==================== shift_extend_pipe
Fig. 1: shift_extend_pipe, signal wires on met1
Scale bar: 50 µm.
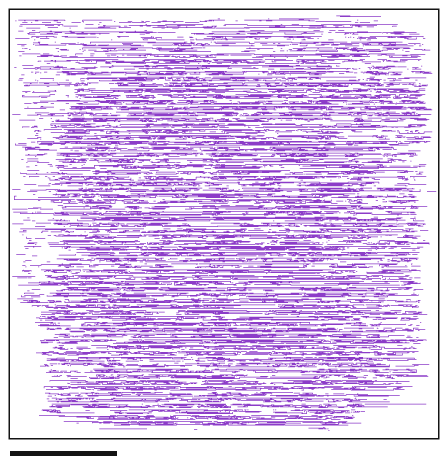
Fig. 2: shift_extend_pipe, signal wires on met2
Scale bar: 50 µm.
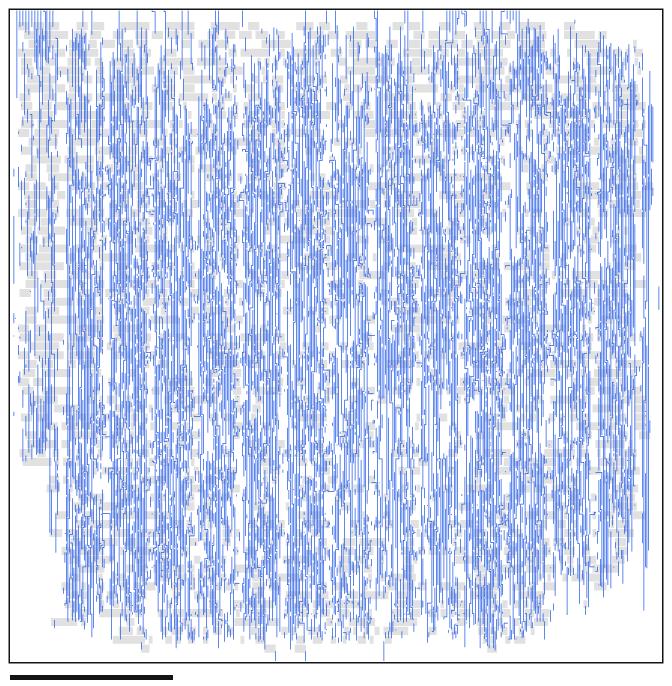
### config.mk
export PLATFORM = sky130hd
export DESIGN_NAME = shift_extend_pipe
export DESIGN_NICKNAME = d
export VERILOG_FILES = /design/src/rtl/shifter_pkg.sv /design/src/rtl/shift_core.sv /design/src/rtl/shift_extend_pipe.sv
export SDC_FILE = /design/constraint.sdc
export NUM_CORES = 1
export LEC_CHECK = 0
export CELL_PAD_IN_SITES_DETAIL_PLACEMENT = 1
export CELL_PAD_IN_SITES_GLOBAL_PLACEMENT = 2
export CORE_MARGIN = 2
export CORE_UTILIZATION = 41
export CTS_CLUSTER_SIZE = 16
export DETAILED_ROUTE_END_ITERATION = 8
export MAX_ROUTING_LAYER = met4
export PLACE_DENSITY = 0.86
export REMOVE_ABC_BUFFERS = 1
export SYNTH_ARGS = -nofsm -noshare
export SYNTH_HDL_FRONTEND = slang
export SYNTH_SLANG_ARGS = --single-unit
### constraint.sdc
create_clock -name clk -period 10.6 [get_ports clk]
set_input_delay 2.12 -clock clk [delete_from_list [all_inputs] [get_ports clk]]
set_output_delay 2.12 -clock clk [all_outputs]
set_load 0.1 [all_outputs]
### src/rtl/shifter_pkg.sv
// Shared op encoding and extend field widths for the operand-2 shifter.
package shifter_pkg;

  typedef enum logic [3:0] {
    LSL   = 4'd0,
    LSR   = 4'd1,
    ASR   = 4'd2,
    ROR   = 4'd3,
    ROR2  = 4'd4,
    RRX   = 4'd5,
    SXTB  = 4'd8,
    UXTB  = 4'd9,
    SXTH  = 4'd10,
    UXTH  = 4'd11,
    SXT24 = 4'd12,
    UXT12 = 4'd13
  } shop_e;

  localparam int unsigned FW_BYTE  = 8;
  localparam int unsigned FW_IMM12 = 12;
  localparam int unsigned FW_HALF  = 16;
  localparam int unsigned FW_BR24  = 24;

endpackage

### src/rtl/shift_core.sv
// Combinational barrel shifter / extender with ARM-style carry-out.
module shift_core
  import shifter_pkg::*;
#(
  parameter int unsigned WIDTH   = 32,
  parameter int unsigned SHAMT_W = 8
) (
  input  logic [3:0]         i_op,
  input  logic [WIDTH-1:0]   i_data,
  input  logic [SHAMT_W-1:0] i_shamt,
  input  logic               i_cin,
  output logic [WIDTH-1:0]   o_data,
  output logic               o_cout,
  output logic               o_err
);

  localparam int unsigned LOG = $clog2(WIDTH);
  // Wide enough to hold both the raw shift amount and WIDTH itself.
  localparam int unsigned CW  = (SHAMT_W > LOG + 1) ? SHAMT_W : LOG + 1;
  localparam logic [CW-1:0] M  = CW'(WIDTH);
  localparam logic [LOG:0]  MW = (LOG + 1)'(WIDTH);

  shop_e             w_op;
  logic [CW-1:0]     w_n;
  logic              w_zero;
  logic              w_ge_m;
  logic [CW-1:0]     w_asr_amt;
  logic [LOG-1:0]    w_r;
  logic [LOG-1:0]    w_r2;
  logic [WIDTH:0]    w_lsl;
  logic [WIDTH:0]    w_lsr;
  logic [WIDTH:0]    w_asr;
  logic [WIDTH-1:0]  w_ror;
  logic [WIDTH-1:0]  w_ror2;

  assign w_op      = shop_e'(i_op);
  assign w_n       = CW'(i_shamt);
  assign w_zero    = (w_n == '0);
  assign w_ge_m    = (w_n >= M);
  assign w_asr_amt = w_ge_m ? M : w_n;
  assign w_r       = w_n[LOG-1:0];
  assign w_r2      = {w_n[LOG-2:0], 1'b0};

  // Extra bit on each shift carries the last bit shifted out.
  assign w_lsl = {1'b0, i_data} << i_shamt;
  assign w_lsr = {i_data, 1'b0} >> i_shamt;
  assign w_asr = $signed({i_data, 1'b0}) >>> w_asr_amt;

  assign w_ror  = (i_data >> w_r)  | (i_data << (MW - {1'b0, w_r}));
  assign w_ror2 = (i_data >> w_r2) | (i_data << (MW - {1'b0, w_r2}));

  always_comb begin
    o_data = i_data;
    o_cout = i_cin;
    o_err  = 1'b0;
    unique case (w_op)
      LSL: begin
        o_data = w_lsl[WIDTH-1:0];
        o_cout = w_zero ? i_cin : w_lsl[WIDTH];
      end
      LSR: begin
        o_data = w_lsr[WIDTH:1];
        o_cout = w_zero ? i_cin : w_lsr[0];
      end
      ASR: begin
        o_data = w_asr[WIDTH:1];
        o_cout = w_zero ? i_cin : w_asr[0];
      end
      ROR: begin
        o_data = w_ror;
        o_cout = w_zero ? i_cin : w_ror[WIDTH-1];
      end
      ROR2: begin
        o_data = w_ror2;
        o_cout = w_zero ? i_cin : w_ror2[WIDTH-1];
      end
      RRX: begin
        o_data = {i_cin, i_data[WIDTH-1:1]};
        o_cout = i_data[0];
      end
      SXTB:  o_data = {{(WIDTH-FW_BYTE){i_data[FW_BYTE-1]}}, i_data[FW_BYTE-1:0]};
      UXTB:  o_data = {{(WIDTH-FW_BYTE){1'b0}}, i_data[FW_BYTE-1:0]};
      SXTH:  o_data = {{(WIDTH-FW_HALF){i_data[FW_HALF-1]}}, i_data[FW_HALF-1:0]};
      UXTH:  o_data = {{(WIDTH-FW_HALF){1'b0}}, i_data[FW_HALF-1:0]};
      SXT24: o_data = {{(WIDTH-FW_BR24){i_data[FW_BR24-1]}}, i_data[FW_BR24-1:0]};
      UXT12: o_data = {{(WIDTH-FW_IMM12){1'b0}}, i_data[FW_IMM12-1:0]};
      default: o_err = 1'b1;
    endcase
  end

endmodule

### src/rtl/shift_extend_pipe.sv
// Two-stage valid/ready pipeline around shift_core: S1 holds the request, S2 the result.
module shift_extend_pipe
  import shifter_pkg::*;
#(
  parameter int unsigned WIDTH   = 32,
  parameter int unsigned SHAMT_W = 8
) (
  input  logic               clk,
  input  logic               rst_n,
  input  logic               in_valid,
  output logic               in_ready,
  input  logic [WIDTH-1:0]   in_data,
  input  logic [SHAMT_W-1:0] in_shamt,
  input  logic [3:0]         in_op,
  input  logic               in_cin,
  output logic               out_valid,
  input  logic               out_ready,
  output logic [WIDTH-1:0]   out_data,
  output logic               out_cout,
  output logic               out_err
);

  logic               r_s1_valid;
  logic [3:0]         r_s1_op;
  logic [WIDTH-1:0]   r_s1_data;
  logic [SHAMT_W-1:0] r_s1_shamt;
  logic               r_s1_cin;

  logic               r_s2_valid;
  logic [WIDTH-1:0]   r_s2_data;
  logic               r_s2_cout;
  logic               r_s2_err;

  logic               w_s2_free;
  logic [WIDTH-1:0]   w_data;
  logic               w_cout;
  logic               w_err;

  // S2 can take a new entry when empty or being drained this cycle.
  assign w_s2_free = !r_s2_valid || out_ready;
  assign in_ready  = !r_s1_valid || w_s2_free;

  shift_core #(
    .WIDTH  (WIDTH),
    .SHAMT_W(SHAMT_W)
  ) u_core (
    .i_op   (r_s1_op),
    .i_data (r_s1_data),
    .i_shamt(r_s1_shamt),
    .i_cin  (r_s1_cin),
    .o_data (w_data),
    .o_cout (w_cout),
    .o_err  (w_err)
  );

  always_ff @(posedge clk or negedge rst_n) begin
    if (!rst_n) begin
      r_s1_valid <= 1'b0;
      r_s1_op    <= '0;
      r_s1_data  <= '0;
      r_s1_shamt <= '0;
      r_s1_cin   <= 1'b0;
    end else if (in_ready) begin
      r_s1_valid <= in_valid;
      if (in_valid) begin
        r_s1_op    <= in_op;
        r_s1_data  <= in_data;
        r_s1_shamt <= in_shamt;
        r_s1_cin   <= in_cin;
      end
    end
  end

  always_ff @(posedge clk or negedge rst_n) begin
    if (!rst_n) begin
      r_s2_valid <= 1'b0;
      r_s2_data  <= '0;
      r_s2_cout  <= 1'b0;
      r_s2_err   <= 1'b0;
    end else if (w_s2_free) begin
      r_s2_valid <= r_s1_valid;
      if (r_s1_valid) begin
        r_s2_data <= w_data;
        r_s2_cout <= w_cout;
        r_s2_err  <= w_err;
      end
    end
  end

  assign out_valid = r_s2_valid;
  assign out_data  = r_s2_data;
  assign out_cout  = r_s2_cout;
  assign out_err   = r_s2_err;

endmodule

==> results.txt <==
yosys + openroad results -> postcts setup bufs 0, mi-comb count 1569, ys async rst share 1.00, clk slew on worst S/H paths 0.07 ns, met1 wire length 36200 µm, critical path arrival 3.92 ns, WHS 0.511 ns, DRC 0, GRT busiest layer met2, Req. time, crit path 8.48 ns, Worst R2R End out_data[11]$_DFFE_PN0P_, GP Congestion 1.08, status finished clean, flop share of the area 0.120, Final #Nets 1898, Worst Path Buf+Inv 2, iteration-0 DRC count of the detailed router 3091, Overall Global Routing Usage 0.496, Comb. pwr 2.66 mW, post-synthesis compound-gate area fraction 0.286, XOR/XNOR Fraction of Synth Area 0.00208, CTS tree built, peak supply drop 0.000129 V, CP top delay family buffers and inverters, ANT cells 9, Init Core Util 0.416, Slew Viols, Final 0
## Picture notes: Fig. 1
The longest straight run is 83.7 µm. The wires run mostly horizontal.
GR Layer Usage met1: 0.624
final WL: 96000 µm

## Picture notes: Fig. 2
The layer carries 39.1 mm of wire. 1658 nets have wire on it. The layer holds 41% of the routed length. The longest straight run is 99.3 µm. The wires run mostly vertical.
GR Util met2: 0.681
via count: 18800

-- placed cells by master (no fill, tap or decap), types with 36 or more instances in the layout --
| cell type | count |
|---|---|
| nand3_1 | 46 |
| buf_4 | 91 |
| dfrtp_1 | 75 |
| a211oi_1 | 50 |
| o21ai_0 | 109 |
| clkdlybuf4s50_1 | 83 |
| a21oi_1 | 119 |
| mux2_2 | 126 |
| mux4_2 | 108 |
| mux2i_1 | 137 |
| nand2_1 | 185 |
| nor3_1 | 36 |
| nor2_1 | 151 |
| o22ai_1 | 36 |

==================== ulpi_phy_regfile
Fig. 3: ulpi_phy_regfile, signal wires on met1
Scale bar: 100 µm.
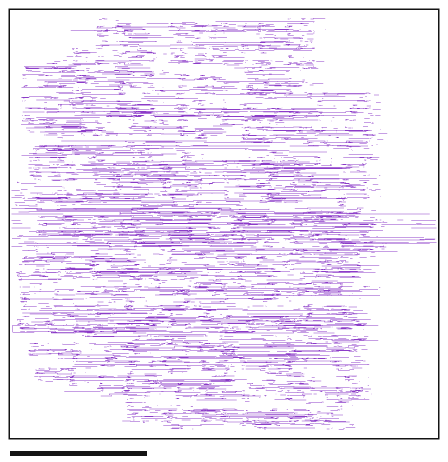
Fig. 4: ulpi_phy_regfile, signal wires on met2
Scale bar: 100 µm.
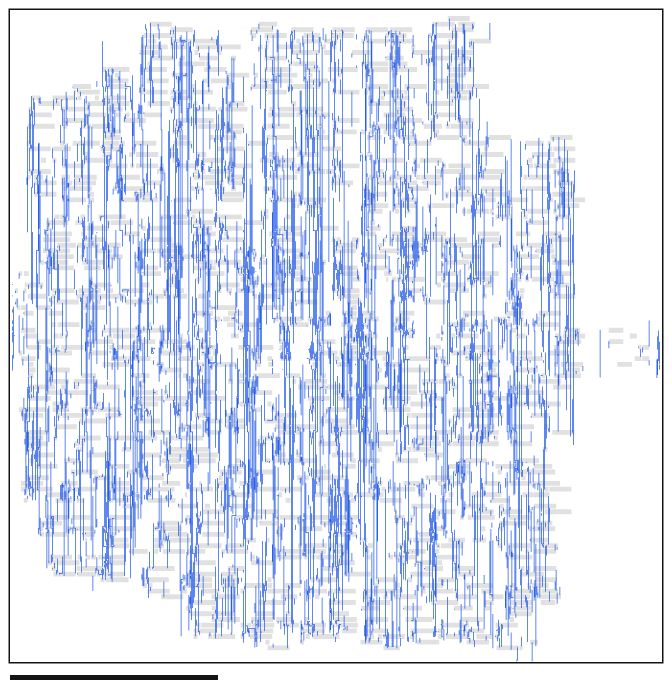
==> config.mk <==
export PLATFORM = sky130hd
export DESIGN_NAME = ulpi_phy_regfile
export DESIGN_NICKNAME = d
export VERILOG_FILES = /design/src/rtl/ulpi_pkg.sv /design/src/rtl/ulpi_phy_regfile.sv
export SDC_FILE = /design/constraint.sdc
export NUM_CORES = 1
export LEC_CHECK = 0
export CELL_PAD_IN_SITES_DETAIL_PLACEMENT = 0
export CELL_PAD_IN_SITES_GLOBAL_PLACEMENT = 1
export CORE_MARGIN = 2
export CORE_UTILIZATION = 25
export CTS_CLUSTER_SIZE = 8
export DETAILED_ROUTE_END_ITERATION = 16
export MAX_ROUTING_LAYER = met4
export PLACE_DENSITY_LB_ADDON = 0.1
export SLEW_MARGIN = 20
export SYNTH_ARGS = -nofsm -noshare
export SYNTH_HDL_FRONTEND = slang
export SYNTH_SLANG_ARGS = --single-unit
export TNS_END_PERCENT = 10
==> constraint.sdc <==
create_clock -name clk -period 2.2 [get_ports clk]
set_clock_uncertainty 0.1 [all_clocks]
set_input_delay 0.33 -clock clk [delete_from_list [all_inputs] [get_ports clk]]
set_output_delay 0.33 -clock clk [all_outputs]
set_load 0.05 [all_outputs]
==> src/rtl/ulpi_pkg.sv <==
// ulpi_pkg
// Constants and types shared by the PHY-side responder and the link-side block.
//   CMD_*          : TX CMD codes carried in DATA[7:6] of the link's command byte
//   REG_COUNT      : depth of the ULPI register file
//   ULPI_EXT_ADDR  : extended-register address (handled as a plain address here)
//   ulpi_state_e   : PHY responder FSM states
//   cmd_code()     : extracts the command code from a bus byte
package ulpi_pkg;

  localparam logic [1:0] CMD_IDLE = 2'b00;
  localparam logic [1:0] CMD_TX   = 2'b01;
  localparam logic [1:0] CMD_REGW = 2'b10;
  localparam logic [1:0] CMD_REGR = 2'b11;

  localparam int REG_COUNT = 64;
  localparam int REG_ADDR_W = 6;
  localparam logic [REG_ADDR_W-1:0] ULPI_EXT_ADDR = 6'h2F;

  typedef enum logic [3:0] {
    IDLE,
    REGW_ACK,
    REGW_DATA,
    REGW_STP,
    REGR_ACK,
    REGR_TURN,
    REGR_DATA,
    TX,
    TURN_IN,
    RXCMD,
    RX_PKT,
    TURN_OUT
  } ulpi_state_e;

  function automatic logic [1:0] cmd_code(input logic [7:0] bus_byte);
    return bus_byte[7:6];
  endfunction

endpackage

==> src/rtl/ulpi_phy_regfile.sv <==
// ulpi_phy_regfile
// 64 x 8 ULPI register file: one synchronous write port, one combinational
// read port, whole array cleared by synchronous reset.
//   clk      : clock
//   srst     : synchronous active-high clear
//   wr_en    : write strobe, wr_addr/wr_data written at the clock edge
//   rd_addr  : read address; rd_data follows it combinationally
module ulpi_phy_regfile
  import ulpi_pkg::*;
(
  input  logic                  clk,
  input  logic                  srst,
  input  logic                  wr_en,
  input  logic [REG_ADDR_W-1:0] wr_addr,
  input  logic [7:0]            wr_data,
  input  logic [REG_ADDR_W-1:0] rd_addr,
  output logic [7:0]            rd_data
);

  // Held in flops rather than block RAM: the whole array must clear in one
  // cycle and the read path is asynchronous.
  logic [7:0] mem_reg [REG_COUNT];

  always_ff @(posedge clk) begin
    if (srst) begin
      for (int i = 0; i < REG_COUNT; i++) begin
        mem_reg[i] <= '0;
      end
    end else if (wr_en) begin
      mem_reg[wr_addr] <= wr_data;
    end
  end

  assign rd_data = mem_reg[rd_addr];

endmodule

==> results.txt <==
yosys + openroad results -> status finished with violations, failing checks negative setup slack, worst setup margin -0.690 ns, Largest Pwr Group sequential cells, Simple Share, Synth 0.177, post-synthesis compound-gate area fraction 0.0207, Final setup viols 8, Non-clk invs 2, Worst Path Buf+Inv 4, share of cells above drive strength 1 0.302, register area 15400 µm², IO Count 31, CTS max path bufs 3, Gate Area 8210 µm², pin count of the biggest net entering global routing 65, syn_area_per_cell 15.3 µm², Fmax 346 MHz, Post-DP Area 27000 µm², Synth area leader edfxtp_1, Final #Nets 1763, crit path cell chain clkdlybuf4s50_1, buf_4, buf_12, nor3b_1, a221oi_1, o211ai_1, a32o_2, buf_12
Notes on Fig. 3 above:
The layer carries 35.9 mm of wire. The longest straight run is 108 µm. The layer holds 47% of the routed length. 1730 nets have wire on it. The wires run mostly horizontal.
GR Layer Usage met1: 0.221
via count: 13500
final WL: 76400 µm

Notes on Fig. 4 above:
The longest straight run is 141 µm. The layer holds 47% of the routed length. 1464 nets have wire on it. The layer carries 35.8 mm of wire.
GR Util met2: 0.253

## final timing paths
kind,from,to,cells past startpoint
worst max-delay path,rd_addr[4],rd_data[7],8
worst min-delay path,wr_data[0],mem_reg[21][0]$_SDFFCE_PN0P_,3
## per-stage QoR
| step | TNS, ns | setup WS (ns) | hold WS (ns) |
|---|---|---|---|
| floorplan | -0.242 | -0.0424 | 0.690 |
| global placement | -161.35 | -0.979 | 0.934 |
| detailed placement | -168.96 | -0.939 | 0.935 |
| CTS | -5.57 | -0.729 | 0.274 |
| global route | -5.70 | -0.756 | 0.300 |
| finish | -5.16 | -0.690 | 0.295 |

==================== hand_scorer
`config.mk`:
```
export PLATFORM = sky130hd
export DESIGN_NAME = hand_scorer
export DESIGN_NICKNAME = d
export VERILOG_FILES = /design/src/rtl/hand_pkg.sv /design/src/rtl/card_value.sv /design/src/rtl/hand_scorer.sv
export SDC_FILE = /design/constraint.sdc
export NUM_CORES = 1
export LEC_CHECK = 0
export CAP_MARGIN = 10
export CORE_MARGIN = 2
export CORE_UTILIZATION = 40
export CTS_CLUSTER_DIAMETER = 50
export DETAILED_ROUTE_END_ITERATION = 8
export PLACE_DENSITY = 0.72
export SYNTH_ARGS = -nofsm -noshare
export SYNTH_HDL_FRONTEND = slang
export SYNTH_SLANG_ARGS = --single-unit
```
`constraint.sdc`:
```
create_clock -name slow_clock -period 3.3 [get_ports slow_clock]
set_clock_uncertainty 0.15 [all_clocks]
set_input_delay 0.495 -clock slow_clock [delete_from_list [all_inputs] [get_ports slow_clock]]
set_output_delay 0.495 -clock slow_clock [all_outputs]
set_load 0.02 [all_outputs]
```
`src/rtl/hand_pkg.sv`:
```
// Shared types and card-code constants for the baccarat hand scorer.
package hand_pkg;

  typedef enum logic [1:0] {
    EMPTY   = 2'd0,
    PARTIAL = 2'd1,
    FULL    = 2'd2
  } state_e;

  localparam int CARD_ACE  = 1;
  localparam int CARD_KING = 13;
  // Highest legal card code; anything above (or zero) is rejected.
  localparam int CARD_MAX_VALID = CARD_KING;

endpackage

```
`src/rtl/card_value.sv`:
```
// Combinational card code -> score value map with a legality flag.
module card_value
  import hand_pkg::*;
#(
  parameter int CARD_W   = 4,
  parameter int FACE_MIN = 10,
  parameter int VAL_W    = 4
) (
  input  logic [CARD_W-1:0] code_i,
  output logic [VAL_W-1:0]  value_o,
  output logic              valid_o
);

  assign valid_o = (32'(code_i) >= CARD_ACE) && (32'(code_i) <= CARD_MAX_VALID);
  // Codes below FACE_MIN are below MOD, so the narrowing cast never drops bits.
  assign value_o = (32'(code_i) < FACE_MIN) ? VAL_W'(code_i) : '0;

endmodule

```
`src/rtl/hand_scorer.sv`:
```
// One baccarat hand: accepts a card per cycle, keeps the score mod MOD,
// counts cards and closes the hand on a natural or when full.
module hand_scorer
  import hand_pkg::*;
#(
  parameter int CARD_W      = 4,
  parameter int MAX_CARDS   = 3,
  parameter int MOD         = 10,
  parameter int FACE_MIN    = 10,
  parameter int NATURAL_EN  = 1,
  parameter int NATURAL_MIN = 8,
  localparam int TOT_W      = $clog2(MOD),
  localparam int CNT_W      = $clog2(MAX_CARDS + 1)
) (
  input  logic              slow_clock,
  input  logic              reset,
  input  logic              clear,
  input  logic              card_valid,
  input  logic [CARD_W-1:0] card_in,
  output logic              card_ready,
  output logic [TOT_W-1:0]  total,
  output logic [CNT_W-1:0]  num_cards,
  output logic              hand_full,
  output logic              natural,
  output logic              bad_card
);

  state_e             state_q;
  logic [TOT_W-1:0]   total_q;
  logic [CNT_W-1:0]   cnt_q;
  logic               natural_q;
  logic               bad_q;

  logic [TOT_W-1:0]   val;
  logic               card_ok;
  logic               take;
  logic [TOT_W:0]     sum_raw;
  logic [TOT_W:0]     sum_red;
  logic [TOT_W-1:0]   total_d;
  logic               is_nat;
  logic               last_card;

  card_value #(
    .CARD_W  (CARD_W),
    .FACE_MIN(FACE_MIN),
    .VAL_W   (TOT_W)
  ) u_card_value (
    .code_i (card_in),
    .value_o(val),
    .valid_o(card_ok)
  );

  assign take    = card_valid & card_ready & ~clear;
  // value < MOD, so a single conditional subtract keeps the sum in range.
  assign sum_raw = {1'b0, total_q} + {1'b0, val};
  assign sum_red = (sum_raw >= (TOT_W+1)'(MOD)) ? sum_raw - (TOT_W+1)'(MOD) : sum_raw;
  assign total_d = sum_red[TOT_W-1:0];

  assign is_nat    = (NATURAL_EN != 0) && (cnt_q == CNT_W'(1)) &&
                     (32'(total_d) >= NATURAL_MIN);
  assign last_card = (cnt_q == CNT_W'(MAX_CARDS - 1));

  always_ff @(posedge slow_clock) begin
    if (reset || clear) begin
      state_q   <= EMPTY;
      total_q   <= '0;
      cnt_q     <= '0;
      natural_q <= 1'b0;
      bad_q     <= 1'b0;
    end else begin
      bad_q <= 1'b0;
      if (take) begin
        if (!card_ok) begin
          bad_q <= 1'b1;
        end else begin
          total_q   <= total_d;
          cnt_q     <= cnt_q + CNT_W'(1);
          natural_q <= natural_q | is_nat;
          state_q   <= (last_card || is_nat) ? FULL : PARTIAL;
        end
      end
    end
  end

  assign card_ready = (state_q != FULL);
  assign hand_full  = (state_q == FULL);
  assign total      = total_q;
  assign num_cards  = cnt_q;
  assign natural    = natural_q;
  assign bad_card   = bad_q;

endmodule

```
Fig. 5: hand_scorer, signal wires on met1
Scale bar: 10 µm.
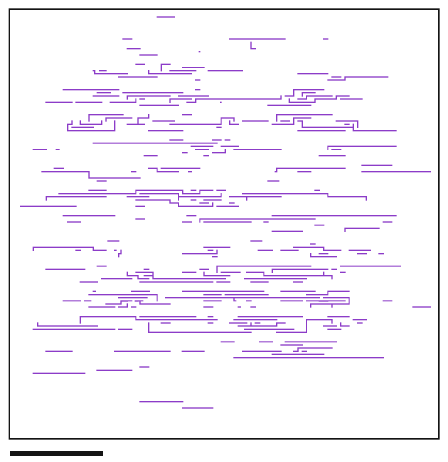
120 nets have wire on it. The longest straight run is 16.6 µm. The layer holds 46% of the routed length. The layer carries 797 µm of wire. The wires run mostly horizontal.
via count: 745
final WL: 1720 µm
GR Layer Usage met1: 0.219

Fig. 6: hand_scorer, signal wires on met2
Scale bar: 10 µm.
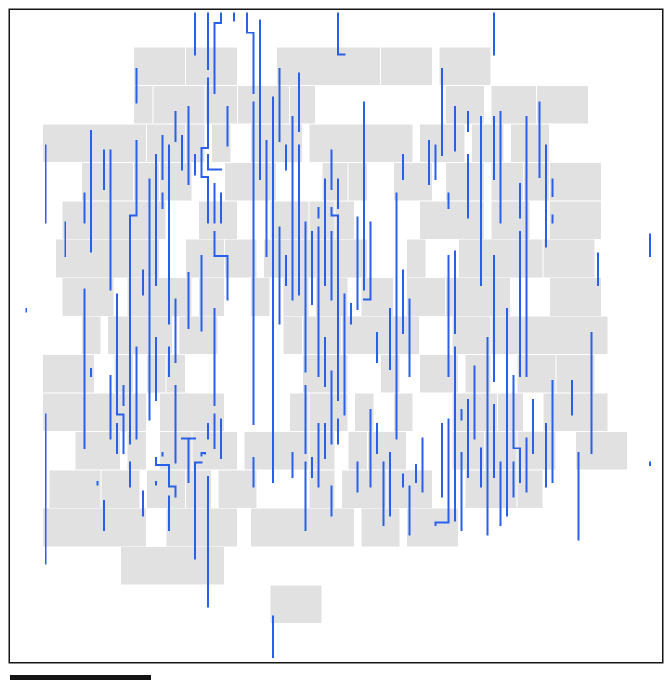
118 nets have wire on it. The layer carries 835 µm of wire.
GR Util met2: 0.331

==> results.txt <==
yosys + openroad results -> status finished clean, worst setup margin 0.157 ns, DRC 0, CP endpoint total[2]$_SDFFE_PP0P_, postcts setup bufs 0, HP Start state_q[0]$_SDFFE_PP0P_, vias in the first global route 748, CP peak stage delay 0.49 ns, Area Overhead vs Synth 44.2%, mi-comb count 64, registers 10, Final Hold Vio Count 0, most common cell in the synthesized netlist dfxtp_1, Setup WS pre-CTS -0.250 ns, headroom to the max-slew limit 0.629, first-pass GRT wire length 2930 µm, ANT cells 0, main flop type dfxtp_1, CTS tree built, Comb. pwr 70.4 µW, P_leak 0.438 nW
==> per-layer routing <==
metal,up-vias,part of all wire,global-route usage
met1,346,0.46,0.219
li1,375,-,-
met5,-,0,0
met2,18,0.48,0.331
met4,0,0.015,0.103
met3,6,0.037,0.0157
==> cell families after synthesis <==
group,share of synthesized area
DFF,0.282
adders and majority gates,0.151
AOI/OAI and AO/OA,0.210
and+or+nand+nor,0.269
buffers and inverters,0.0634
xor gates and xnor gates,0.0247
==> timing repair <==
item | CTS | global route
hold buffers | 0 | 0
gates resized | 0 | 5
endpoints found under the setup margin | 0 | 6

==================== fpu_issue_seq
[src/rtl/fpu_issue_seq.sv]
`timescale 1ns / 1ps
`default_nettype none
// ============================================================================
//  Module      : fpu_issue_seq
//  Description : Pipelined issue/retire sequencer for the FPU datapath.
//                Accepts one op per cycle on a valid/ready handshake. It sends
//                registered operands and a one-hot start pulse to the unit
//                selected by the op code. A shift-register scoreboard captures
//                each unit result on its exact completion cycle and returns it
//                with the caller's tag.
//
//  Ports       : clk, rst             - clock, synchronous active-high reset
//                in_valid / in_ready  - op request handshake
//                in_ctl, in_tag       - op code and caller tag
//                in_x1, in_x2         - operands
//                flush                - discard every in-flight op
//                unit_go              - one-hot one-cycle unit start pulse
//                unit_x1, unit_x2     - registered operands to the units
//                unit_y               - unit result buses, slice k = ctl k
//                out_valid            - one-cycle result strobe
//                out_tag, out_y       - tag and result of the retired op
//                out_err              - illegal-op flag
//                inflight             - number of outstanding ops
//
//  Config      : FPU_ISSUE_ILLEGAL_TRAP_EN
//                  defined   - an illegal op code (latency 0) is accepted and
//                              returned two cycles later with out_err=1 and
//                              out_y=0
//                  undefined - an illegal op code is accepted and dropped;
//                              out_err is always 0
//
//  Revision    : 1.0 - initial release
// ============================================================================

module fpu_issue_seq #(
    parameter int                      WIDTH     = 32,
    parameter int                      CTL_W     = 4,
    parameter int                      TAG_W     = 4,
    parameter int                      MAX_LAT   = 15,
    parameter logic [4*(2**CTL_W)-1:0] LAT_TABLE = 64'h0111_1000_1943_2200
) (
    input  logic                            clk,
    input  logic                            rst,
    input  logic                            in_valid,
    output logic                            in_ready,
    input  logic [CTL_W-1:0]                in_ctl,
    input  logic [TAG_W-1:0]                in_tag,
    input  logic [WIDTH-1:0]                in_x1,
    input  logic [WIDTH-1:0]                in_x2,
    input  logic                            flush,
    output logic [(2**CTL_W)-1:0]           unit_go,
    output logic [WIDTH-1:0]                unit_x1,
    output logic [WIDTH-1:0]                unit_x2,
    input  logic [(2**CTL_W)*WIDTH-1:0]     unit_y,
    output logic                            out_valid,
    output logic [TAG_W-1:0]                out_tag,
    output logic [WIDTH-1:0]                out_y,
    output logic                            out_err,
    output logic [$clog2(MAX_LAT+2)-1:0]    inflight
);

    localparam int NOP    = 2**CTL_W;
    localparam int NSLOT  = MAX_LAT + 2;
    localparam int SLOT_W = $clog2(NSLOT);
    localparam int INF_W  = $clog2(MAX_LAT + 2);

    // Compare ops return a single flag in bit 0 of their unit slice.
    localparam logic [CTL_W-1:0] CTL_FEQ = CTL_W'(11);
    localparam logic [CTL_W-1:0] CTL_FLE = CTL_W'(12);

    // ------------------------------------------------------------------
    // Unpack the latency table and the unit result buses
    // ------------------------------------------------------------------
    logic [3:0]       lat_tab [NOP];
    logic [WIDTH-1:0] y_tab   [NOP];

    for (genvar k = 0; k < NOP; k++) begin : g_unpack
        assign lat_tab[k] = LAT_TABLE[4*k +: 4];
        assign y_tab[k]   = unit_y[k*WIDTH +: WIDTH];
    end

    // ------------------------------------------------------------------
    // State
    // ------------------------------------------------------------------
    // due_q[i] set means an op's result is on its unit bus i cycles from
    // now; slot 0 is sampled at the end of the current cycle.
    logic [NSLOT-1:0]  due_q,  due_d;
    logic [TAG_W-1:0]  tag_q  [NSLOT];
    logic [TAG_W-1:0]  tag_d  [NSLOT];
    logic [CTL_W-1:0]  ctl_q  [NSLOT];
    logic [CTL_W-1:0]  ctl_d  [NSLOT];

    logic [NOP-1:0]    go_q,   go_d;
    logic [WIDTH-1:0]  x1_q,   x2_q;
    logic              ov_q,   ov_d;
    logic [TAG_W-1:0]  otag_q, otag_d;
    logic [WIDTH-1:0]  oy_q,   oy_d;
    logic              oerr_q, oerr_d;
    logic [INF_W-1:0]  inf_q,  inf_d;

    // ------------------------------------------------------------------
    // Combinational decode
    // ------------------------------------------------------------------
    logic [3:0]        in_lat;
    logic              in_legal;
    logic [SLOT_W-1:0] in_slot;
    logic              accept;
    logic              enq;
    logic              ret;
    logic [CTL_W-1:0]  ret_ctl;
    logic [3:0]        ret_lat;

    always_comb begin
        in_lat   = lat_tab[in_ctl];
        in_legal = (in_lat != 4'd0);
        in_slot  = SLOT_W'(in_lat);

        // A new op lands in slot L of the next scoreboard state. The op
        // that would occupy that slot after the shift sits in slot L+1 now,
        // so a set bit there means both results would need the single
        // capture port on the same cycle.
        in_ready = !rst && !flush && !due_q[in_slot + SLOT_W'(1)];
        accept   = in_valid && in_ready;

`ifdef FPU_ISSUE_ILLEGAL_TRAP_EN
        // Illegal codes enter the scoreboard with latency 0 and retire as
        // an error two cycles after acceptance.
        enq      = accept;
`else
        // Illegal codes are consumed but never tracked.
        enq      = accept && in_legal;
`endif

        ret      = due_q[0];
        ret_ctl  = ctl_q[0];
        ret_lat  = lat_tab[ret_ctl];
    end

    // ------------------------------------------------------------------
    // Next-state logic
    // ------------------------------------------------------------------
    always_comb begin
        // Scoreboard shifts down one slot per cycle.
        due_d = {1'b0, due_q[NSLOT-1:1]};
        for (int i = 0; i < NSLOT - 1; i++) begin
            tag_d[i] = tag_q[i+1];
            ctl_d[i] = ctl_q[i+1];
        end
        tag_d[NSLOT-1] = '0;
        ctl_d[NSLOT-1] = '0;

        if (enq) begin
            due_d[in_slot] = 1'b1;
            tag_d[in_slot] = in_tag;
            ctl_d[in_slot] = in_ctl;
        end

        // Start pulse only for codes that map to a real unit.
        go_d = (accept && in_legal) ? ({{(NOP-1){1'b0}}, 1'b1} << in_ctl) : '0;

        // Result capture from slot 0.
        ov_d   = ret;
        otag_d = tag_q[0];
        if (ret_lat == 4'd0) begin
            oy_d = '0;
        end else if ((ret_ctl == CTL_FEQ) || (ret_ctl == CTL_FLE)) begin
            oy_d = WIDTH'(y_tab[ret_ctl][0]);
        end else begin
            oy_d = y_tab[ret_ctl];
        end

`ifdef FPU_ISSUE_ILLEGAL_TRAP_EN
        oerr_d = (ret_lat == 4'd0);
`else
        oerr_d = 1'b0;
`endif

        inf_d = inf_q + INF_W'(enq) - INF_W'(ret);

        // Flush drops everything, including a capture due on this edge.
        if (flush) begin
            due_d = '0;
            for (int i = 0; i < NSLOT; i++) begin
                tag_d[i] = '0;
                ctl_d[i] = '0;
            end
            ov_d  = 1'b0;
            inf_d = '0;
        end
    end

    // ------------------------------------------------------------------
    // Registers
    // ------------------------------------------------------------------
    always_ff @(posedge clk) begin
        if (rst) begin
            due_q <= '0;
            for (int i = 0; i < NSLOT; i++) begin
                tag_q[i] <= '0;
                ctl_q[i] <= '0;
            end
            go_q   <= '0;
            x1_q   <= '0;
            x2_q   <= '0;
            ov_q   <= 1'b0;
            otag_q <= '0;
            oy_q   <= '0;
            oerr_q <= 1'b0;
            inf_q  <= '0;
        end else begin
            due_q <= due_d;
            for (int i = 0; i < NSLOT; i++) begin
                tag_q[i] <= tag_d[i];
                ctl_q[i] <= ctl_d[i];
            end
            go_q <= go_d;
            if (accept) begin
                x1_q <= in_x1;
                x2_q <= in_x2;
            end
            ov_q <= ov_d;
            // Result fields hold their last values between strobes.
            if (ov_d) begin
                otag_q <= otag_d;
                oy_q   <= oy_d;
                oerr_q <= oerr_d;
            end
            inf_q <= inf_d;
        end
    end

    // ------------------------------------------------------------------
    // Outputs
    // ------------------------------------------------------------------
    assign unit_go   = go_q;
    assign unit_x1   = x1_q;
    assign unit_x2   = x2_q;
    assign out_valid = ov_q;
    assign out_tag   = otag_q;
    assign out_y     = oy_q;
    assign out_err   = oerr_q;
    assign inflight  = inf_q;

endmodule

`default_nettype wire

[config.mk]
export PLATFORM = sky130hd
export DESIGN_NAME = fpu_issue_seq
export DESIGN_NICKNAME = d
export VERILOG_FILES = /design/src/rtl/fpu_issue_seq.sv
export SDC_FILE = /design/constraint.sdc
export NUM_CORES = 1
export LEC_CHECK = 0
export ABC_AREA = 1
export CAP_MARGIN = 15
export CORE_AREA = 4 4 276 278
export DETAILED_ROUTE_END_ITERATION = 12
export DIE_AREA = 0 0 280 282
export PLACE_DENSITY = 0.43
export SLEW_MARGIN = 0
export SYNTH_ARGS = -nofsm -noshare
export SYNTH_HDL_FRONTEND = slang
export SYNTH_SLANG_ARGS = --single-unit
[constraint.sdc]
create_clock -name clk -period 4.91 [get_ports clk]
set_input_delay 0.491 -clock clk [delete_from_list [all_inputs] [get_ports clk]]
set_output_delay 0.491 -clock clk [all_outputs]
set_load 0.02 [all_outputs]
Fig. 7: fpu_issue_seq, signal wires on met1
Scale bar: 100 µm.
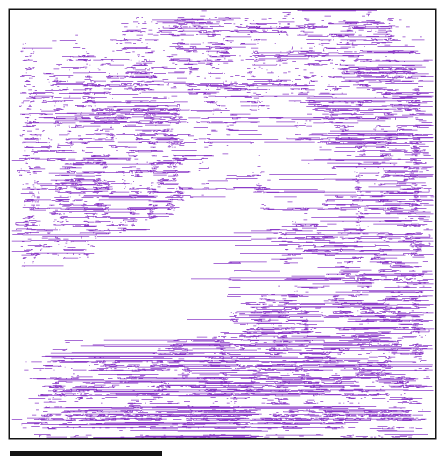
The wires run mostly horizontal. The layer holds 39% of the routed length. The layer carries 35.0 mm of wire. The longest straight run is 156 µm.
GR Layer Usage met1: 0.246
via count: 17000
final WL: 88900 µm

Fig. 8: fpu_issue_seq, signal wires on met2
Scale bar: 100 µm.
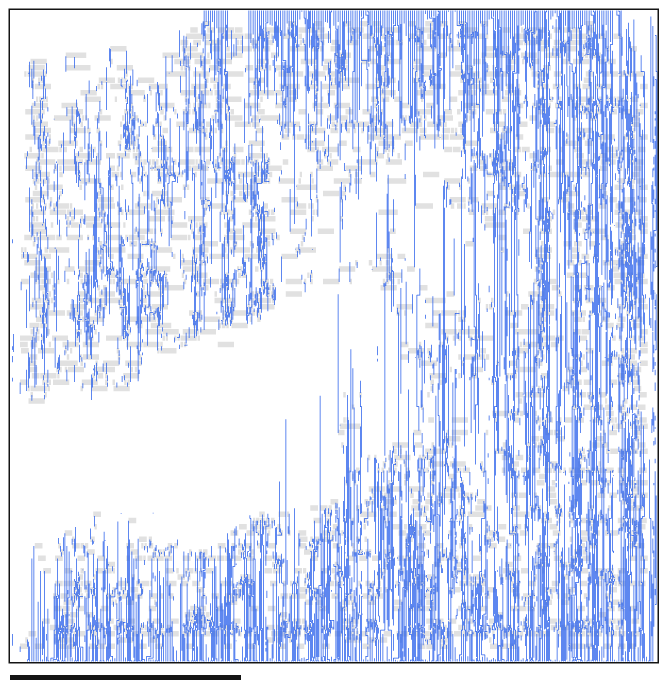
The wires run mostly vertical. The longest straight run is 130 µm. The layer carries 43.3 mm of wire.
GR Util met2: 0.359

==> results.txt <==
yosys + openroad results -> Hold/Removal Path Class reg -> reg, share of power burned in combinational logic 0.169, WHS 0.390 ns, pin count of the biggest net entering global routing 101, mi-comb count 1492, crit start category input port, crit path cell chain clkdlybuf4s50_1, nand2_1, inv_1, ha_1, inv_1, nand2_2, nand2_1, buf_4, ha_1, nand2_2, nand2_1, clkinv_1, nand3_1, nand3_1, nand2_1, nor2_4, buf_4, clkdlybuf4s50_1, final core utilization 0.307, Post-Syn Area 13600 µm², peak supply drop 0.000243 V, Post-DP Area 21500 µm², worst setup margin 0.391 ns, antenna viol nets, final 0, CP Class in -> out, CTS Hold Buffers Added 0, P_leak 8.13 nW, clock network share of area 0.0478, CTS max path bufs 3, nature of the critical path endpoint output port, Filler Cell Count 8049, Synth top cells by count nor2_1 (505), o21ai_0 (336), dfxtp_1 (266), status finished clean, Pre-Repair DR Iteration Count 5
[tightest hold or removal path, delay by kind of cell (launching register included)]
family / cells / cell delay [ns]
buf+inv: 1 / 0.04
flops: 1 / 0.29
simple gates: 1 / 0.04
[metal layers]
layer	share of wire	wire, µm
met3	0.081	7190
met4	0.038	3400
met1	0.39	35000
met2	0.49	43300
met5	0.00064	57
[cells by family (layout without fill, tap and decap cells)]
group,after synthesis,in the layout,share of synthesized area
xor+xnor,2,2,0.00129
compound gates,581,581,0.238
simple gates,889,889,0.269
other cells,1,37,0.000276
flops,266,266,0.392
buf+inv,305,930,0.0894
fa+ha+maj,10,10,0.00977

==================== traffic_scheduler
## config.mk

```make
export PLATFORM = sky130hd
export DESIGN_NAME = traffic_scheduler
export DESIGN_NICKNAME = d
export VERILOG_FILES = /design/src/rtl/traffic_pkg.sv /design/src/rtl/phase_timer.sv /design/src/rtl/traffic_scheduler.sv
export SDC_FILE = /design/constraint.sdc
export NUM_CORES = 1
export LEC_CHECK = 0
export CORE_UTILIZATION = 53
export CTS_BUF_LIST = sky130_fd_sc_hd__clkbuf_2
export CTS_CLUSTER_SIZE = 10
export DETAILED_ROUTE_END_ITERATION = 7
export PLACE_DENSITY = 0.92
export SLEW_MARGIN = 20
export SYNTH_ARGS = -nofsm -noshare
export SYNTH_HDL_FRONTEND = slang
export SYNTH_SLANG_ARGS = --single-unit
export TNS_END_PERCENT = 1
```

## constraint.sdc

```tcl
create_clock -name clk -period 4 [get_ports clk]
set_clock_uncertainty 0.15 [all_clocks]
set_input_delay 0.8 -clock clk [delete_from_list [all_inputs] [get_ports clk]]
set_output_delay 0.8 -clock clk [all_outputs]
set_load 0.02 [all_outputs]
```

## src/rtl/traffic_pkg.sv

```systemverilog
// rtl/traffic_pkg.sv - shared types and constants for the intersection controller
package traffic_pkg;

  typedef enum logic [1:0] {
    ALLRED = 2'd0,
    GREEN  = 2'd1,
    YELLOW = 2'd2
  } tl_state_e;

  localparam logic DIR0 = 1'b0;
  localparam logic DIR1 = 1'b1;

  localparam logic [1:0] ALL_RED = 2'b11;

endpackage

```

## src/rtl/phase_timer.sv

```systemverilog
// rtl/phase_timer.sv - saturating phase counter with synchronous clear
module phase_timer #(
  parameter int CNT_W = 4,
  parameter int SAT   = 11
) (
  input  logic             clk,
  input  logic             rst,
  input  logic             i_clr,
  output logic [CNT_W-1:0] o_count
);

  localparam logic [CNT_W-1:0] SAT_V = CNT_W'(SAT);

  logic [CNT_W-1:0] r_count;

  always_ff @(posedge clk) begin
    if (!rst) begin
      r_count <= '0;
    end else if (i_clr) begin
      r_count <= '0;
    end else if (r_count != SAT_V) begin
      r_count <= r_count + 1'b1;
    end
  end

  assign o_count = r_count;

endmodule

```

## src/rtl/traffic_scheduler.sv

```systemverilog
// rtl/traffic_scheduler.sv - actuated two-direction intersection lamp sequencer
module traffic_scheduler
  import traffic_pkg::*;
#(
  parameter int GREEN_MIN = 6,
  parameter int GREEN_MAX = 12,
  parameter int YELLOW_T  = 2,
  parameter int ALLRED_T  = 1,
  parameter int WALK_T    = 4,
  parameter int CNT_W     = 4
) (
  input  logic       clk,
  input  logic       rst,
  input  logic [1:0] car_req,
  input  logic [1:0] ped_req,
  output logic [1:0] r,
  output logic [1:0] y,
  output logic [1:0] g,
  output logic [1:0] walk,
  output logic       green_start
);

  localparam logic [CNT_W-1:0] ALLRED_END = CNT_W'(ALLRED_T - 1);
  localparam logic [CNT_W-1:0] YELLOW_END = CNT_W'(YELLOW_T - 1);
  localparam logic [CNT_W-1:0] GMIN_END   = CNT_W'(GREEN_MIN - 1);
  localparam logic [CNT_W-1:0] GMAX_END   = CNT_W'(GREEN_MAX - 1);
  localparam logic [CNT_W-1:0] WALK_LEN   = CNT_W'(WALK_T);

  tl_state_e        r_state;
  logic             r_dir;
  logic [1:0]       r_ped_pend;
  logic             r_walk_act;

  logic [CNT_W-1:0] w_timer;
  logic             w_o;
  logic             w_cross;
  logic             w_advance;
  logic [1:0]       w_pend_next;

  assign w_o     = ~r_dir;
  assign w_cross = car_req[w_o] | r_ped_pend[w_o];

  always_comb begin
    w_advance = 1'b0;
    case (r_state)
      ALLRED:  w_advance = (w_timer == ALLRED_END);
      // own demand only stretches green until the max timer is reached
      GREEN:   w_advance = w_cross && (w_timer >= GMIN_END) &&
                           (!car_req[r_dir] || (w_timer == GMAX_END));
      YELLOW:  w_advance = (w_timer == YELLOW_END);
      default: w_advance = 1'b0;
    endcase
  end

  // a button press coinciding with green entry is served, so the clear wins
  always_comb begin
    w_pend_next = r_ped_pend | ped_req;
    if (r_state == ALLRED && w_advance) begin
      w_pend_next[w_o] = 1'b0;
    end
  end

  phase_timer #(
    .CNT_W(CNT_W),
    .SAT  (GREEN_MAX - 1)
  ) u_phase_timer (
    .clk    (clk),
    .rst    (rst),
    .i_clr  (w_advance),
    .o_count(w_timer)
  );

  always_ff @(posedge clk) begin
    if (!rst) begin
      r_state    <= ALLRED;
      r_dir      <= DIR1;
      r_ped_pend <= 2'b00;
      r_walk_act <= 1'b0;
    end else begin
      r_ped_pend <= w_pend_next;
      if (w_advance) begin
        case (r_state)
          ALLRED: begin
            r_state    <= GREEN;
            r_dir      <= w_o;
            r_walk_act <= r_ped_pend[w_o] | ped_req[w_o];
          end
          GREEN:   r_state <= YELLOW;
          YELLOW:  r_state <= ALLRED;
          default: r_state <= ALLRED;
        endcase
      end
    end
  end

  always_comb begin
    r           = ALL_RED;
    y           = 2'b00;
    g           = 2'b00;
    walk        = 2'b00;
    green_start = 1'b0;
    case (r_state)
      GREEN: begin
        r           = 2'b00;
        r[w_o]      = 1'b1;
        g[r_dir]    = 1'b1;
        walk[r_dir] = r_walk_act && (w_timer < WALK_LEN);
        green_start = (w_timer == '0);
      end
      YELLOW: begin
        r        = 2'b00;
        r[w_o]   = 1'b1;
        y[r_dir] = 1'b1;
      end
      default: r = ALL_RED;
    endcase
  end

endmodule

```

==> results.txt <==
yosys + openroad results -> met3 GRT Util 0.0867, WHS 0.328 ns, Area Overhead vs Synth 20.2%, Yosys Chip Area 732 µm², tool warning count 32, IO Count 15, peak supply drop 0.000374 V, GP Congestion 0.741, post-route cell area 880 µm², Hold/Removal Path Class reg -> reg, vias in the first global route 532, pin count of the biggest net entering global routing 15, CTS tree built, critical path depth in cells 3, share of power burned in combinational logic 0.628, Final Hold Vio Count 0, Overall Global Routing Usage 0.226, yosys warns 0, internal power 332 µW, Setup TNS 0 ns, GRT busiest layer met2, yosys cell count 77, slowest cell on the critical path clkdlybuf4s50_1, CP top delay family buffers and inverters, status finished clean, Req. time, crit path 3.05 ns, Adder Share, Synth 0.137
## synthesized netlist by cell type (2+ instances only)
master   instances
ha_1             8
buf_6            2
inv_1            5
or3_1            2
mux2i_1          5
dfxtp_1         10
a21oi_1          3
nor3b_1          4
o21ai_0          2
nor2b_1          3
nand2_1         10
o31ai_4          2
and2_1           2
nor2_1           3
nand3_1          2
## area by class of cell
cell class | count | share of cell area
timing repair buffer | 14 | 0.159
clock buffer | 3 | 0.0171
sequential | 10 | 0.228
multi-input combinational | 59 | 0.553
tap | 15 | 0.0213
inverter | 5 | 0.0213
Fig. 9: traffic_scheduler, signal wires on met1
Scale bar: 10 µm.
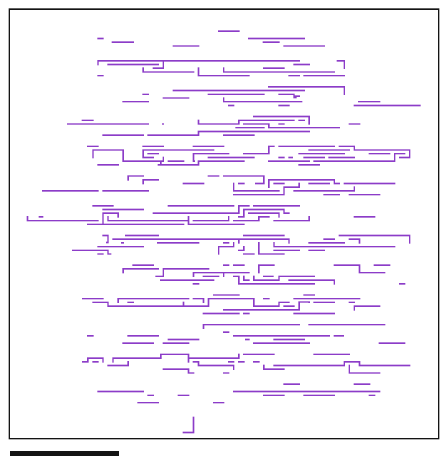
The longest straight run is 18.4 µm. 92 nets have wire on it.
via count: 587
final WL: 1550 µm
GR Layer Usage met1: 0.262


==================== m2s_request_issuer_flat
Fig. 10: m2s_request_issuer_flat, signal wires on met1
Scale bar: 50 µm.
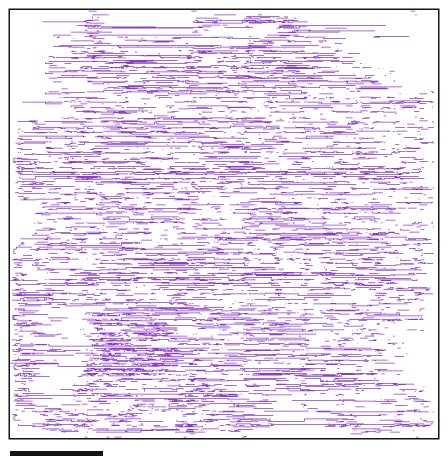
## src/rtl/m2s_request_issuer_if.sv

```systemverilog
`default_nettype none
// ============================================================================
// Module      : m2s_request_issuer_if
// Description : Bundles the client command channel, the request/response
//               channels toward the Multi2Sim memory interface and the
//               client response channel of m2s_request_issuer.
//               master modport : the issuer (drives cmd_ready, access_en,
//                                request_out, ident_out, rsp_*)
//               slave modport  : client + memory side (drives cmd_*, resp_*)
// Parameters  : ID_W - width of the locally used transaction ID (rsp_id)
// Revision    : 1.0 - initial release
// ============================================================================
interface m2s_request_issuer_if #(
  parameter int ID_W = 4
);
  // client command channel
  logic            cmd_valid;
  logic            cmd_ready;
  logic            cmd_rw;
  logic [30:0]     cmd_addr;
  logic [31:0]     cmd_wdata;
  // request toward the memory interface
  logic            access_en;
  logic [63:0]     request_out;
  logic [9:0]      ident_out;
  // response from the memory interface
  logic            resp_valid;
  logic [31:0]     resp_data;
  logic [9:0]      resp_id;
  // response toward the client
  logic            rsp_valid;
  logic [31:0]     rsp_data;
  logic [ID_W-1:0] rsp_id;
  logic            rsp_rw;
  logic [30:0]     rsp_addr;

  modport master (
    input  cmd_valid, cmd_rw, cmd_addr, cmd_wdata,
    input  resp_valid, resp_data, resp_id,
    output cmd_ready, access_en, request_out, ident_out,
    output rsp_valid, rsp_data, rsp_id, rsp_rw, rsp_addr
  );

  modport slave (
    output cmd_valid, cmd_rw, cmd_addr, cmd_wdata,
    output resp_valid, resp_data, resp_id,
    input  cmd_ready, access_en, request_out, ident_out,
    input  rsp_valid, rsp_data, rsp_id, rsp_rw, rsp_addr
  );
endinterface
`default_nettype wire

```

## src/rtl/m2s_request_issuer.sv

```systemverilog
`default_nettype none
// ============================================================================
// Module      : m2s_request_issuer
// Description : Initiator side of the Multi2Sim VPI memory interface.
//               Accepts client commands, allocates the lowest free
//               transaction ID, emits a one-cycle access_en strobe with the
//               packed request {rw, addr[30:0], data[31:0]}, tracks the
//               outstanding IDs and matches returned {data, id} responses
//               back to the originating command.
// Ports       : clk, reset (asynchronous, active-high)
//               bus          - m2s_request_issuer_if.master (cmd/req/resp/rsp)
//               outstanding  - number of busy table entries (0..2**ID_W)
//               err_unexp    - pulse: response ID out of range or not busy
//               timeout_err  - pulse: an entry aged out (0 without macro)
//               timeout_id   - ID that aged out
// Parameters  : ID_W (table depth 2**ID_W), TIMEOUT (age limit in cycles)
// Config      : define M2S_REQ_TIMEOUT_EN to enable per-entry age counters
// Revision    : 1.0 - initial release
// ============================================================================
module m2s_request_issuer #(
  parameter int ID_W    = 4,
  parameter int TIMEOUT = 1024
) (
  input  wire                   clk,
  input  wire                   reset,
  m2s_request_issuer_if.master  bus,
  output logic [ID_W:0]         outstanding,
  output logic                  err_unexp,
  output logic                  timeout_err,
  output logic [ID_W-1:0]       timeout_id
);

  localparam int              c_DEPTH     = 1 << ID_W;
  localparam logic [ID_W:0]   c_DEPTH_CNT = (ID_W + 1)'(c_DEPTH);

  typedef enum logic [0:0] {
    ST_IDLE  = 1'b0,
    ST_ISSUE = 1'b1
  } state_t;

  state_t              r_state;
  logic [c_DEPTH-1:0]  r_busy;
  logic [ID_W:0]       r_outstanding;
  logic                r_cmd_ready;
  logic                r_access_en;
  logic [63:0]         r_request;
  logic [9:0]          r_ident;
  logic                r_rsp_valid;
  logic [31:0]         r_rsp_data;
  logic [ID_W-1:0]     r_rsp_id;
  logic                r_rsp_rw;
  logic [30:0]         r_rsp_addr;
  logic                r_err_unexp;
  logic                r_timeout_err;
  logic [ID_W-1:0]     r_timeout_id;

  // command table, no reset needed: an entry is only read while busy
  logic                r_rw_tab   [c_DEPTH];
  logic [30:0]         r_addr_tab [c_DEPTH];

  logic                w_accept;
  logic                w_resp_in_range;
  logic [ID_W-1:0]     w_resp_idx;
  logic                w_resp_hit;
  logic [ID_W-1:0]     w_free_id;
  logic                w_to_fire;
  logic [ID_W-1:0]     w_to_id;
  logic [c_DEPTH-1:0]  w_busy_next;
  logic [ID_W:0]       w_count_next;

  assign w_accept        = bus.cmd_valid & r_cmd_ready;
  // any set bit above the local ID field means the ID cannot be ours
  assign w_resp_in_range = ((bus.resp_id >> ID_W) == 10'd0);
  assign w_resp_idx      = bus.resp_id[ID_W-1:0];
  assign w_resp_hit      = bus.resp_valid & w_resp_in_range & r_busy[w_resp_idx];

  // lowest-index free entry; cmd_ready guarantees one exists when accepting
  always_comb begin
    w_free_id = '0;
    for (int i = c_DEPTH - 1; i >= 0; i--) begin
      if (!r_busy[i]) begin
        w_free_id = ID_W'(i);
      end
    end
  end

`ifdef M2S_REQ_TIMEOUT_EN
  localparam int                 c_AGE_W    = $clog2(TIMEOUT) + 1;
  localparam logic [c_AGE_W-1:0] c_AGE_LAST = c_AGE_W'(TIMEOUT - 1);

  logic [c_AGE_W-1:0] r_age [c_DEPTH];
  logic [c_DEPTH-1:0] w_expired;

  // An entry sitting at TIMEOUT-1 would reach TIMEOUT on this edge, so it
  // expires now. A response to the same entry wins and masks the expiry.
  // Unserved expiries keep their saturated age and fire on later cycles.
  always_comb begin
    w_expired = '0;
    w_to_fire = 1'b0;
    w_to_id   = '0;
    for (int i = c_DEPTH - 1; i >= 0; i--) begin
      w_expired[i] = r_busy[i] && (r_age[i] == c_AGE_LAST) &&
                     !(w_resp_hit && (w_resp_idx == ID_W'(i)));
      if (w_expired[i]) begin
        w_to_fire = 1'b1;
        w_to_id   = ID_W'(i);
      end
    end
  end

  always_ff @(posedge clk or posedge reset) begin
    if (reset) begin
      for (int i = 0; i < c_DEPTH; i++) begin
        r_age[i] <= '0;
      end
    end else begin
      for (int i = 0; i < c_DEPTH; i++) begin
        if (w_accept && (w_free_id == ID_W'(i))) begin
          r_age[i] <= '0;
        end else if (r_busy[i] && (r_age[i] != c_AGE_LAST)) begin
          r_age[i] <= r_age[i] + 1'b1;
        end
      end
    end
  end
`else
  assign w_to_fire = 1'b0;
  assign w_to_id   = '0;
`endif

  // Allocation picks a non-busy entry while response/timeout clear busy ones,
  // so the set and the clears never target the same bit.
  always_comb begin
    w_busy_next = r_busy;
    if (w_accept) begin
      w_busy_next[w_free_id] = 1'b1;
    end
    if (w_resp_hit) begin
      w_busy_next[w_resp_idx] = 1'b0;
    end
    if (w_to_fire) begin
      w_busy_next[w_to_id] = 1'b0;
    end
  end

  assign w_count_next = r_outstanding
                      + (ID_W + 1)'(w_accept)
                      - (ID_W + 1)'(w_resp_hit)
                      - (ID_W + 1)'(w_to_fire);

  always_ff @(posedge clk) begin
    if (w_accept) begin
      r_rw_tab[w_free_id]   <= bus.cmd_rw;
      r_addr_tab[w_free_id] <= bus.cmd_addr;
    end
  end

  always_ff @(posedge clk or posedge reset) begin
    if (reset) begin
      r_state       <= ST_IDLE;
      r_busy        <= '0;
      r_outstanding <= '0;
      r_cmd_ready   <= 1'b0;
      r_access_en   <= 1'b0;
      r_request     <= '0;
      r_ident       <= '0;
      r_rsp_valid   <= 1'b0;
      r_rsp_data    <= '0;
      r_rsp_id      <= '0;
      r_rsp_rw      <= 1'b0;
      r_rsp_addr    <= '0;
      r_err_unexp   <= 1'b0;
      r_timeout_err <= 1'b0;
      r_timeout_id  <= '0;
    end else begin
      r_busy        <= w_busy_next;
      r_outstanding <= w_count_next;

      case (r_state)
        ST_IDLE: begin
          if (w_accept) begin
            r_state     <= ST_ISSUE;
            r_cmd_ready <= 1'b0;
            r_access_en <= 1'b1;
            r_request   <= {bus.cmd_rw, bus.cmd_addr, bus.cmd_wdata};
            r_ident     <= 10'(w_free_id);
          end else begin
            r_cmd_ready <= (w_count_next < c_DEPTH_CNT);
          end
        end
        ST_ISSUE: begin
          r_state     <= ST_IDLE;
          r_access_en <= 1'b0;
          r_cmd_ready <= (w_count_next < c_DEPTH_CNT);
        end
        default: begin
          r_state     <= ST_IDLE;
          r_access_en <= 1'b0;
          r_cmd_ready <= 1'b0;
        end
      endcase

      r_rsp_valid <= w_resp_hit;
      if (w_resp_hit) begin
        r_rsp_data <= bus.resp_data;
        r_rsp_id   <= w_resp_idx;
        r_rsp_rw   <= r_rw_tab[w_resp_idx];
        r_rsp_addr <= r_addr_tab[w_resp_idx];
      end
      r_err_unexp <= bus.resp_valid & ~w_resp_hit;

      r_timeout_err <= w_to_fire;
      if (w_to_fire) begin
        r_timeout_id <= w_to_id;
      end
    end
  end

  assign bus.cmd_ready   = r_cmd_ready;
  assign bus.access_en   = r_access_en;
  assign bus.request_out = r_request;
  assign bus.ident_out   = r_ident;
  assign bus.rsp_valid   = r_rsp_valid;
  assign bus.rsp_data    = r_rsp_data;
  assign bus.rsp_id      = r_rsp_id;
  assign bus.rsp_rw      = r_rsp_rw;
  assign bus.rsp_addr    = r_rsp_addr;
  assign outstanding     = r_outstanding;
  assign err_unexp       = r_err_unexp;
  assign timeout_err     = r_timeout_err;
  assign timeout_id      = r_timeout_id;

endmodule
`default_nettype wire

```

## src/flat_wrapper.sv

```systemverilog
// flat-port wrapper written by rule: the top's interface ports become plain ports
module m2s_request_issuer_flat 
#(
  parameter int ID_W    = 4,
  parameter int TIMEOUT = 1024
)
  (clk, reset, outstanding, err_unexp, timeout_err, timeout_id, bus_cmd_valid, bus_cmd_rw, bus_cmd_addr, bus_cmd_wdata, bus_resp_valid, bus_resp_data, bus_resp_id, bus_cmd_ready, bus_access_en, bus_request_out, bus_ident_out, bus_rsp_valid, bus_rsp_data, bus_rsp_id, bus_rsp_rw, bus_rsp_addr);
  m2s_request_issuer_if #(.ID_W(ID_W)) bus_i ();
  input  wire clk;
  input  wire reset;
  output logic [ID_W:0] outstanding;
  output logic err_unexp;
  output logic timeout_err;
  output logic [ID_W-1:0] timeout_id;
  input wire logic [$bits(bus_i.cmd_valid)-1:0] bus_cmd_valid;
  input wire logic [$bits(bus_i.cmd_rw)-1:0] bus_cmd_rw;
  input wire logic [$bits(bus_i.cmd_addr)-1:0] bus_cmd_addr;
  input wire logic [$bits(bus_i.cmd_wdata)-1:0] bus_cmd_wdata;
  input wire logic [$bits(bus_i.resp_valid)-1:0] bus_resp_valid;
  input wire logic [$bits(bus_i.resp_data)-1:0] bus_resp_data;
  input wire logic [$bits(bus_i.resp_id)-1:0] bus_resp_id;
  output wire logic [$bits(bus_i.cmd_ready)-1:0] bus_cmd_ready;
  output wire logic [$bits(bus_i.access_en)-1:0] bus_access_en;
  output wire logic [$bits(bus_i.request_out)-1:0] bus_request_out;
  output wire logic [$bits(bus_i.ident_out)-1:0] bus_ident_out;
  output wire logic [$bits(bus_i.rsp_valid)-1:0] bus_rsp_valid;
  output wire logic [$bits(bus_i.rsp_data)-1:0] bus_rsp_data;
  output wire logic [$bits(bus_i.rsp_id)-1:0] bus_rsp_id;
  output wire logic [$bits(bus_i.rsp_rw)-1:0] bus_rsp_rw;
  output wire logic [$bits(bus_i.rsp_addr)-1:0] bus_rsp_addr;
  assign bus_i.cmd_valid = bus_cmd_valid;
  assign bus_i.cmd_rw = bus_cmd_rw;
  assign bus_i.cmd_addr = bus_cmd_addr;
  assign bus_i.cmd_wdata = bus_cmd_wdata;
  assign bus_i.resp_valid = bus_resp_valid;
  assign bus_i.resp_data = bus_resp_data;
  assign bus_i.resp_id = bus_resp_id;
  assign bus_cmd_ready = bus_i.cmd_ready;
  assign bus_access_en = bus_i.access_en;
  assign bus_request_out = bus_i.request_out;
  assign bus_ident_out = bus_i.ident_out;
  assign bus_rsp_valid = bus_i.rsp_valid;
  assign bus_rsp_data = bus_i.rsp_data;
  assign bus_rsp_id = bus_i.rsp_id;
  assign bus_rsp_rw = bus_i.rsp_rw;
  assign bus_rsp_addr = bus_i.rsp_addr;
  m2s_request_issuer #(.ID_W(ID_W), .TIMEOUT(TIMEOUT)) u_core (.clk(clk), .reset(reset), .bus(bus_i), .outstanding(outstanding), .err_unexp(err_unexp), .timeout_err(timeout_err), .timeout_id(timeout_id));
endmodule
```

## config.mk

```make
export PLATFORM = sky130hd
export DESIGN_NAME = m2s_request_issuer_flat
export DESIGN_NICKNAME = d
export VERILOG_FILES = /design/src/rtl/m2s_request_issuer_if.sv /design/src/rtl/m2s_request_issuer.sv /design/src/flat_wrapper.sv
export SDC_FILE = /design/constraint.sdc
export NUM_CORES = 1
export LEC_CHECK = 0
export ABC_AREA = 0
export CAP_MARGIN = 40
export CORE_MARGIN = 2
export CORE_UTILIZATION = 50
export DETAILED_ROUTE_END_ITERATION = 10
export DONT_BUFFER_PORTS = 1
export SYNTH_ARGS = -nofsm -noshare
export SYNTH_HDL_FRONTEND = slang
export SYNTH_SLANG_ARGS = --single-unit
```

## constraint.sdc

```tcl
create_clock -name clk -period 6.4 [get_ports clk]
set_clock_uncertainty 0.1 [all_clocks]
set_input_delay 1.6 -clock clk [delete_from_list [all_inputs] [get_ports clk]]
set_output_delay 1.6 -clock clk [all_outputs]
set_load 0.05 [all_outputs]
```

==> results.txt <==
yosys + openroad results -> status finished clean, Clock Power Share 0.348, Worst Path Buf+Inv 5, final core utilization 0.567, Rows 83, HPWL after detailed placement 31400 µm, routed wl met3 3830 µm, GP Congestion 0.847, HP Start u_core.r_state$_DFF_PP0_, flop share of the area 0.670, mi-comb count 633, Layout non-clock buf frac 0.0116, critical path arrival 4.83 ns, Area Overhead vs Synth 12.8%, Post-DP Area 26700 µm², met2 wire len 27100 µm, CTS max path bufs 3, Yosys Chip Area 25700 µm², Post-Syn Area 25700 µm², worst slew pin tran 0.835 ns, Init Core Util 0.503
Notes on Fig. 10 above:
The layer holds 43% of the routed length. The wires run mostly horizontal. The layer carries 24.5 mm of wire.
via count: 12800
final WL: 56600 µm
GR Layer Usage met1: 0.312

## worst reg2reg max path, delay by kind of cell (launching register included)
| family | cells | cell delay [ns] |
|---|---|---|
| simple gates | 3 | 1.27 |
| compound gates | 3 | 1.14 |
| flops | 1 | 0.44 |
| buf+inv | 1 | 0.52 |
## logic make-up after synthesis
family / count (synthesis)
AOI/OAI and AO/OA: 140
xor gates and xnor gates: 4
adders and majority gates: 6
other: 1
DFF: 674
muxes: 169
and+or+nand+nor: 303
buffers and inverters: 100

==================== findmax_mem_reader
Fig. 11: findmax_mem_reader, signal wires on met1
Scale bar: 20 µm.
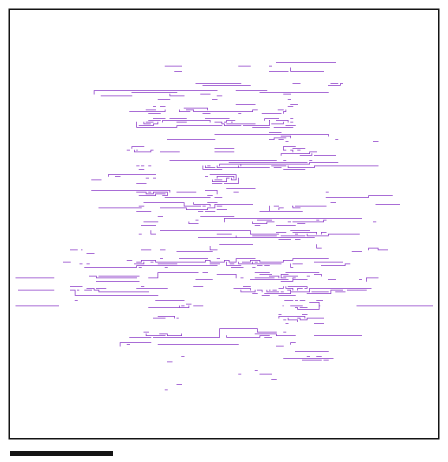
Fig. 12: findmax_mem_reader, signal wires on met2
Scale bar: 20 µm.
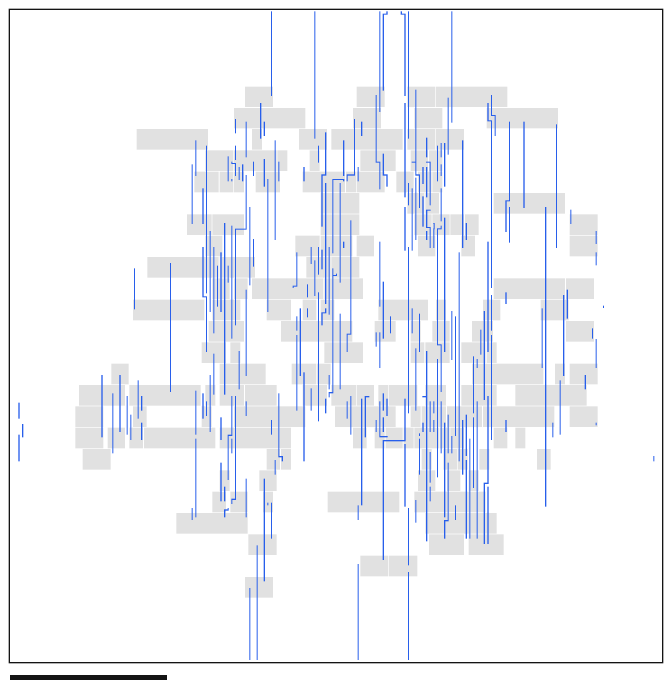
**src/rtl/findmax_pkg.sv**
```systemverilog
// Shared constants and state encoding for the find-max datapath: memory reader, comparator and
// top-level control.
package findmax_pkg;

  localparam int unsigned DefaultDataW = 16;
  localparam int unsigned DefaultAddrW = 4;

  localparam logic [1:0] IDLE  = 2'd0;
  localparam logic [1:0] ISSUE = 2'd1;
  localparam logic [1:0] DRAIN = 2'd2;
  localparam logic [1:0] DONE  = 2'd3;

  typedef enum logic [1:0] {
    StIdle  = IDLE,
    StIssue = ISSUE,
    StDrain = DRAIN,
    StDone  = DONE
  } reader_state_e;

endpackage

```
**src/rtl/findmax_valid_pipe.sv**
```systemverilog
// Shift register that carries {valid, last} across the BRAM read latency, so that each strobe
// lines up with its word on douta.
module findmax_valid_pipe #(
  parameter int unsigned DEPTH = 1
) (
  input  logic clk,
  input  logic reset,
  input  logic flush,
  input  logic in_valid,
  input  logic in_last,
  output logic out_valid,
  output logic out_last
);

  logic [DEPTH-1:0] valid_q;
  logic [DEPTH-1:0] last_q;

  always_ff @(posedge clk or negedge reset) begin
    if (!reset) begin
      valid_q <= '0;
      last_q  <= '0;
    end else if (flush) begin
      valid_q <= '0;
      last_q  <= '0;
    end else begin
      valid_q[0] <= in_valid;
      last_q[0]  <= in_valid && in_last;
      for (int i = 1; i < int'(DEPTH); i++) begin
        valid_q[i] <= valid_q[i-1];
        last_q[i]  <= last_q[i-1];
      end
    end
  end

  assign out_valid = valid_q[DEPTH-1];
  assign out_last  = last_q[DEPTH-1];

endmodule

```
**src/rtl/findmax_mem_reader.sv**
```systemverilog
// Read-side initiator for the find-max BRAM: walks an address window and frames the returned
// words with clear/strobe/last/done for the comparator.
module findmax_mem_reader
  import findmax_pkg::*;
#(
  parameter int unsigned DATA_W = DefaultDataW,
  parameter int unsigned ADDR_W = DefaultAddrW,
  parameter int unsigned RD_LAT = 1
) (
  input  logic              clk,
  input  logic              reset,
  input  logic              start,
  input  logic              abort,
  input  logic [ADDR_W-1:0] base_addr,
  input  logic [ADDR_W:0]   count,
  output logic [ADDR_W-1:0] addra,
  output logic              ena,
  input  logic [DATA_W-1:0] douta,
  output logic              clear_max,
  output logic              active_datapath,
  output logic              last,
  output logic              busy,
  output logic              done
);

  localparam logic [ADDR_W:0] FullWindow = {1'b1, {ADDR_W{1'b0}}};

  reader_state_e   state_q;
  logic [ADDR_W:0] count_q;
  logic [ADDR_W:0] issued_q;   // addresses issued so far, including the one on addra
  logic [ADDR_W:0] count_clamped;
  logic            hit_last;
  logic            flush;

  // douta is consumed by the comparator, not by this block.
  logic unused_douta;
  assign unused_douta = ^douta;

  always_comb begin
    count_clamped = (count > FullWindow) ? FullWindow : count;
    hit_last      = (issued_q == count_q);
    flush         = abort && (state_q == StIssue || state_q == StDrain);
  end

  always_ff @(posedge clk or negedge reset) begin
    if (!reset) begin
      state_q   <= StIdle;
      count_q   <= '0;
      issued_q  <= '0;
      addra     <= '0;
      ena       <= 1'b0;
      clear_max <= 1'b0;
      busy      <= 1'b0;
      done      <= 1'b0;
    end else begin
      clear_max <= 1'b0;
      done      <= 1'b0;
      unique case (state_q)
        StIdle: begin
          if (start) begin
            count_q <= count_clamped;
            if (count_clamped == '0) begin
              state_q <= StDone;
              done    <= 1'b1;
            end else begin
              state_q   <= StIssue;
              addra     <= base_addr;
              issued_q  <= (ADDR_W+1)'(1);
              ena       <= 1'b1;
              clear_max <= 1'b1;
              busy      <= 1'b1;
            end
          end
        end
        StIssue: begin
          if (abort) begin
            state_q <= StIdle;
            ena     <= 1'b0;
            busy    <= 1'b0;
          end else if (hit_last) begin
            state_q <= StDrain;
            ena     <= 1'b0;
          end else begin
            addra    <= addra + ADDR_W'(1);
            issued_q <= issued_q + (ADDR_W+1)'(1);
          end
        end
        StDrain: begin
          if (abort) begin
            state_q <= StIdle;
            busy    <= 1'b0;
          end else if (active_datapath && last) begin
            state_q <= StDone;
            busy    <= 1'b0;
            done    <= 1'b1;
          end
        end
        StDone: state_q <= StIdle;
        default: state_q <= StIdle;
      endcase
    end
  end

  findmax_valid_pipe #(
    .DEPTH(RD_LAT)
  ) u_valid_pipe (
    .clk      (clk),
    .reset    (reset),
    .flush    (flush),
    .in_valid (ena),
    .in_last  (ena && hit_last),
    .out_valid(active_datapath),
    .out_last (last)
  );

endmodule

```
**config.mk**
```make
export PLATFORM = sky130hd
export DESIGN_NAME = findmax_mem_reader
export DESIGN_NICKNAME = d
export VERILOG_FILES = /design/src/rtl/findmax_pkg.sv /design/src/rtl/findmax_valid_pipe.sv /design/src/rtl/findmax_mem_reader.sv
export SDC_FILE = /design/constraint.sdc
export NUM_CORES = 1
export LEC_CHECK = 0
export ABC_CLOCK_PERIOD_IN_PS = 5500
export CORE_MARGIN = 8
export CORE_UTILIZATION = 30
export CTS_CLUSTER_SIZE = 25
export DETAILED_ROUTE_END_ITERATION = 16
export MAX_ROUTING_LAYER = met4
export PLACE_DENSITY = 0.51
export SLEW_MARGIN = 40
export SYNTH_ARGS = -nofsm -noshare
export SYNTH_HDL_FRONTEND = slang
export SYNTH_SLANG_ARGS = --single-unit
```
**constraint.sdc**
```tcl
create_clock -name clk -period 5.5 [get_ports clk]
set_clock_uncertainty 0.15 [all_clocks]
set_input_delay 1.1 -clock clk [delete_from_list [all_inputs] [get_ports clk]]
set_output_delay 1.1 -clock clk [all_outputs]
set_load 0.02 [all_outputs]
```
==> results.txt <==
yosys + openroad results -> status finished clean, Post-Syn Area 1350 µm², CP Class in -> reg, final period utilization 0.527, Gate Area 726 µm², CTS max path bufs 2, Overall Power 871 µW, Final #Nets 189, R2R setup slack 2.85 ns, Max Used Layer met4, sw power 369 µW, H-tree depth 1, share of power burned in combinational logic 0.531, Clock Power Share 0.139, CTS tree built, hold depth 2, main flop type dfrtp_1, max cap viols 0, crit start category input port, Setup WS pre-CTS 2.31 ns, Top logic family simple AND/OR/NAND/NOR gates, iteration-0 DRC count of the detailed router 35, clock buffers 4, met1 wire length 1350 µm, Adder Share, Synth 0.0555, clk slew on worst S/H paths 0.09 ns
Notes on Fig. 11 above:
The longest straight run is 26.7 µm. The layer holds 45% of the routed length. The wires run mostly horizontal. 156 nets have wire on it.
final WL: 3000 µm
GR Layer Usage met1: 0.106

Notes on Fig. 12 above:
The longest straight run is 38.1 µm. 143 nets have wire on it. The layer holds 50% of the routed length. The wires run mostly vertical.
via count: 1036
GR Util met2: 0.151

-- worst max-delay path: stages --
cell,delay [ns]
clkdlybuf4s50_1,0.53
nor3_4,0.36
a31oi_4,0.16
o211a_4,0.24
mux2_1,0.32
a22o_1,0.19
-- flip-flops by register name, summed over array words and instances (netlist names) --
name,flops
count_q,5
u_valid_pipe.out_valid,1
u_valid_pipe.out_last,1
ena,1
busy,1
done,1
clear_max,1
state_q,2
issued_q,5
addra,4

==================== csr_file
### src/rtl/csr_file.sv
// M-mode CSR file: combinational read at csr_addr_i, writes commit on the next clk_i edge.
// Optional 64-bit mcycle/cycle counter built only when CSR_COUNTERS_EN is defined; no backpressure.
module csr_file (
    input  logic        clk_i,
    input  logic        rst_i,
    input  logic [11:0] csr_addr_i,
    input  logic        csr_wr_en_i,
    input  logic [31:0] csr_data_i,
    output logic [31:0] csr_data_o
);

    localparam logic [31:0] MISA_VAL = 32'h4000_1105;

    logic        mstatus_mie_q,  mstatus_mie_d;
    logic        mstatus_mpie_q, mstatus_mpie_d;
    logic [31:0] mie_q,      mie_d;
    logic [29:0] mtvec_q,    mtvec_d;
    logic [31:0] mscratch_q, mscratch_d;
    logic [30:0] mepc_q,     mepc_d;
    logic [31:0] mcause_q,   mcause_d;
    logic [31:0] mtval_q,    mtval_d;

    always_comb begin
        mstatus_mie_d  = mstatus_mie_q;
        mstatus_mpie_d = mstatus_mpie_q;
        mie_d          = mie_q;
        mtvec_d        = mtvec_q;
        mscratch_d     = mscratch_q;
        mepc_d         = mepc_q;
        mcause_d       = mcause_q;
        mtval_d        = mtval_q;
        if (csr_wr_en_i) begin
            case (csr_addr_i)
                12'h300: begin
                    mstatus_mie_d  = csr_data_i[3];
                    mstatus_mpie_d = csr_data_i[7];
                end
                12'h304: mie_d      = csr_data_i & 32'h0000_0888;
                12'h305: mtvec_d    = csr_data_i[31:2];
                12'h340: mscratch_d = csr_data_i;
                12'h341: mepc_d     = csr_data_i[31:1];
                12'h342: mcause_d   = csr_data_i;
                12'h343: mtval_d    = csr_data_i;
                default: ;
            endcase
        end
    end

    always_ff @(posedge clk_i) begin
        if (rst_i) begin
            mstatus_mie_q  <= 1'b0;
            mstatus_mpie_q <= 1'b0;
            mie_q          <= '0;
            mtvec_q        <= '0;
            mscratch_q     <= '0;
            mepc_q         <= '0;
            mcause_q       <= '0;
            mtval_q        <= '0;
        end else begin
            mstatus_mie_q  <= mstatus_mie_d;
            mstatus_mpie_q <= mstatus_mpie_d;
            mie_q          <= mie_d;
            mtvec_q        <= mtvec_d;
            mscratch_q     <= mscratch_d;
            mepc_q         <= mepc_d;
            mcause_q       <= mcause_d;
            mtval_q        <= mtval_d;
        end
    end

`ifdef CSR_COUNTERS_EN
    logic [31:0] mcycle_lo_q, mcycle_lo_d;
    logic [31:0] mcycle_hi_q, mcycle_hi_d;
    logic [32:0] lo_inc;
    logic        wr_lo, wr_hi;

    assign wr_lo  = csr_wr_en_i && (csr_addr_i == 12'hB00);
    assign wr_hi  = csr_wr_en_i && (csr_addr_i == 12'hB80);
    assign lo_inc = {1'b0, mcycle_lo_q} + 33'd1;

    // A high-word write wins over the carry; a low-word write freezes the high word.
    always_comb begin
        mcycle_lo_d = wr_lo ? csr_data_i : lo_inc[31:0];
        if (wr_hi)
            mcycle_hi_d = csr_data_i;
        else if (wr_lo)
            mcycle_hi_d = mcycle_hi_q;
        else
            mcycle_hi_d = mcycle_hi_q + {31'd0, lo_inc[32]};
    end

    always_ff @(posedge clk_i) begin
        if (rst_i) begin
            mcycle_lo_q <= '0;
            mcycle_hi_q <= '0;
        end else begin
            mcycle_lo_q <= mcycle_lo_d;
            mcycle_hi_q <= mcycle_hi_d;
        end
    end
`endif

    always_comb begin
        csr_data_o = '0;
        case (csr_addr_i)
            12'h300: csr_data_o = {19'd0, 2'b11, 3'd0, mstatus_mpie_q, 3'd0, mstatus_mie_q, 3'd0};
            12'h301: csr_data_o = MISA_VAL;
            12'h304: csr_data_o = mie_q;
            12'h305: csr_data_o = {mtvec_q, 2'b00};
            12'h340: csr_data_o = mscratch_q;
            12'h341: csr_data_o = {mepc_q, 1'b0};
            12'h342: csr_data_o = mcause_q;
            12'h343: csr_data_o = mtval_q;
`ifdef CSR_COUNTERS_EN
            12'hB00, 12'hC00: csr_data_o = mcycle_lo_q;
            12'hB80, 12'hC80: csr_data_o = mcycle_hi_q;
`endif
            default: csr_data_o = '0;
        endcase
    end

endmodule

### config.mk
export PLATFORM = sky130hd
export DESIGN_NAME = csr_file
export DESIGN_NICKNAME = d
export VERILOG_FILES = /design/src/rtl/csr_file.sv
export SDC_FILE = /design/constraint.sdc
export NUM_CORES = 1
export LEC_CHECK = 0
export CORE_MARGIN = 2
export CORE_UTILIZATION = 45
export DETAILED_ROUTE_END_ITERATION = 6
export PLACE_DENSITY = 0.66
export RECOVER_POWER = 25
export SYNTH_ARGS = -nofsm -noshare
export SYNTH_HDL_FRONTEND = slang
export SYNTH_SLANG_ARGS = --single-unit
export TNS_END_PERCENT = 30
### constraint.sdc
create_clock -name clk_i -period 3.86 [get_ports clk_i]
set_input_delay 0.772 -clock clk_i [delete_from_list [all_inputs] [get_ports clk_i]]
set_output_delay 0.772 -clock clk_i [all_outputs]
set_load 0.03 [all_outputs]
Fig. 13: csr_file, signal wires on met1
Scale bar: 50 µm.
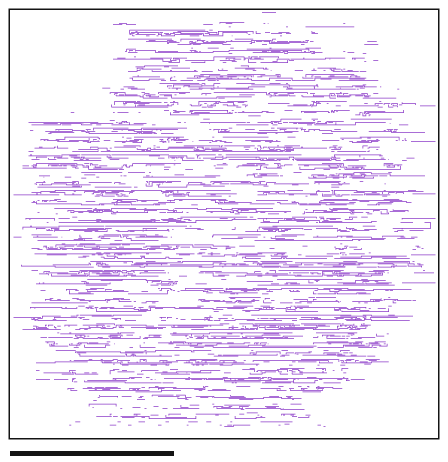
The layer holds 48% of the routed length. The longest straight run is 55.7 µm.
final WL: 18900 µm
via count: 6086
GR Layer Usage met1: 0.321

Fig. 14: csr_file, signal wires on met2
Scale bar: 50 µm.
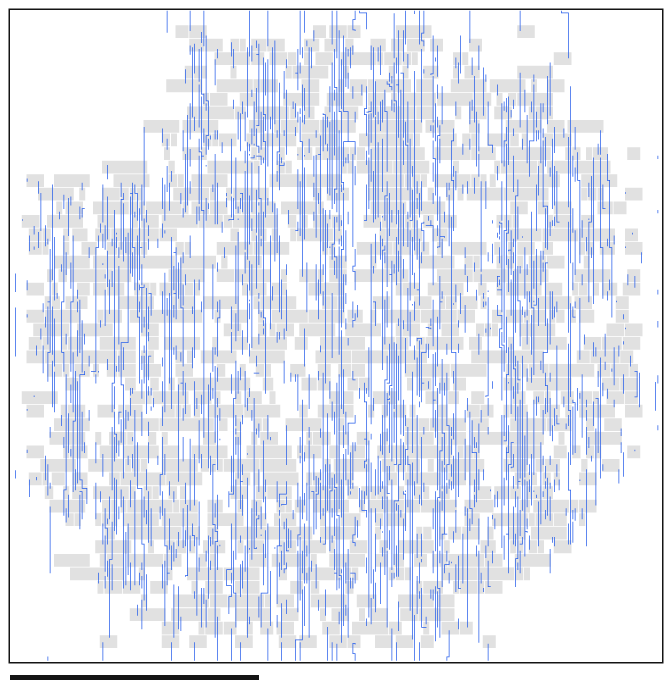
The longest straight run is 69.0 µm. The layer carries 8720 µm of wire. The wires run mostly vertical.
GR Util met2: 0.369

worst max-delay path, delay by kind of cell:
kind / cells / cell delay (ns)
AOI/OAI and AO/OA: 1 / 0.17
buffers and inverters: 5 / 1.33
and+or+nand+nor: 2 / 0.62
registers in the layout, summed over array words and instances (netlist names):
| name | count |
|---|---|
| mstatus_mpie_q | 1 |
| mstatus_mie_q | 1 |
| mepc_q | 31 |
| mie_q | 3 |
| mtval_q | 32 |
| mtvec_q | 30 |
| mscratch_q | 32 |
| mcause_q | 32 |
==> results.txt <==
yosys + openroad results -> final core utilization 0.561, skew final 0 ns, CP startpoint csr_addr_i[1], crit path cell chain dlygate4sd3_1, buf_4, nor4b_1, clkbuf_1, and4_1, buf_4, a22o_1, buf_4, register area 3240 µm², Yosys Chip Area 7230 µm², HP Start mscratch_q[12]$_SDFFE_PP0P_, most used logic cell in the final layout nand2_1, tool warning count 26, initial antenna violation count 0, Slew Viols, Final 0, status finished clean, most frequent CP cell buf_4, seq pwr 1.67 mW, crit start category input port, Die H 131 µm, main flop type dfxtp_1

==================== rr_network_switch
Fig. 15: rr_network_switch, signal wires on met1
Scale bar: 20 µm.
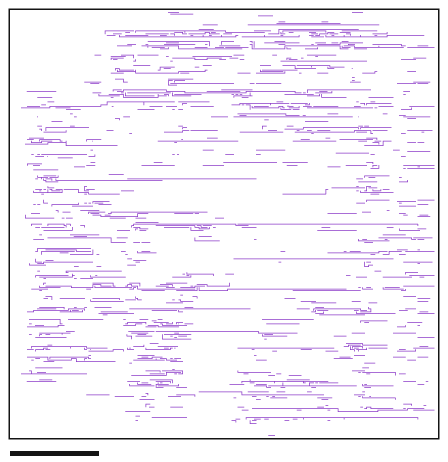
## config.mk

```make
export PLATFORM = sky130hd
export DESIGN_NAME = rr_network_switch
export DESIGN_NICKNAME = d
export VERILOG_FILES = /design/src/rtl/switch_pkg.sv /design/src/rtl/rr_arbiter.sv /design/src/rtl/rr_network_switch.sv
export SDC_FILE = /design/constraint.sdc
export NUM_CORES = 1
export LEC_CHECK = 0
export ABC_AREA = 0
export ABC_CLOCK_PERIOD_IN_PS = 2830
export CORE_MARGIN = 2
export CORE_UTILIZATION = 39
export CTS_BUF_LIST = sky130_fd_sc_hd__clkbuf_4
export DETAILED_ROUTE_END_ITERATION = 16
export DONT_BUFFER_PORTS = 1
export GPL_TIMING_DRIVEN = 0
export PLACE_DENSITY = 0.58
export SYNTH_ARGS = -nofsm -noshare
export SYNTH_HDL_FRONTEND = slang
export SYNTH_SLANG_ARGS = --single-unit
export TNS_END_PERCENT = 20
```

## constraint.sdc

```tcl
create_clock -name clk -period 2.83 [get_ports clk]
set_input_delay 0.283 -clock clk [delete_from_list [all_inputs] [get_ports clk]]
set_output_delay 0.283 -clock clk [all_outputs]
set_load 0.01 [all_outputs]
```

## src/rtl/switch_pkg.sv

```systemverilog
// Shared definitions for the round-robin packet-word switch: arbitration mode
// encodings and the source-index width helper.
package switch_pkg;

  localparam logic MODE_RR    = 1'b0;
  localparam logic MODE_FIXED = 1'b1;

  localparam int MAX_PORTS = 16;
  localparam int SRC_W     = $clog2(MAX_PORTS);

  typedef logic [SRC_W-1:0] src_idx_t;

  // Index width for an n-port switch; never narrower than one bit.
  function automatic int idx_w(input int n);
    return (n < 2) ? 1 : $clog2(n);
  endfunction

endpackage

```

## src/rtl/rr_arbiter.sv

```systemverilog
// Combinational N-way arbiter: round-robin starting at ptr, or fixed priority
// where the lowest index wins. Produces a one-hot grant and its index.
module rr_arbiter
  import switch_pkg::*;
#(
  parameter int N     = 4,
  parameter int IDX_W = $clog2(N)
) (
  input  logic [N-1:0]     req,
  input  logic [IDX_W-1:0] ptr,
  input  logic             mode,
  output logic [N-1:0]     grant,
  output logic [IDX_W-1:0] grant_idx
);

  logic [IDX_W:0] scan;

  // Loops run from the far end so the first matching requester is the last write.
  always_comb begin
    grant_idx = '0;
    scan      = '0;
    if (mode == MODE_FIXED) begin
      for (int i = N - 1; i >= 0; i--) begin
        if (req[i]) grant_idx = IDX_W'(i);
      end
    end else begin
      for (int k = N - 1; k >= 0; k--) begin
        scan = {1'b0, ptr} + (IDX_W + 1)'(k);
        if (scan >= (IDX_W + 1)'(N)) scan = scan - (IDX_W + 1)'(N);
        if (req[scan[IDX_W-1:0]]) grant_idx = scan[IDX_W-1:0];
      end
    end
  end

  always_comb begin
    grant = '0;
    if (|req) grant[grant_idx] = 1'b1;
  end

endmodule

```

## src/rtl/rr_network_switch.sv

```systemverilog
// N-input to 1-output packet-word switch with a single registered output stage,
// run-time selectable round-robin / fixed-priority arbitration and a contention counter.
module rr_network_switch
  import switch_pkg::*;
#(
  parameter int N_PORTS = 4,
  parameter int DATA_W  = 32,
  parameter int CNT_W   = 16
) (
  input  logic                       clk,
  input  logic                       rst_n,
  input  logic                       prio_mode,
  input  logic [N_PORTS-1:0]         in_valid,
  input  logic [DATA_W-1:0]          in_data [N_PORTS],
  output logic [N_PORTS-1:0]         in_ready,
  output logic                       out_valid,
  output logic [DATA_W-1:0]          out_data,
  output logic [$clog2(N_PORTS)-1:0] out_src,
  input  logic                       out_ready,
  output logic [CNT_W-1:0]           contention_cnt
);

  localparam int IDX_W = $clog2(N_PORTS);

  // Handshake contract: a channel transfers when in_valid[i] && in_ready[i].
  // in_ready is a function of in_valid and the output stage's load condition;
  // requesters must hold in_valid/in_data until accepted and must not wait on in_ready.

  logic [IDX_W-1:0]   rr_ptr;
  logic [N_PORTS-1:0] grant;
  logic [IDX_W-1:0]   winner;
  logic               load;
  logic               any_valid;
  logic               xfer;
  logic               contended;

  rr_arbiter #(
    .N     (N_PORTS),
    .IDX_W (IDX_W)
  ) u_arb (
    .req       (in_valid),
    .ptr       (rr_ptr),
    .mode      (prio_mode),
    .grant     (grant),
    .grant_idx (winner)
  );

  assign load      = !out_valid || out_ready;
  assign any_valid = |in_valid;
  assign xfer      = rst_n && load && any_valid;
  // Two or more requesters present: clearing the lowest set bit leaves something.
  assign contended = (in_valid & (in_valid - 1'b1)) != '0;
  assign in_ready  = xfer ? grant : '0;

  always_ff @(posedge clk) begin
    if (!rst_n) begin
      out_valid      <= 1'b0;
      out_data       <= '0;
      out_src        <= '0;
      rr_ptr         <= '0;
      contention_cnt <= '0;
    end else begin
      if (load) begin
        out_valid <= any_valid;
        if (any_valid) begin
          out_data <= in_data[winner];
          out_src  <= winner;
        end
      end
      if (xfer && prio_mode == MODE_RR) begin
        rr_ptr <= (winner == IDX_W'(N_PORTS - 1)) ? '0 : winner + 1'b1;
      end
      if (xfer && contended && contention_cnt != '1) begin
        contention_cnt <= contention_cnt + 1'b1;
      end
    end
  end

endmodule
```

==> results.txt <==
yosys + openroad results -> status finished clean, Adder Share, Synth 0.0105, Setup TNS 0 ns, Filler Cell Count 840, Simple Share, Synth 0.153, post-route cell area 3560 µm², HPWL after detailed placement 6690 µm, Final Hold Vio Count 0, Overall Power 1.87 mW, Fmax 383 MHz, Area Overhead vs Synth 7.04%, CTS max path bufs 2, min Tclk post-route 2.61 ns, Final #Nets 493, initial antenna violation count 0, Gate Area 2050 µm², port bufs 0, Die H 96.3 µm, critical path arrival 2.33 ns, pin count of the biggest net entering global routing 17
## Picture notes: Fig. 15
The wires run mostly horizontal. The longest straight run is 40.5 µm. 429 nets have wire on it. The layer carries 3360 µm of wire.
GR Layer Usage met1: 0.199
via count: 2602
final WL: 8540 µm

## cell type report
| class | instances | share of cell area |
|---|---|---|
| multi-input combinational | 262 | 0.575 |
| sequential | 53 | 0.298 |
| buffer | 29 | 0.0570 |
| tap | 105 | 0.0369 |
| clock inverter | 3 | 0.0183 |
| clock buffer | 5 | 0.0105 |
| inverter | 4 | 0.00422 |
## worst max-delay path, stage by stage, from the launching register on
cell and delay, ns:
dfxtp_1 0.46, and4bb_1 0.22, a311oi_2 0.31, o221ai_2 0.14, buf_6 0.16, buf_12 0.15
buf_12 0.15, nor3_1 0.37

==================== htif_ctrl
Fig. 16: htif_ctrl, signal wires on met1
Scale bar: 20 µm.
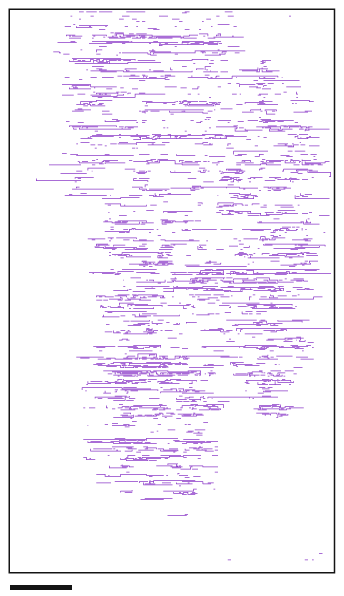
Fig. 17: htif_ctrl, signal wires on met2
Scale bar: 20 µm.
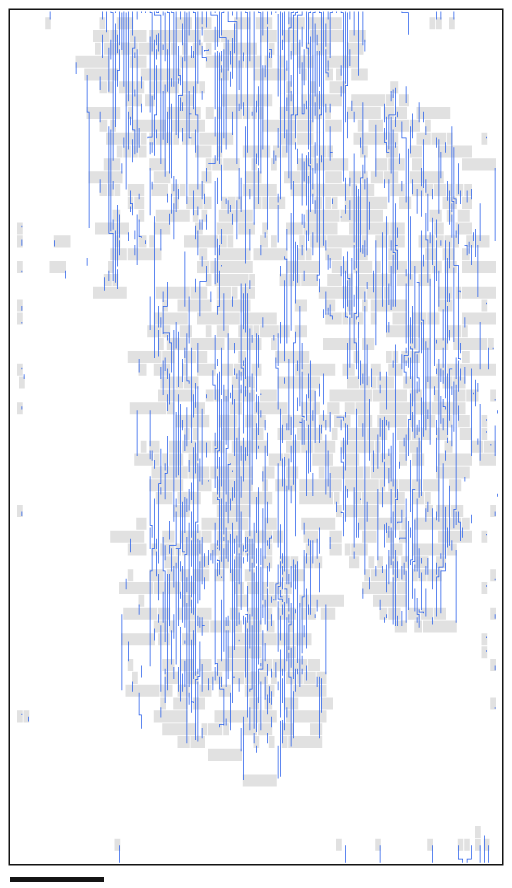
$ cat config.mk
export PLATFORM = sky130hd
export DESIGN_NAME = htif_ctrl
export DESIGN_NICKNAME = d
export VERILOG_FILES = /design/src/rtl/leve_htif_pkg.sv /design/src/rtl/htif_ctrl_watchdog.sv /design/src/rtl/htif_ctrl.sv
export SDC_FILE = /design/constraint.sdc
export NUM_CORES = 1
export LEC_CHECK = 0
export CAP_MARGIN = 25
export CORE_ASPECT_RATIO = 1.75
export CORE_UTILIZATION = 29
export DETAILED_ROUTE_END_ITERATION = 8
export GPL_ROUTABILITY_DRIVEN = 0
export PLACE_DENSITY = 0.61
export SETUP_SLACK_MARGIN = 0.05
export SLEW_MARGIN = 40
export SYNTH_ARGS = -nofsm -noshare
export SYNTH_HDL_FRONTEND = slang
export SYNTH_SLANG_ARGS = --single-unit
export TNS_END_PERCENT = 5
$ cat constraint.sdc
create_clock -name CLK -period 2.2 [get_ports CLK]
set_input_delay 0.44 -clock CLK [delete_from_list [all_inputs] [get_ports CLK]]
set_output_delay 0.44 -clock CLK [all_outputs]
set_load 0.05 [all_outputs]
$ cat src/rtl/leve_htif_pkg.sv
// Shared HTIF definitions: controller states, tohost field positions and
// the device/command codes recognised by the console path.
package leve_htif_pkg;

  typedef enum logic [1:0] {
    IDLE,
    WAIT,
    RESP,
    DONE
  } htif_state_t;

  localparam int unsigned EXIT_BIT = 0;
  localparam int unsigned DEV_MSB  = 31;
  localparam int unsigned DEV_LSB  = 24;
  localparam int unsigned CMD_MSB  = 23;
  localparam int unsigned CMD_LSB  = 16;

  localparam logic [7:0]  DEV_CONSOLE = 8'd1;
  localparam logic [7:0]  CMD_PUTCHAR = 8'd1;
  localparam logic [31:0] HTIF_ACK    = 32'h1;

endpackage

$ cat src/rtl/htif_ctrl_watchdog.sv
// Saturating cycle counter with enable. It raises a combinational expire
// pulse when the count reaches limit-1. A limit of 0 never expires.
module htif_watchdog #(
  parameter int unsigned CNT_W = 32
) (
  input  logic             clk,
  input  logic             rst,
  input  logic             en,
  input  logic [CNT_W-1:0] limit,
  output logic             expire
);

  logic [CNT_W-1:0] cnt;

  // Count enabled cycles, holding at all-ones instead of wrapping.
  always_ff @(posedge clk) begin
    if (rst) begin
      cnt <= '0;
    end else if (en && (cnt != '1)) begin
      cnt <= cnt + CNT_W'(1);
    end
  end

  assign expire = en && (limit != '0) && (cnt == limit - CNT_W'(1));

endmodule

$ cat src/rtl/htif_ctrl.sv
// Host-target interface controller. Decodes tohost writes into exit or
// device requests, acknowledges device requests on fromhost after a fixed
// latency, and keeps sticky done/pass/timeout/proto_err verdicts.
// Optional console output is enabled by defining HTIF_CONSOLE_EN.
module htif_ctrl
  import leve_htif_pkg::*;
#(
  parameter int unsigned RESP_LAT       = 4,
  parameter int unsigned TIMEOUT_CYCLES = 1000000,
  parameter int unsigned CNT_W          = 32
) (
  input  logic        CLK,
  input  logic        RST,
  input  logic        tohost_we,
  input  logic [31:0] tohost,
  output logic        fromhost_we,
  output logic [31:0] fromhost,
  output logic        busy,
  output logic        done,
  output logic        pass,
  output logic        timeout,
  output logic [30:0] exit_code,
  output logic        proto_err,
  output logic        char_valid,
  output logic [7:0]  char_data
);

  htif_state_t      state, state_next;
  logic [CNT_W-1:0] rcnt;
  logic             accept_exit;
  logic             accept_dev;
  logic             expire;
  logic             wd_en;

  assign wd_en = (state != DONE);

  htif_watchdog #(
    .CNT_W(CNT_W)
  ) u_wdog (
    .clk    (CLK),
    .rst    (RST),
    .en     (wd_en),
    .limit  (CNT_W'(TIMEOUT_CYCLES)),
    .expire (expire)
  );

  // State register.
  always_ff @(posedge CLK) begin
    if (RST) begin
      state <= IDLE;
    end else begin
      state <= state_next;
    end
  end

  // Next-state decode; an exit write in the expiry cycle takes priority.
  always_comb begin
    state_next  = state;
    accept_exit = 1'b0;
    accept_dev  = 1'b0;
    case (state)
      IDLE: begin
        if (tohost_we && tohost[EXIT_BIT]) begin
          accept_exit = 1'b1;
          state_next  = DONE;
        end else if (tohost_we) begin
          accept_dev = 1'b1;
          state_next = WAIT;
        end
      end
      WAIT:    if (rcnt == '0) state_next = RESP;
      RESP:    state_next = IDLE;
      DONE:    state_next = DONE;
      default: state_next = IDLE;
    endcase
    if (expire && !accept_exit) begin
      state_next = DONE;
    end
  end

  // Response latency counter and sticky verdict registers.
  always_ff @(posedge CLK) begin
    if (RST) begin
      rcnt      <= '0;
      done      <= 1'b0;
      pass      <= 1'b0;
      timeout   <= 1'b0;
      exit_code <= '0;
      proto_err <= 1'b0;
    end else begin
      if (accept_dev) begin
        rcnt <= CNT_W'(RESP_LAT - 1);
      end else if ((state == WAIT) && (rcnt != '0)) begin
        rcnt <= rcnt - CNT_W'(1);
      end

      if (accept_exit) begin
        exit_code <= tohost[31:1];
        pass      <= (tohost[31:1] == '0);
        done      <= 1'b1;
      end else if (expire) begin
        timeout <= 1'b1;
        done    <= 1'b1;
        pass    <= 1'b0;
      end

      if (tohost_we && ((state == WAIT) || (state == RESP))) begin
        proto_err <= 1'b1;
      end
    end
  end

  assign fromhost_we = (state == RESP);
  assign fromhost    = (state == RESP) ? HTIF_ACK : '0;
  assign busy        = (state == WAIT);

`ifdef HTIF_CONSOLE_EN
  logic is_putchar;

  assign is_putchar = (tohost[DEV_MSB:DEV_LSB] == DEV_CONSOLE) &&
                      (tohost[CMD_MSB:CMD_LSB] == CMD_PUTCHAR);

  // One-cycle putchar strobe following acceptance; the byte is held.
  always_ff @(posedge CLK) begin
    if (RST) begin
      char_valid <= 1'b0;
      char_data  <= '0;
    end else begin
      char_valid <= accept_dev && is_putchar;
      if (accept_dev && is_putchar) begin
        char_data <= tohost[8:1];
      end
    end
  end
`else
  assign char_valid = 1'b0;
  assign char_data  = '0;
`endif

endmodule

==> results.txt <==
yosys + openroad results -> Synth area leader dfxtp_1, Worst R2R Path Depth 6, top-area cell type share of the netlist area 0.381, RSZ-0062 raised after global routing yes, yosys cell count 636, Max Used Layer met4, met2 wire len 7810 µm, syn_area_per_cell 8.34 µm², CTS Hold Buffers Added 0, Setup TNS 0 ns, slowest cell on the critical path or4_4, Largest regs rcnt: 32 flops, u_wdog.cnt: 32 flops, exit_code: 31 flops, Root Driver clkbuf_16, status finished with violations, Yosys Chip Area 5310 µm², failing checks design-rule violations, Req. time, crit path 2.46 ns, Worst R2R End rcnt[1]$_SDFFE_PP0P_, met3 GRT Util 0.0267, worst slew pin tran 0.704 ns, Synth top cells by count dfxtp_1 (101), nand2_1 (85), a21oi_1 (59), worst reg2reg startpoint rcnt[26]$_SDFFE_PP0P_, Worst-Skew Late Latency 0.35 ns, Synth flops 101, number of distinct library cells after synthesis 68, most common cell in the synthesized netlist dfxtp_1, DRC 2
About Fig. 16:
The longest straight run is 33.1 µm. The layer holds 38% of the routed length. The wires run mostly horizontal. The layer carries 5260 µm of wire. 700 nets have wire on it.
via count: 4873
GR Layer Usage met1: 0.139
final WL: 14000 µm

About Fig. 17:
The layer carries 7810 µm of wire. 673 nets have wire on it. The longest straight run is 56.8 µm.
GR Util met2: 0.296

## layout make-up
type                            count  area (µm²)  area share
Multi-Input combinational cell    481        2950       0.428
Inverter                           16        60.1     0.00871
Tap cell                          234         293      0.0425
Clock buffer                       10         229      0.0332
Clock inverter                      6        52.6     0.00762
Timing Repair Buffer              147        1290       0.187
Sequential cell                   101        2020       0.294
## report_power, final
group	switching [mW]	internal, mW
clock network	0.754	0.787
logic	2.98	2.19
registers	0.263	2.15
total	4.00	5.14

==================== branch_resolution_tracker
Fig. 18: branch_resolution_tracker, signal wires on met1
Scale bar: 50 µm.
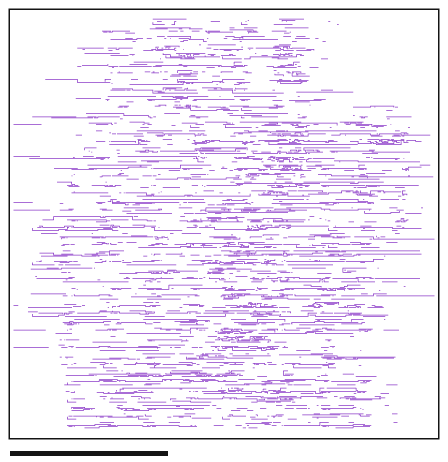
Fig. 19: branch_resolution_tracker, signal wires on met2
Scale bar: 50 µm.
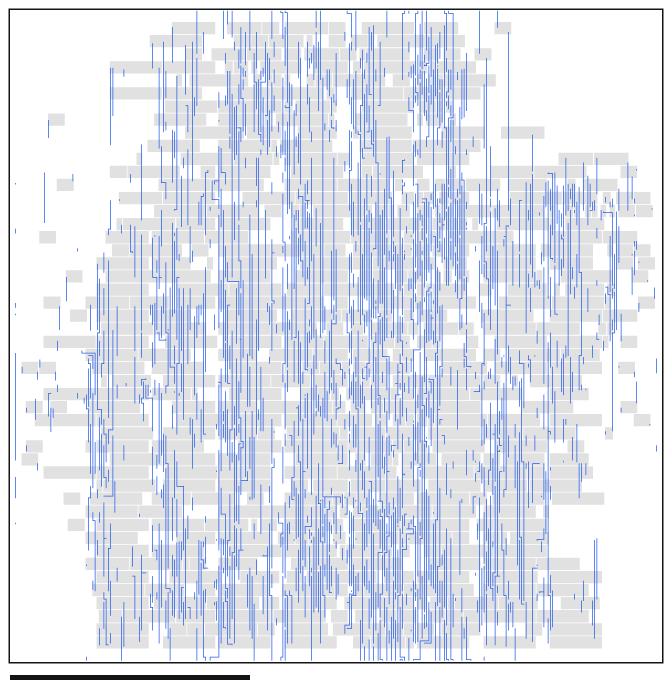
Fig. 20: branch_resolution_tracker, M3 wires
Scale bar: 50 µm.
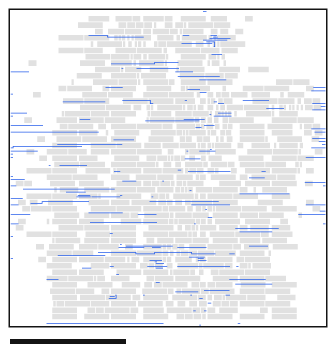
==> src/rtl/branch_resolution_tracker.sv <==
// ----------------------------------------------------------------------------
// branch_resolution_tracker
//
// Writer side of the global-history predictor's update interface.
// Every conditional branch issued by fetch is queued with its prediction and
// both candidate next PCs. When a branch resolves in WB, the oldest entry is
// popped. One cycle later the predictor update strobe, the resolved PC and the
// outcome are driven. A wrong prediction empties the queue, because every
// younger entry is on the wrong path. It also raises a one-cycle
// flush/redirect to fetch.
//
// Optional feature macro: BRANCH_STATS_EN
//   When defined, the module adds the saturating counters branch_count and
//   mispredict_count.
//
// Parameters
//   DEPTH  in-flight branch entries (power of 2, >= 2)
//   CNT_W  statistics counter width (BRANCH_STATS_EN only)
//
// Ports
//   clk                    clock
//   reset                  synchronous active-high reset
//   fetch_push             fetch issued a conditional branch this cycle
//   fetch_pc               PC of that branch
//   fetch_predict_taken    prediction used by fetch
//   fetch_target_pc        taken-path PC
//   fetch_fallthrough_pc   not-taken PC
//   full                   queue holds DEPTH entries; fetch must stall branches
//   empty                  queue holds no entries
//   wb_branch_valid        a conditional branch resolves in WB this cycle
//   wb_take_jump           actual outcome of that branch
//   update_branch_history  1-cycle update strobe to the predictor
//   resolved_pc            PC of the resolved branch
//   resolved_taken         outcome forwarded to the predictor
//   mispredict             1-cycle flush request to the pipeline
//   redirect_pc            correct-path PC, valid while mispredict=1
//   underflow_err          sticky: a resolve arrived while the queue was empty
//   branch_count           (BRANCH_STATS_EN) accepted resolves, saturating
//   mispredict_count       (BRANCH_STATS_EN) mispredicts, saturating
// ----------------------------------------------------------------------------
module branch_resolution_tracker #(
  parameter int DEPTH = 4,
  parameter int CNT_W = 16
) (
  input  logic             clk,
  input  logic             reset,
  input  logic             fetch_push,
  input  logic [15:0]      fetch_pc,
  input  logic             fetch_predict_taken,
  input  logic [15:0]      fetch_target_pc,
  input  logic [15:0]      fetch_fallthrough_pc,
  output logic             full,
  output logic             empty,
  input  logic             wb_branch_valid,
  input  logic             wb_take_jump,
  output logic             update_branch_history,
  output logic [15:0]      resolved_pc,
  output logic             resolved_taken,
  output logic             mispredict,
  output logic [15:0]      redirect_pc,
  output logic             underflow_err
`ifdef BRANCH_STATS_EN
  ,
  output logic [CNT_W-1:0] branch_count,
  output logic [CNT_W-1:0] mispredict_count
`endif
);

  localparam int PTR_W = (DEPTH > 1) ? $clog2(DEPTH) : 1;
  localparam int CNT_FW = $clog2(DEPTH + 1);
  localparam logic [CNT_FW-1:0] FULL_COUNT = CNT_FW'(DEPTH);

  typedef struct packed {
    logic [15:0] pc;
    logic        pred;
    logic [15:0] target;
    logic [15:0] fallthrough;
  } entry_t;

  typedef enum logic [0:0] {
    ST_RUN   = 1'b0,
    ST_FLUSH = 1'b1
  } state_t;

  state_t             state_reg;
  logic [PTR_W-1:0]   wr_ptr_reg;
  logic [PTR_W-1:0]   rd_ptr_reg;
  logic [CNT_FW-1:0]  count_reg;
  logic               update_reg;
  logic [15:0]        resolved_pc_reg;
  logic               resolved_taken_reg;
  logic               mispredict_reg;
  logic [15:0]        redirect_pc_reg;
  logic               underflow_reg;

  entry_t             entries [DEPTH];
  entry_t             head;
  entry_t             new_entry;

  logic               in_run;
  logic               resolve_ok;
  logic               mispredict_now;
  logic               push_ok;
  logic               underflow_now;

  assign new_entry = '{pc:          fetch_pc,
                       pred:        fetch_predict_taken,
                       target:      fetch_target_pc,
                       fallthrough: fetch_fallthrough_pc};

  assign head = entries[rd_ptr_reg];

  // Event decode. FLUSH suppresses everything, because both the push and the
  // resolve are wrong-path work in that cycle.
  always_comb begin
    in_run         = (state_reg == ST_RUN);
    resolve_ok     = in_run && wb_branch_valid && (count_reg != '0);
    mispredict_now = resolve_ok && (head.pred != wb_take_jump);
    underflow_now  = in_run && wb_branch_valid && (count_reg == '0);
    // A full queue still accepts a push when the same edge frees the head slot.
    // A push in the same cycle as a mispredict is on the wrong path and is dropped.
    push_ok        = in_run && fetch_push && !mispredict_now &&
                     ((count_reg != FULL_COUNT) || resolve_ok);
  end

  // Entry storage: one register slot per entry, written when it is the tail.
  // When the queue is full and a push coincides with a pop, the tail and the
  // head are the same slot. The head is read before the edge, so the old
  // contents still reach the outputs.
  genvar gi;
  generate
    for (gi = 0; gi < DEPTH; gi++) begin : g_entry
      entry_t slot_reg;
      always_ff @(posedge clk) begin
        if (push_ok && (wr_ptr_reg == PTR_W'(gi))) begin
          slot_reg <= new_entry;
        end
      end
      assign entries[gi] = slot_reg;
    end
  endgenerate

  // Control FSM, queue pointers and registered outputs
  always_ff @(posedge clk) begin
    if (reset) begin
      state_reg          <= ST_RUN;
      wr_ptr_reg         <= '0;
      rd_ptr_reg         <= '0;
      count_reg          <= '0;
      update_reg         <= 1'b0;
      resolved_pc_reg    <= 16'h0;
      resolved_taken_reg <= 1'b0;
      mispredict_reg     <= 1'b0;
      redirect_pc_reg    <= 16'h0;
      underflow_reg      <= 1'b0;
    end else begin
      update_reg     <= 1'b0;
      mispredict_reg <= 1'b0;
      case (state_reg)
        ST_RUN: begin
          if (underflow_now) begin
            underflow_reg <= 1'b1;
          end
          if (resolve_ok) begin
            update_reg         <= 1'b1;
            resolved_pc_reg    <= head.pc;
            resolved_taken_reg <= wb_take_jump;
          end
          if (mispredict_now) begin
            mispredict_reg  <= 1'b1;
            redirect_pc_reg <= wb_take_jump ? head.target : head.fallthrough;
            wr_ptr_reg      <= '0;
            rd_ptr_reg      <= '0;
            count_reg       <= '0;
            state_reg       <= ST_FLUSH;
          end else begin
            if (push_ok) begin
              wr_ptr_reg <= wr_ptr_reg + PTR_W'(1);
            end
            if (resolve_ok) begin
              rd_ptr_reg <= rd_ptr_reg + PTR_W'(1);
            end
            case ({push_ok, resolve_ok})
              2'b10:   count_reg <= count_reg + CNT_FW'(1);
              2'b01:   count_reg <= count_reg - CNT_FW'(1);
              default: count_reg <= count_reg;
            endcase
          end
        end
        ST_FLUSH: begin
          state_reg <= ST_RUN;
        end
        default: begin
          state_reg <= ST_RUN;
        end
      endcase
    end
  end

  assign full                  = (count_reg == FULL_COUNT);
  assign empty                 = (count_reg == '0);
  assign update_branch_history = update_reg;
  assign resolved_pc           = resolved_pc_reg;
  assign resolved_taken        = resolved_taken_reg;
  assign mispredict            = mispredict_reg;
  assign redirect_pc           = redirect_pc_reg;
  assign underflow_err         = underflow_reg;

`ifdef BRANCH_STATS_EN
  logic [CNT_W-1:0] branch_count_reg;
  logic [CNT_W-1:0] mispredict_count_reg;

  // Saturating counters: both stick at all-ones.
  always_ff @(posedge clk) begin
    if (reset) begin
      branch_count_reg     <= '0;
      mispredict_count_reg <= '0;
    end else begin
      if (resolve_ok && (branch_count_reg != '1)) begin
        branch_count_reg <= branch_count_reg + CNT_W'(1);
      end
      if (mispredict_now && (mispredict_count_reg != '1)) begin
        mispredict_count_reg <= mispredict_count_reg + CNT_W'(1);
      end
    end
  end

  assign branch_count     = branch_count_reg;
  assign mispredict_count = mispredict_count_reg;
`endif

endmodule

==> config.mk <==
export PLATFORM = sky130hd
export DESIGN_NAME = branch_resolution_tracker
export DESIGN_NICKNAME = d
export VERILOG_FILES = /design/src/rtl/branch_resolution_tracker.sv
export SDC_FILE = /design/constraint.sdc
export NUM_CORES = 1
export LEC_CHECK = 0
export ABC_AREA = 0
export CAP_MARGIN = 10
export CORE_UTILIZATION = 51
export CTS_CLUSTER_DIAMETER = 120
export CTS_CLUSTER_SIZE = 8
export DETAILED_ROUTE_END_ITERATION = 8
export PLACE_DENSITY = 0.86
export SETUP_SLACK_MARGIN = 0.5
export SLEW_MARGIN = 10
export SYNTH_ARGS = -nofsm -noshare
export SYNTH_HDL_FRONTEND = slang
export SYNTH_SLANG_ARGS = --single-unit
==> constraint.sdc <==
create_clock -name clk -period 3.3 [get_ports clk]
set_clock_uncertainty 0.15 [all_clocks]
set_input_delay 0.99 -clock clk [delete_from_list [all_inputs] [get_ports clk]]
set_output_delay 0.99 -clock clk [all_outputs]
set_load 0.01 [all_outputs]
==> results.txt <==
yosys + openroad results -> status finished clean, CTS sink count 239, Die H 136 µm, final core utilization 0.657, critical path arrival 3.03 ns, Post-Synthesis Cells 502, Comb area share 0.195, nature of the critical path endpoint flip-flop, Init Core Util 0.525, GRT busiest layer met2, Post-Syn Area 9120 µm², Synth flops 239, Final setup viols 0, CP Class in -> reg, min Tclk post-route 2.77 ns, Synth area leader edfxtp_1, Setup TNS 0 ns, die area 18400 µm², Largest cell class flip-flops and latches, Adder Share, Synth 0.00769, first-pass GRT wire length 29800 µm
## Picture notes: Fig. 18
The wires run mostly horizontal. The longest straight run is 28.1 µm. The layer holds 39% of the routed length. 624 nets have wire on it. The layer carries 7530 µm of wire.
final WL: 19200 µm
via count: 5096
GR Layer Usage met1: 0.272

## Picture notes: Fig. 19
630 nets have wire on it. The longest straight run is 54.9 µm. The wires run mostly vertical. The layer holds 51% of the routed length.
GR Util met2: 0.368

## Picture notes: Fig. 20
The layer carries 1170 µm of wire. The wires run mostly horizontal. The longest straight run is 49.9 µm. 90 nets have wire on it.
met3 GRT Util: 0.0498

## worst max-delay path by stage
stage,slack (ns),cells after the start,end,startpoint
2_1_floorplan,0.51,4,entries[0]$_DFFE_PP_,fetch_push
3_3_place_gp,0.20,6,entries[168]$_DFFE_PP_,wb_branch_valid
3_5_place_dp,0.16,7,count_reg[2]$_SDFFE_PP0P_,fetch_push
4_1_cts,0.47,3,empty,count_reg[2]$_SDFFE_PP0P_
5_1_grt,0.51,5,entries[60]$_DFFE_PP_,fetch_push
6_report,0.53,7,redirect_pc[13]$_SDFFE_PP0P_,wb_branch_valid

==================== spi_ram_master
Fig. 21: spi_ram_master, signal wires on met1
Scale bar: 20 µm.
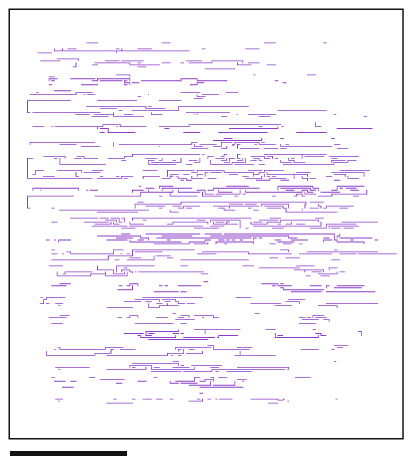
Fig. 22: spi_ram_master, signal wires on met2
Scale bar: 20 µm.
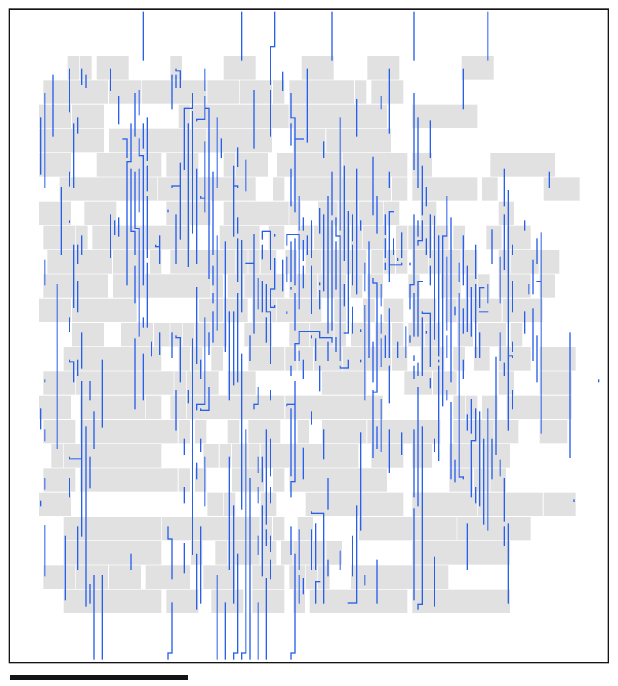
==> src/rtl/spi_ram_master.sv <==
// Master sequencer for the single-clock SPI RAM slave.
// Each one-byte request is sent as two 10-bit command frames.
// Opcode 00 carries the write address and 01 carries the write data.
// Opcode 10 carries the read address and 11 carries a dummy byte while the
// master captures eight MISO bits. Frames are sent MSB first, one bit per clk.
module spi_ram_master #(
    parameter int ADDR_W  = 8,
    parameter int TAIL    = 2,
    parameter int RD_WAIT = 4,
    parameter int GAP     = 2
) (
    input  logic              clk,
    input  logic              rst,
    input  logic              req_valid,
    output logic              req_ready,
    input  logic              req_wr,
    input  logic [ADDR_W-1:0] req_addr,
    input  logic [7:0]        req_wdata,
    output logic              rsp_valid,
    output logic [7:0]        rsp_rdata,
    output logic              busy,
    output logic              SS_n,
    output logic              MOSI,
    input  logic              MISO
);

    typedef enum logic [2:0] {
        IDLE, SEL, SHIFT, TAIL_ST, RDWAIT, CAPTURE, GAP_ST
    } state_t;

    localparam logic [3:0] TAIL_LAST = 4'(TAIL - 1);
    localparam logic [3:0] WAIT_LAST = 4'(RD_WAIT - 1);
    localparam logic [3:0] GAP_LAST  = 4'(GAP - 1);

    state_t      state, state_nxt;
    logic [9:0]  word, word_nxt;
    logic [3:0]  cnt, cnt_nxt;
    logic        second, second_nxt;
    logic        is_wr, is_wr_nxt;
    logic [7:0]  wdata_q, wdata_nxt;
    logic [7:0]  shreg, shreg_nxt;
    logic        ss_n_nxt, mosi_nxt, ready_nxt, busy_nxt, rsp_valid_nxt;
    logic [7:0]  rdata_nxt;

    // Next-state and next-output logic; every output is registered below.
    always_comb begin
        state_nxt     = state;
        word_nxt      = word;
        cnt_nxt       = cnt;
        second_nxt    = second;
        is_wr_nxt     = is_wr;
        wdata_nxt     = wdata_q;
        shreg_nxt     = shreg;
        ss_n_nxt      = 1'b1;
        mosi_nxt      = 1'b0;
        ready_nxt     = 1'b0;
        busy_nxt      = 1'b1;
        rsp_valid_nxt = 1'b0;
        rdata_nxt     = rsp_rdata;

        case (state)
            IDLE: begin
                busy_nxt  = 1'b0;
                ready_nxt = 1'b1;
                if (req_valid && req_ready) begin
                    is_wr_nxt  = req_wr;
                    wdata_nxt  = req_wdata;
                    word_nxt   = {(req_wr ? 2'b00 : 2'b10), req_addr};
                    second_nxt = 1'b0;
                    state_nxt  = SEL;
                    ss_n_nxt   = 1'b0;
                    mosi_nxt   = word_nxt[9];
                    busy_nxt   = 1'b1;
                    ready_nxt  = 1'b0;
                end
            end
            SEL: begin
                // The slave peeks at the command-type bit here, so it is
                // presented once before the full ten-bit shift.
                ss_n_nxt  = 1'b0;
                mosi_nxt  = word[9];
                cnt_nxt   = 4'd9;
                state_nxt = SHIFT;
            end
            SHIFT: begin
                ss_n_nxt = 1'b0;
                if (cnt == 4'd0) begin
                    if (word[9:8] == 2'b11) begin
                        state_nxt = RDWAIT;
                        cnt_nxt   = WAIT_LAST;
                    end else begin
                        state_nxt = TAIL_ST;
                        cnt_nxt   = TAIL_LAST;
                    end
                end else begin
                    cnt_nxt  = cnt - 4'd1;
                    mosi_nxt = word[cnt - 4'd1];
                end
            end
            TAIL_ST: begin
                if (cnt == 4'd0) begin
                    state_nxt = GAP_ST;
                    cnt_nxt   = GAP_LAST;
                end else begin
                    ss_n_nxt = 1'b0;
                    cnt_nxt  = cnt - 4'd1;
                end
            end
            RDWAIT: begin
                ss_n_nxt = 1'b0;
                if (cnt == 4'd0) begin
                    state_nxt = CAPTURE;
                    cnt_nxt   = 4'd7;
                end else begin
                    cnt_nxt = cnt - 4'd1;
                end
            end
            CAPTURE: begin
                shreg_nxt = {shreg[6:0], MISO};
                if (cnt == 4'd0) begin
                    rdata_nxt     = {shreg[6:0], MISO};
                    rsp_valid_nxt = 1'b1;
                    state_nxt     = GAP_ST;
                    cnt_nxt       = GAP_LAST;
                end else begin
                    ss_n_nxt = 1'b0;
                    cnt_nxt  = cnt - 4'd1;
                end
            end
            GAP_ST: begin
                if (cnt != 4'd0) begin
                    cnt_nxt = cnt - 4'd1;
                end else if (!second) begin
                    second_nxt = 1'b1;
                    word_nxt   = is_wr ? {2'b01, wdata_q} : {2'b11, 8'h00};
                    state_nxt  = SEL;
                    ss_n_nxt   = 1'b0;
                    mosi_nxt   = word_nxt[9];
                end else begin
                    state_nxt = IDLE;
                    busy_nxt  = 1'b0;
                    ready_nxt = 1'b1;
                end
            end
            default: begin
                state_nxt = IDLE;
            end
        endcase
    end

    // Control state and pin outputs; reset aborts any frame in flight.
    always_ff @(posedge clk) begin
        if (rst) begin
            state     <= IDLE;
            cnt       <= 4'd0;
            second    <= 1'b0;
            SS_n      <= 1'b1;
            MOSI      <= 1'b0;
            req_ready <= 1'b1;
            busy      <= 1'b0;
            rsp_valid <= 1'b0;
            rsp_rdata <= 8'h00;
        end else begin
            state     <= state_nxt;
            cnt       <= cnt_nxt;
            second    <= second_nxt;
            SS_n      <= ss_n_nxt;
            MOSI      <= mosi_nxt;
            req_ready <= ready_nxt;
            busy      <= busy_nxt;
            rsp_valid <= rsp_valid_nxt;
            rsp_rdata <= rdata_nxt;
        end
    end

    // Request fields, frame word and capture shifter need no reset.
    always_ff @(posedge clk) begin
        word    <= word_nxt;
        is_wr   <= is_wr_nxt;
        wdata_q <= wdata_nxt;
        shreg   <= shreg_nxt;
    end

endmodule

==> config.mk <==
export PLATFORM = sky130hd
export DESIGN_NAME = spi_ram_master
export DESIGN_NICKNAME = d
export VERILOG_FILES = /design/src/rtl/spi_ram_master.sv
export SDC_FILE = /design/constraint.sdc
export NUM_CORES = 1
export LEC_CHECK = 0
export CORE_ASPECT_RATIO = 1.1
export CORE_MARGIN = 3
export CORE_UTILIZATION = 53
export DETAILED_ROUTE_END_ITERATION = 7
export GPL_TIMING_DRIVEN = 0
export PLACE_DENSITY = 0.79
export SYNTH_ARGS = -nofsm -noshare
export SYNTH_HDL_FRONTEND = slang
export SYNTH_SLANG_ARGS = --single-unit
==> constraint.sdc <==
create_clock -name clk -period 2.9 [get_ports clk]
set_clock_uncertainty 0.1 [all_clocks]
set_input_delay 0.29 -clock clk [delete_from_list [all_inputs] [get_ports clk]]
set_output_delay 0.29 -clock clk [all_outputs]
set_load 0.01 [all_outputs]
==> results.txt <==
yosys + openroad results -> sw power 842 µW, most common cell in the synthesized netlist nand2_1, switching share of power 0.351, yosys cell count 208, R2R setup slack 0.33 ns, Largest cell class flip-flops and latches, Gate Area 856 µm², Post-synth EDFFs 26, post-synthesis compound-gate area fraction 0.133, vias in the first global route 1536, Worst Path Buf+Inv 4, HPWL after detailed placement 3000 µm, Init Core Util 0.571, pin count of the biggest net entering global routing 15, CP max FO 10, Comb area share 0.319, Fmax 389 MHz, clock network share of area 0.0438, CTS max path bufs 2, most common logic cells in the final layout clkdlybuf4s50_1 (33), nand2_1 (28), edfxtp_1 (26), dfxtp_1 (21), nor2_1 (20), Die H 73.1 µm, status finished clean, Synth top cells by count nand2_1 (28), edfxtp_1 (26), dfxtp_1 (21), core area 3800 µm², CP top delay family simple AND/OR/NAND/NOR gates
About Fig. 21:
The layer carries 1930 µm of wire. The layer holds 46% of the routed length. The longest straight run is 23.0 µm. The wires run mostly horizontal. 247 nets have wire on it.
final WL: 4190 µm
GR Layer Usage met1: 0.268
via count: 1643

About Fig. 22:
The wires run mostly vertical. 221 nets have wire on it. The layer carries 1950 µm of wire. The longest straight run is 26.9 µm. The layer holds 46% of the routed length.
GR Util met2: 0.283

==> metrics by stage <==
stage,std cells,area (µm²)
after floorplan,208,2170
after global placement,291,2560
after detailed placement,291,2560
after CTS,299,2680
after global routing,299,2690
final,299,2690
==> layer usage <==
metal | up-vias | global-route usage
met5 | - | 0
met3 | 7 | 0.0555
met4 | 0 | 0.0743
li1 | 825 | -
met1 | 759 | 0.268
met2 | 52 | 0.283
==> flip-flops by register name (all words and copies together) (netlist names), 3 cells and up <==
name       flops
wdata_q        8
rsp_rdata      8
state          3
cnt            4
word          10
shreg          7


==> notes/layouts.md <==
Pictures saved along the way, in no particular order.

Cell area per tile.
picture 1
The die is cut into 7 by 7 equal tiles; white is low, dark blue is high, 0 to 100% covered.
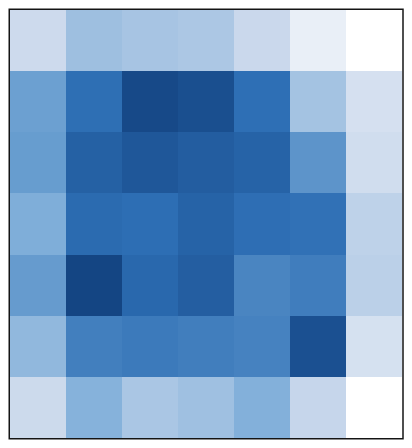
picture 2
The die is cut into 8 by 8 equal tiles; white is low, dark blue is high, 0 to 100% covered.
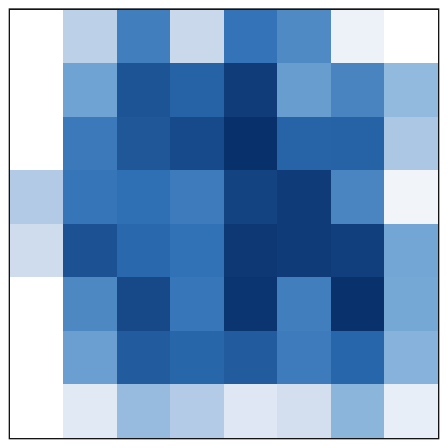
picture 3
The die is cut into 10 by 10 equal tiles; white is low, dark blue is high, 0 to 100% covered.
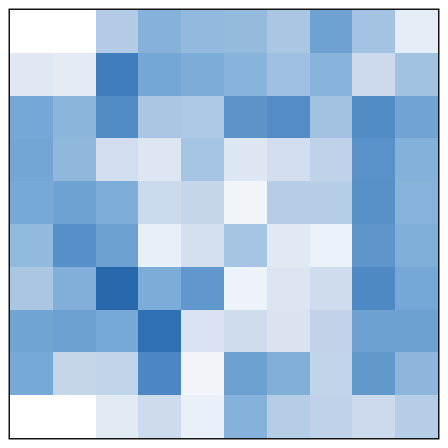
picture 4
The die is cut into 9 by 9 equal tiles; white is low, dark blue is high, 0 to 100% covered.
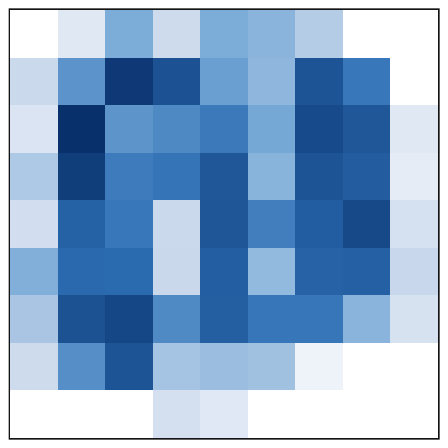
picture 5
The die is cut into 8 by 8 equal tiles; white is low, dark blue is high, 0 to 100% covered.
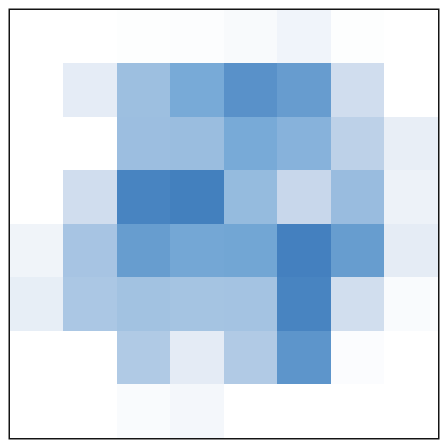
traffic_scheduler -> picture 2
spi_ram_master -> picture 1
findmax_mem_reader -> picture 5
hand_scorer -> picture 4
rr_network_switch -> picture 3


## Gallery

The metal 4 layer.
Plate I
Scale bar: 50 µm.
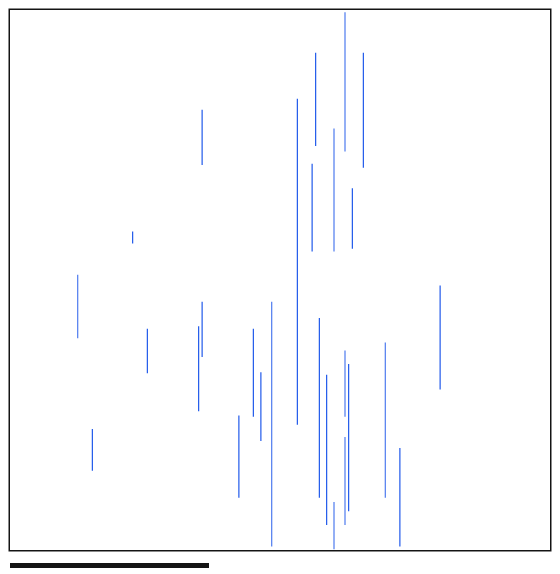
Plate II
Scale bar: 20 µm.
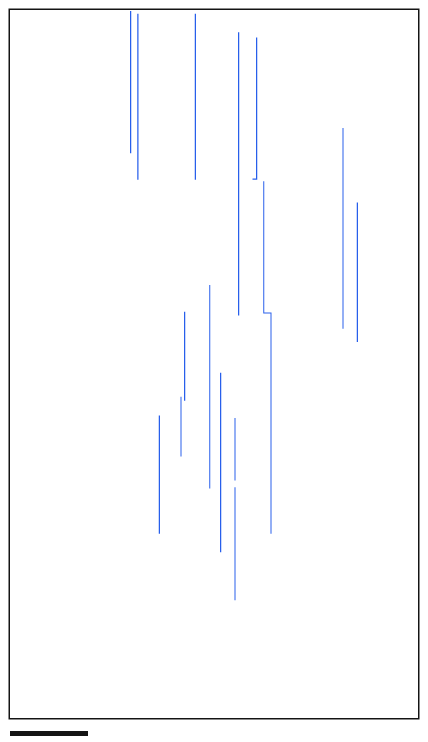
Plate III
Scale bar: 100 µm.
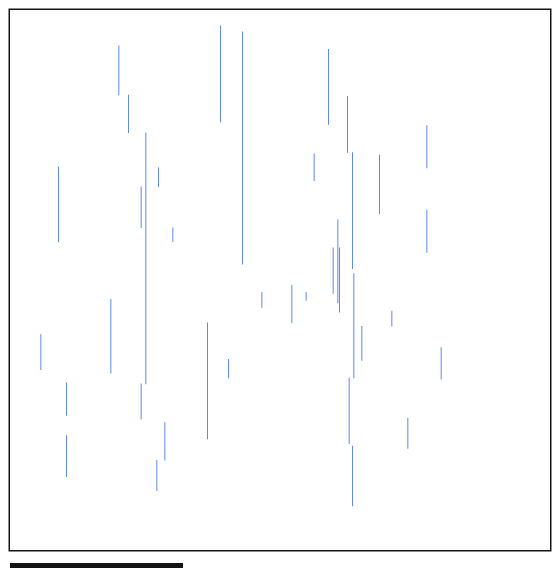
Plate IV
Scale bar: 100 µm.
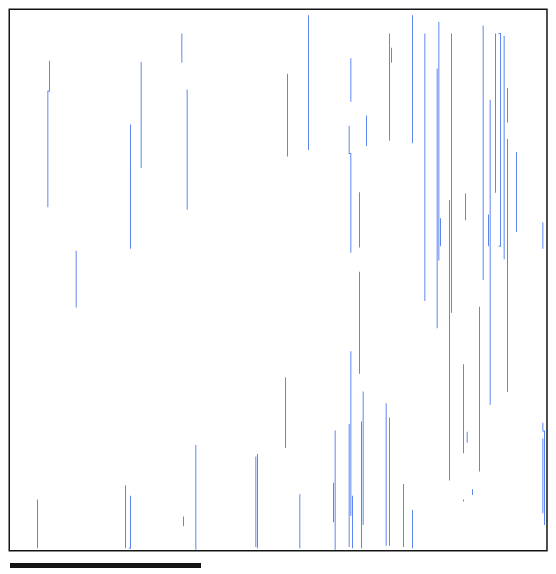
Plate V
Scale bar: 50 µm.
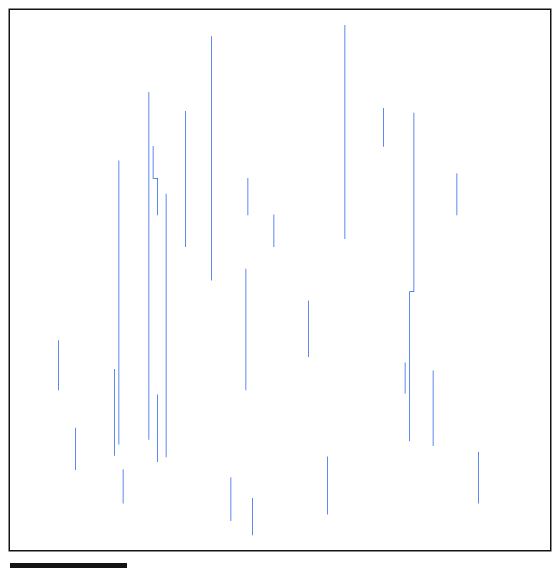
Plate VI
Scale bar: 50 µm.
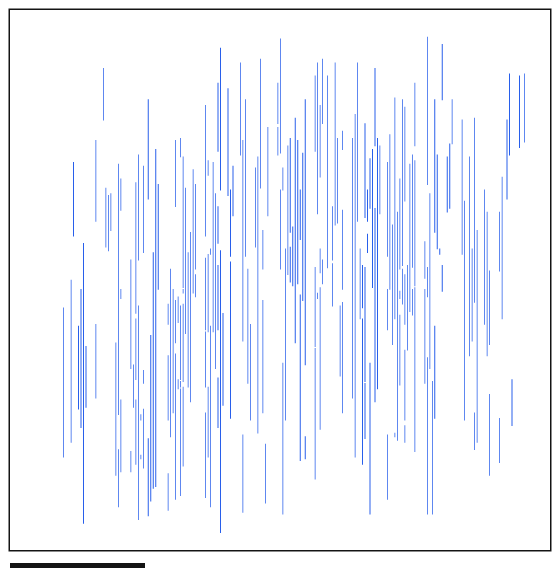
Plate I -> branch_resolution_tracker
Plate II -> htif_ctrl
Plate IV -> fpu_issue_seq
Plate V -> m2s_request_issuer_flat
Plate III -> ulpi_phy_regfile
Plate VI -> shift_extend_pipe
The one with the largest die is Plate III.

Key to Plate III:
The longest straight run is 146 µm. The layer carries 1300 µm of wire. 17 nets have wire on it. The layer holds 1.7% of the routed length. The wires run mostly vertical.

No activity file was given, so power comes from the tool's default toggle rates.
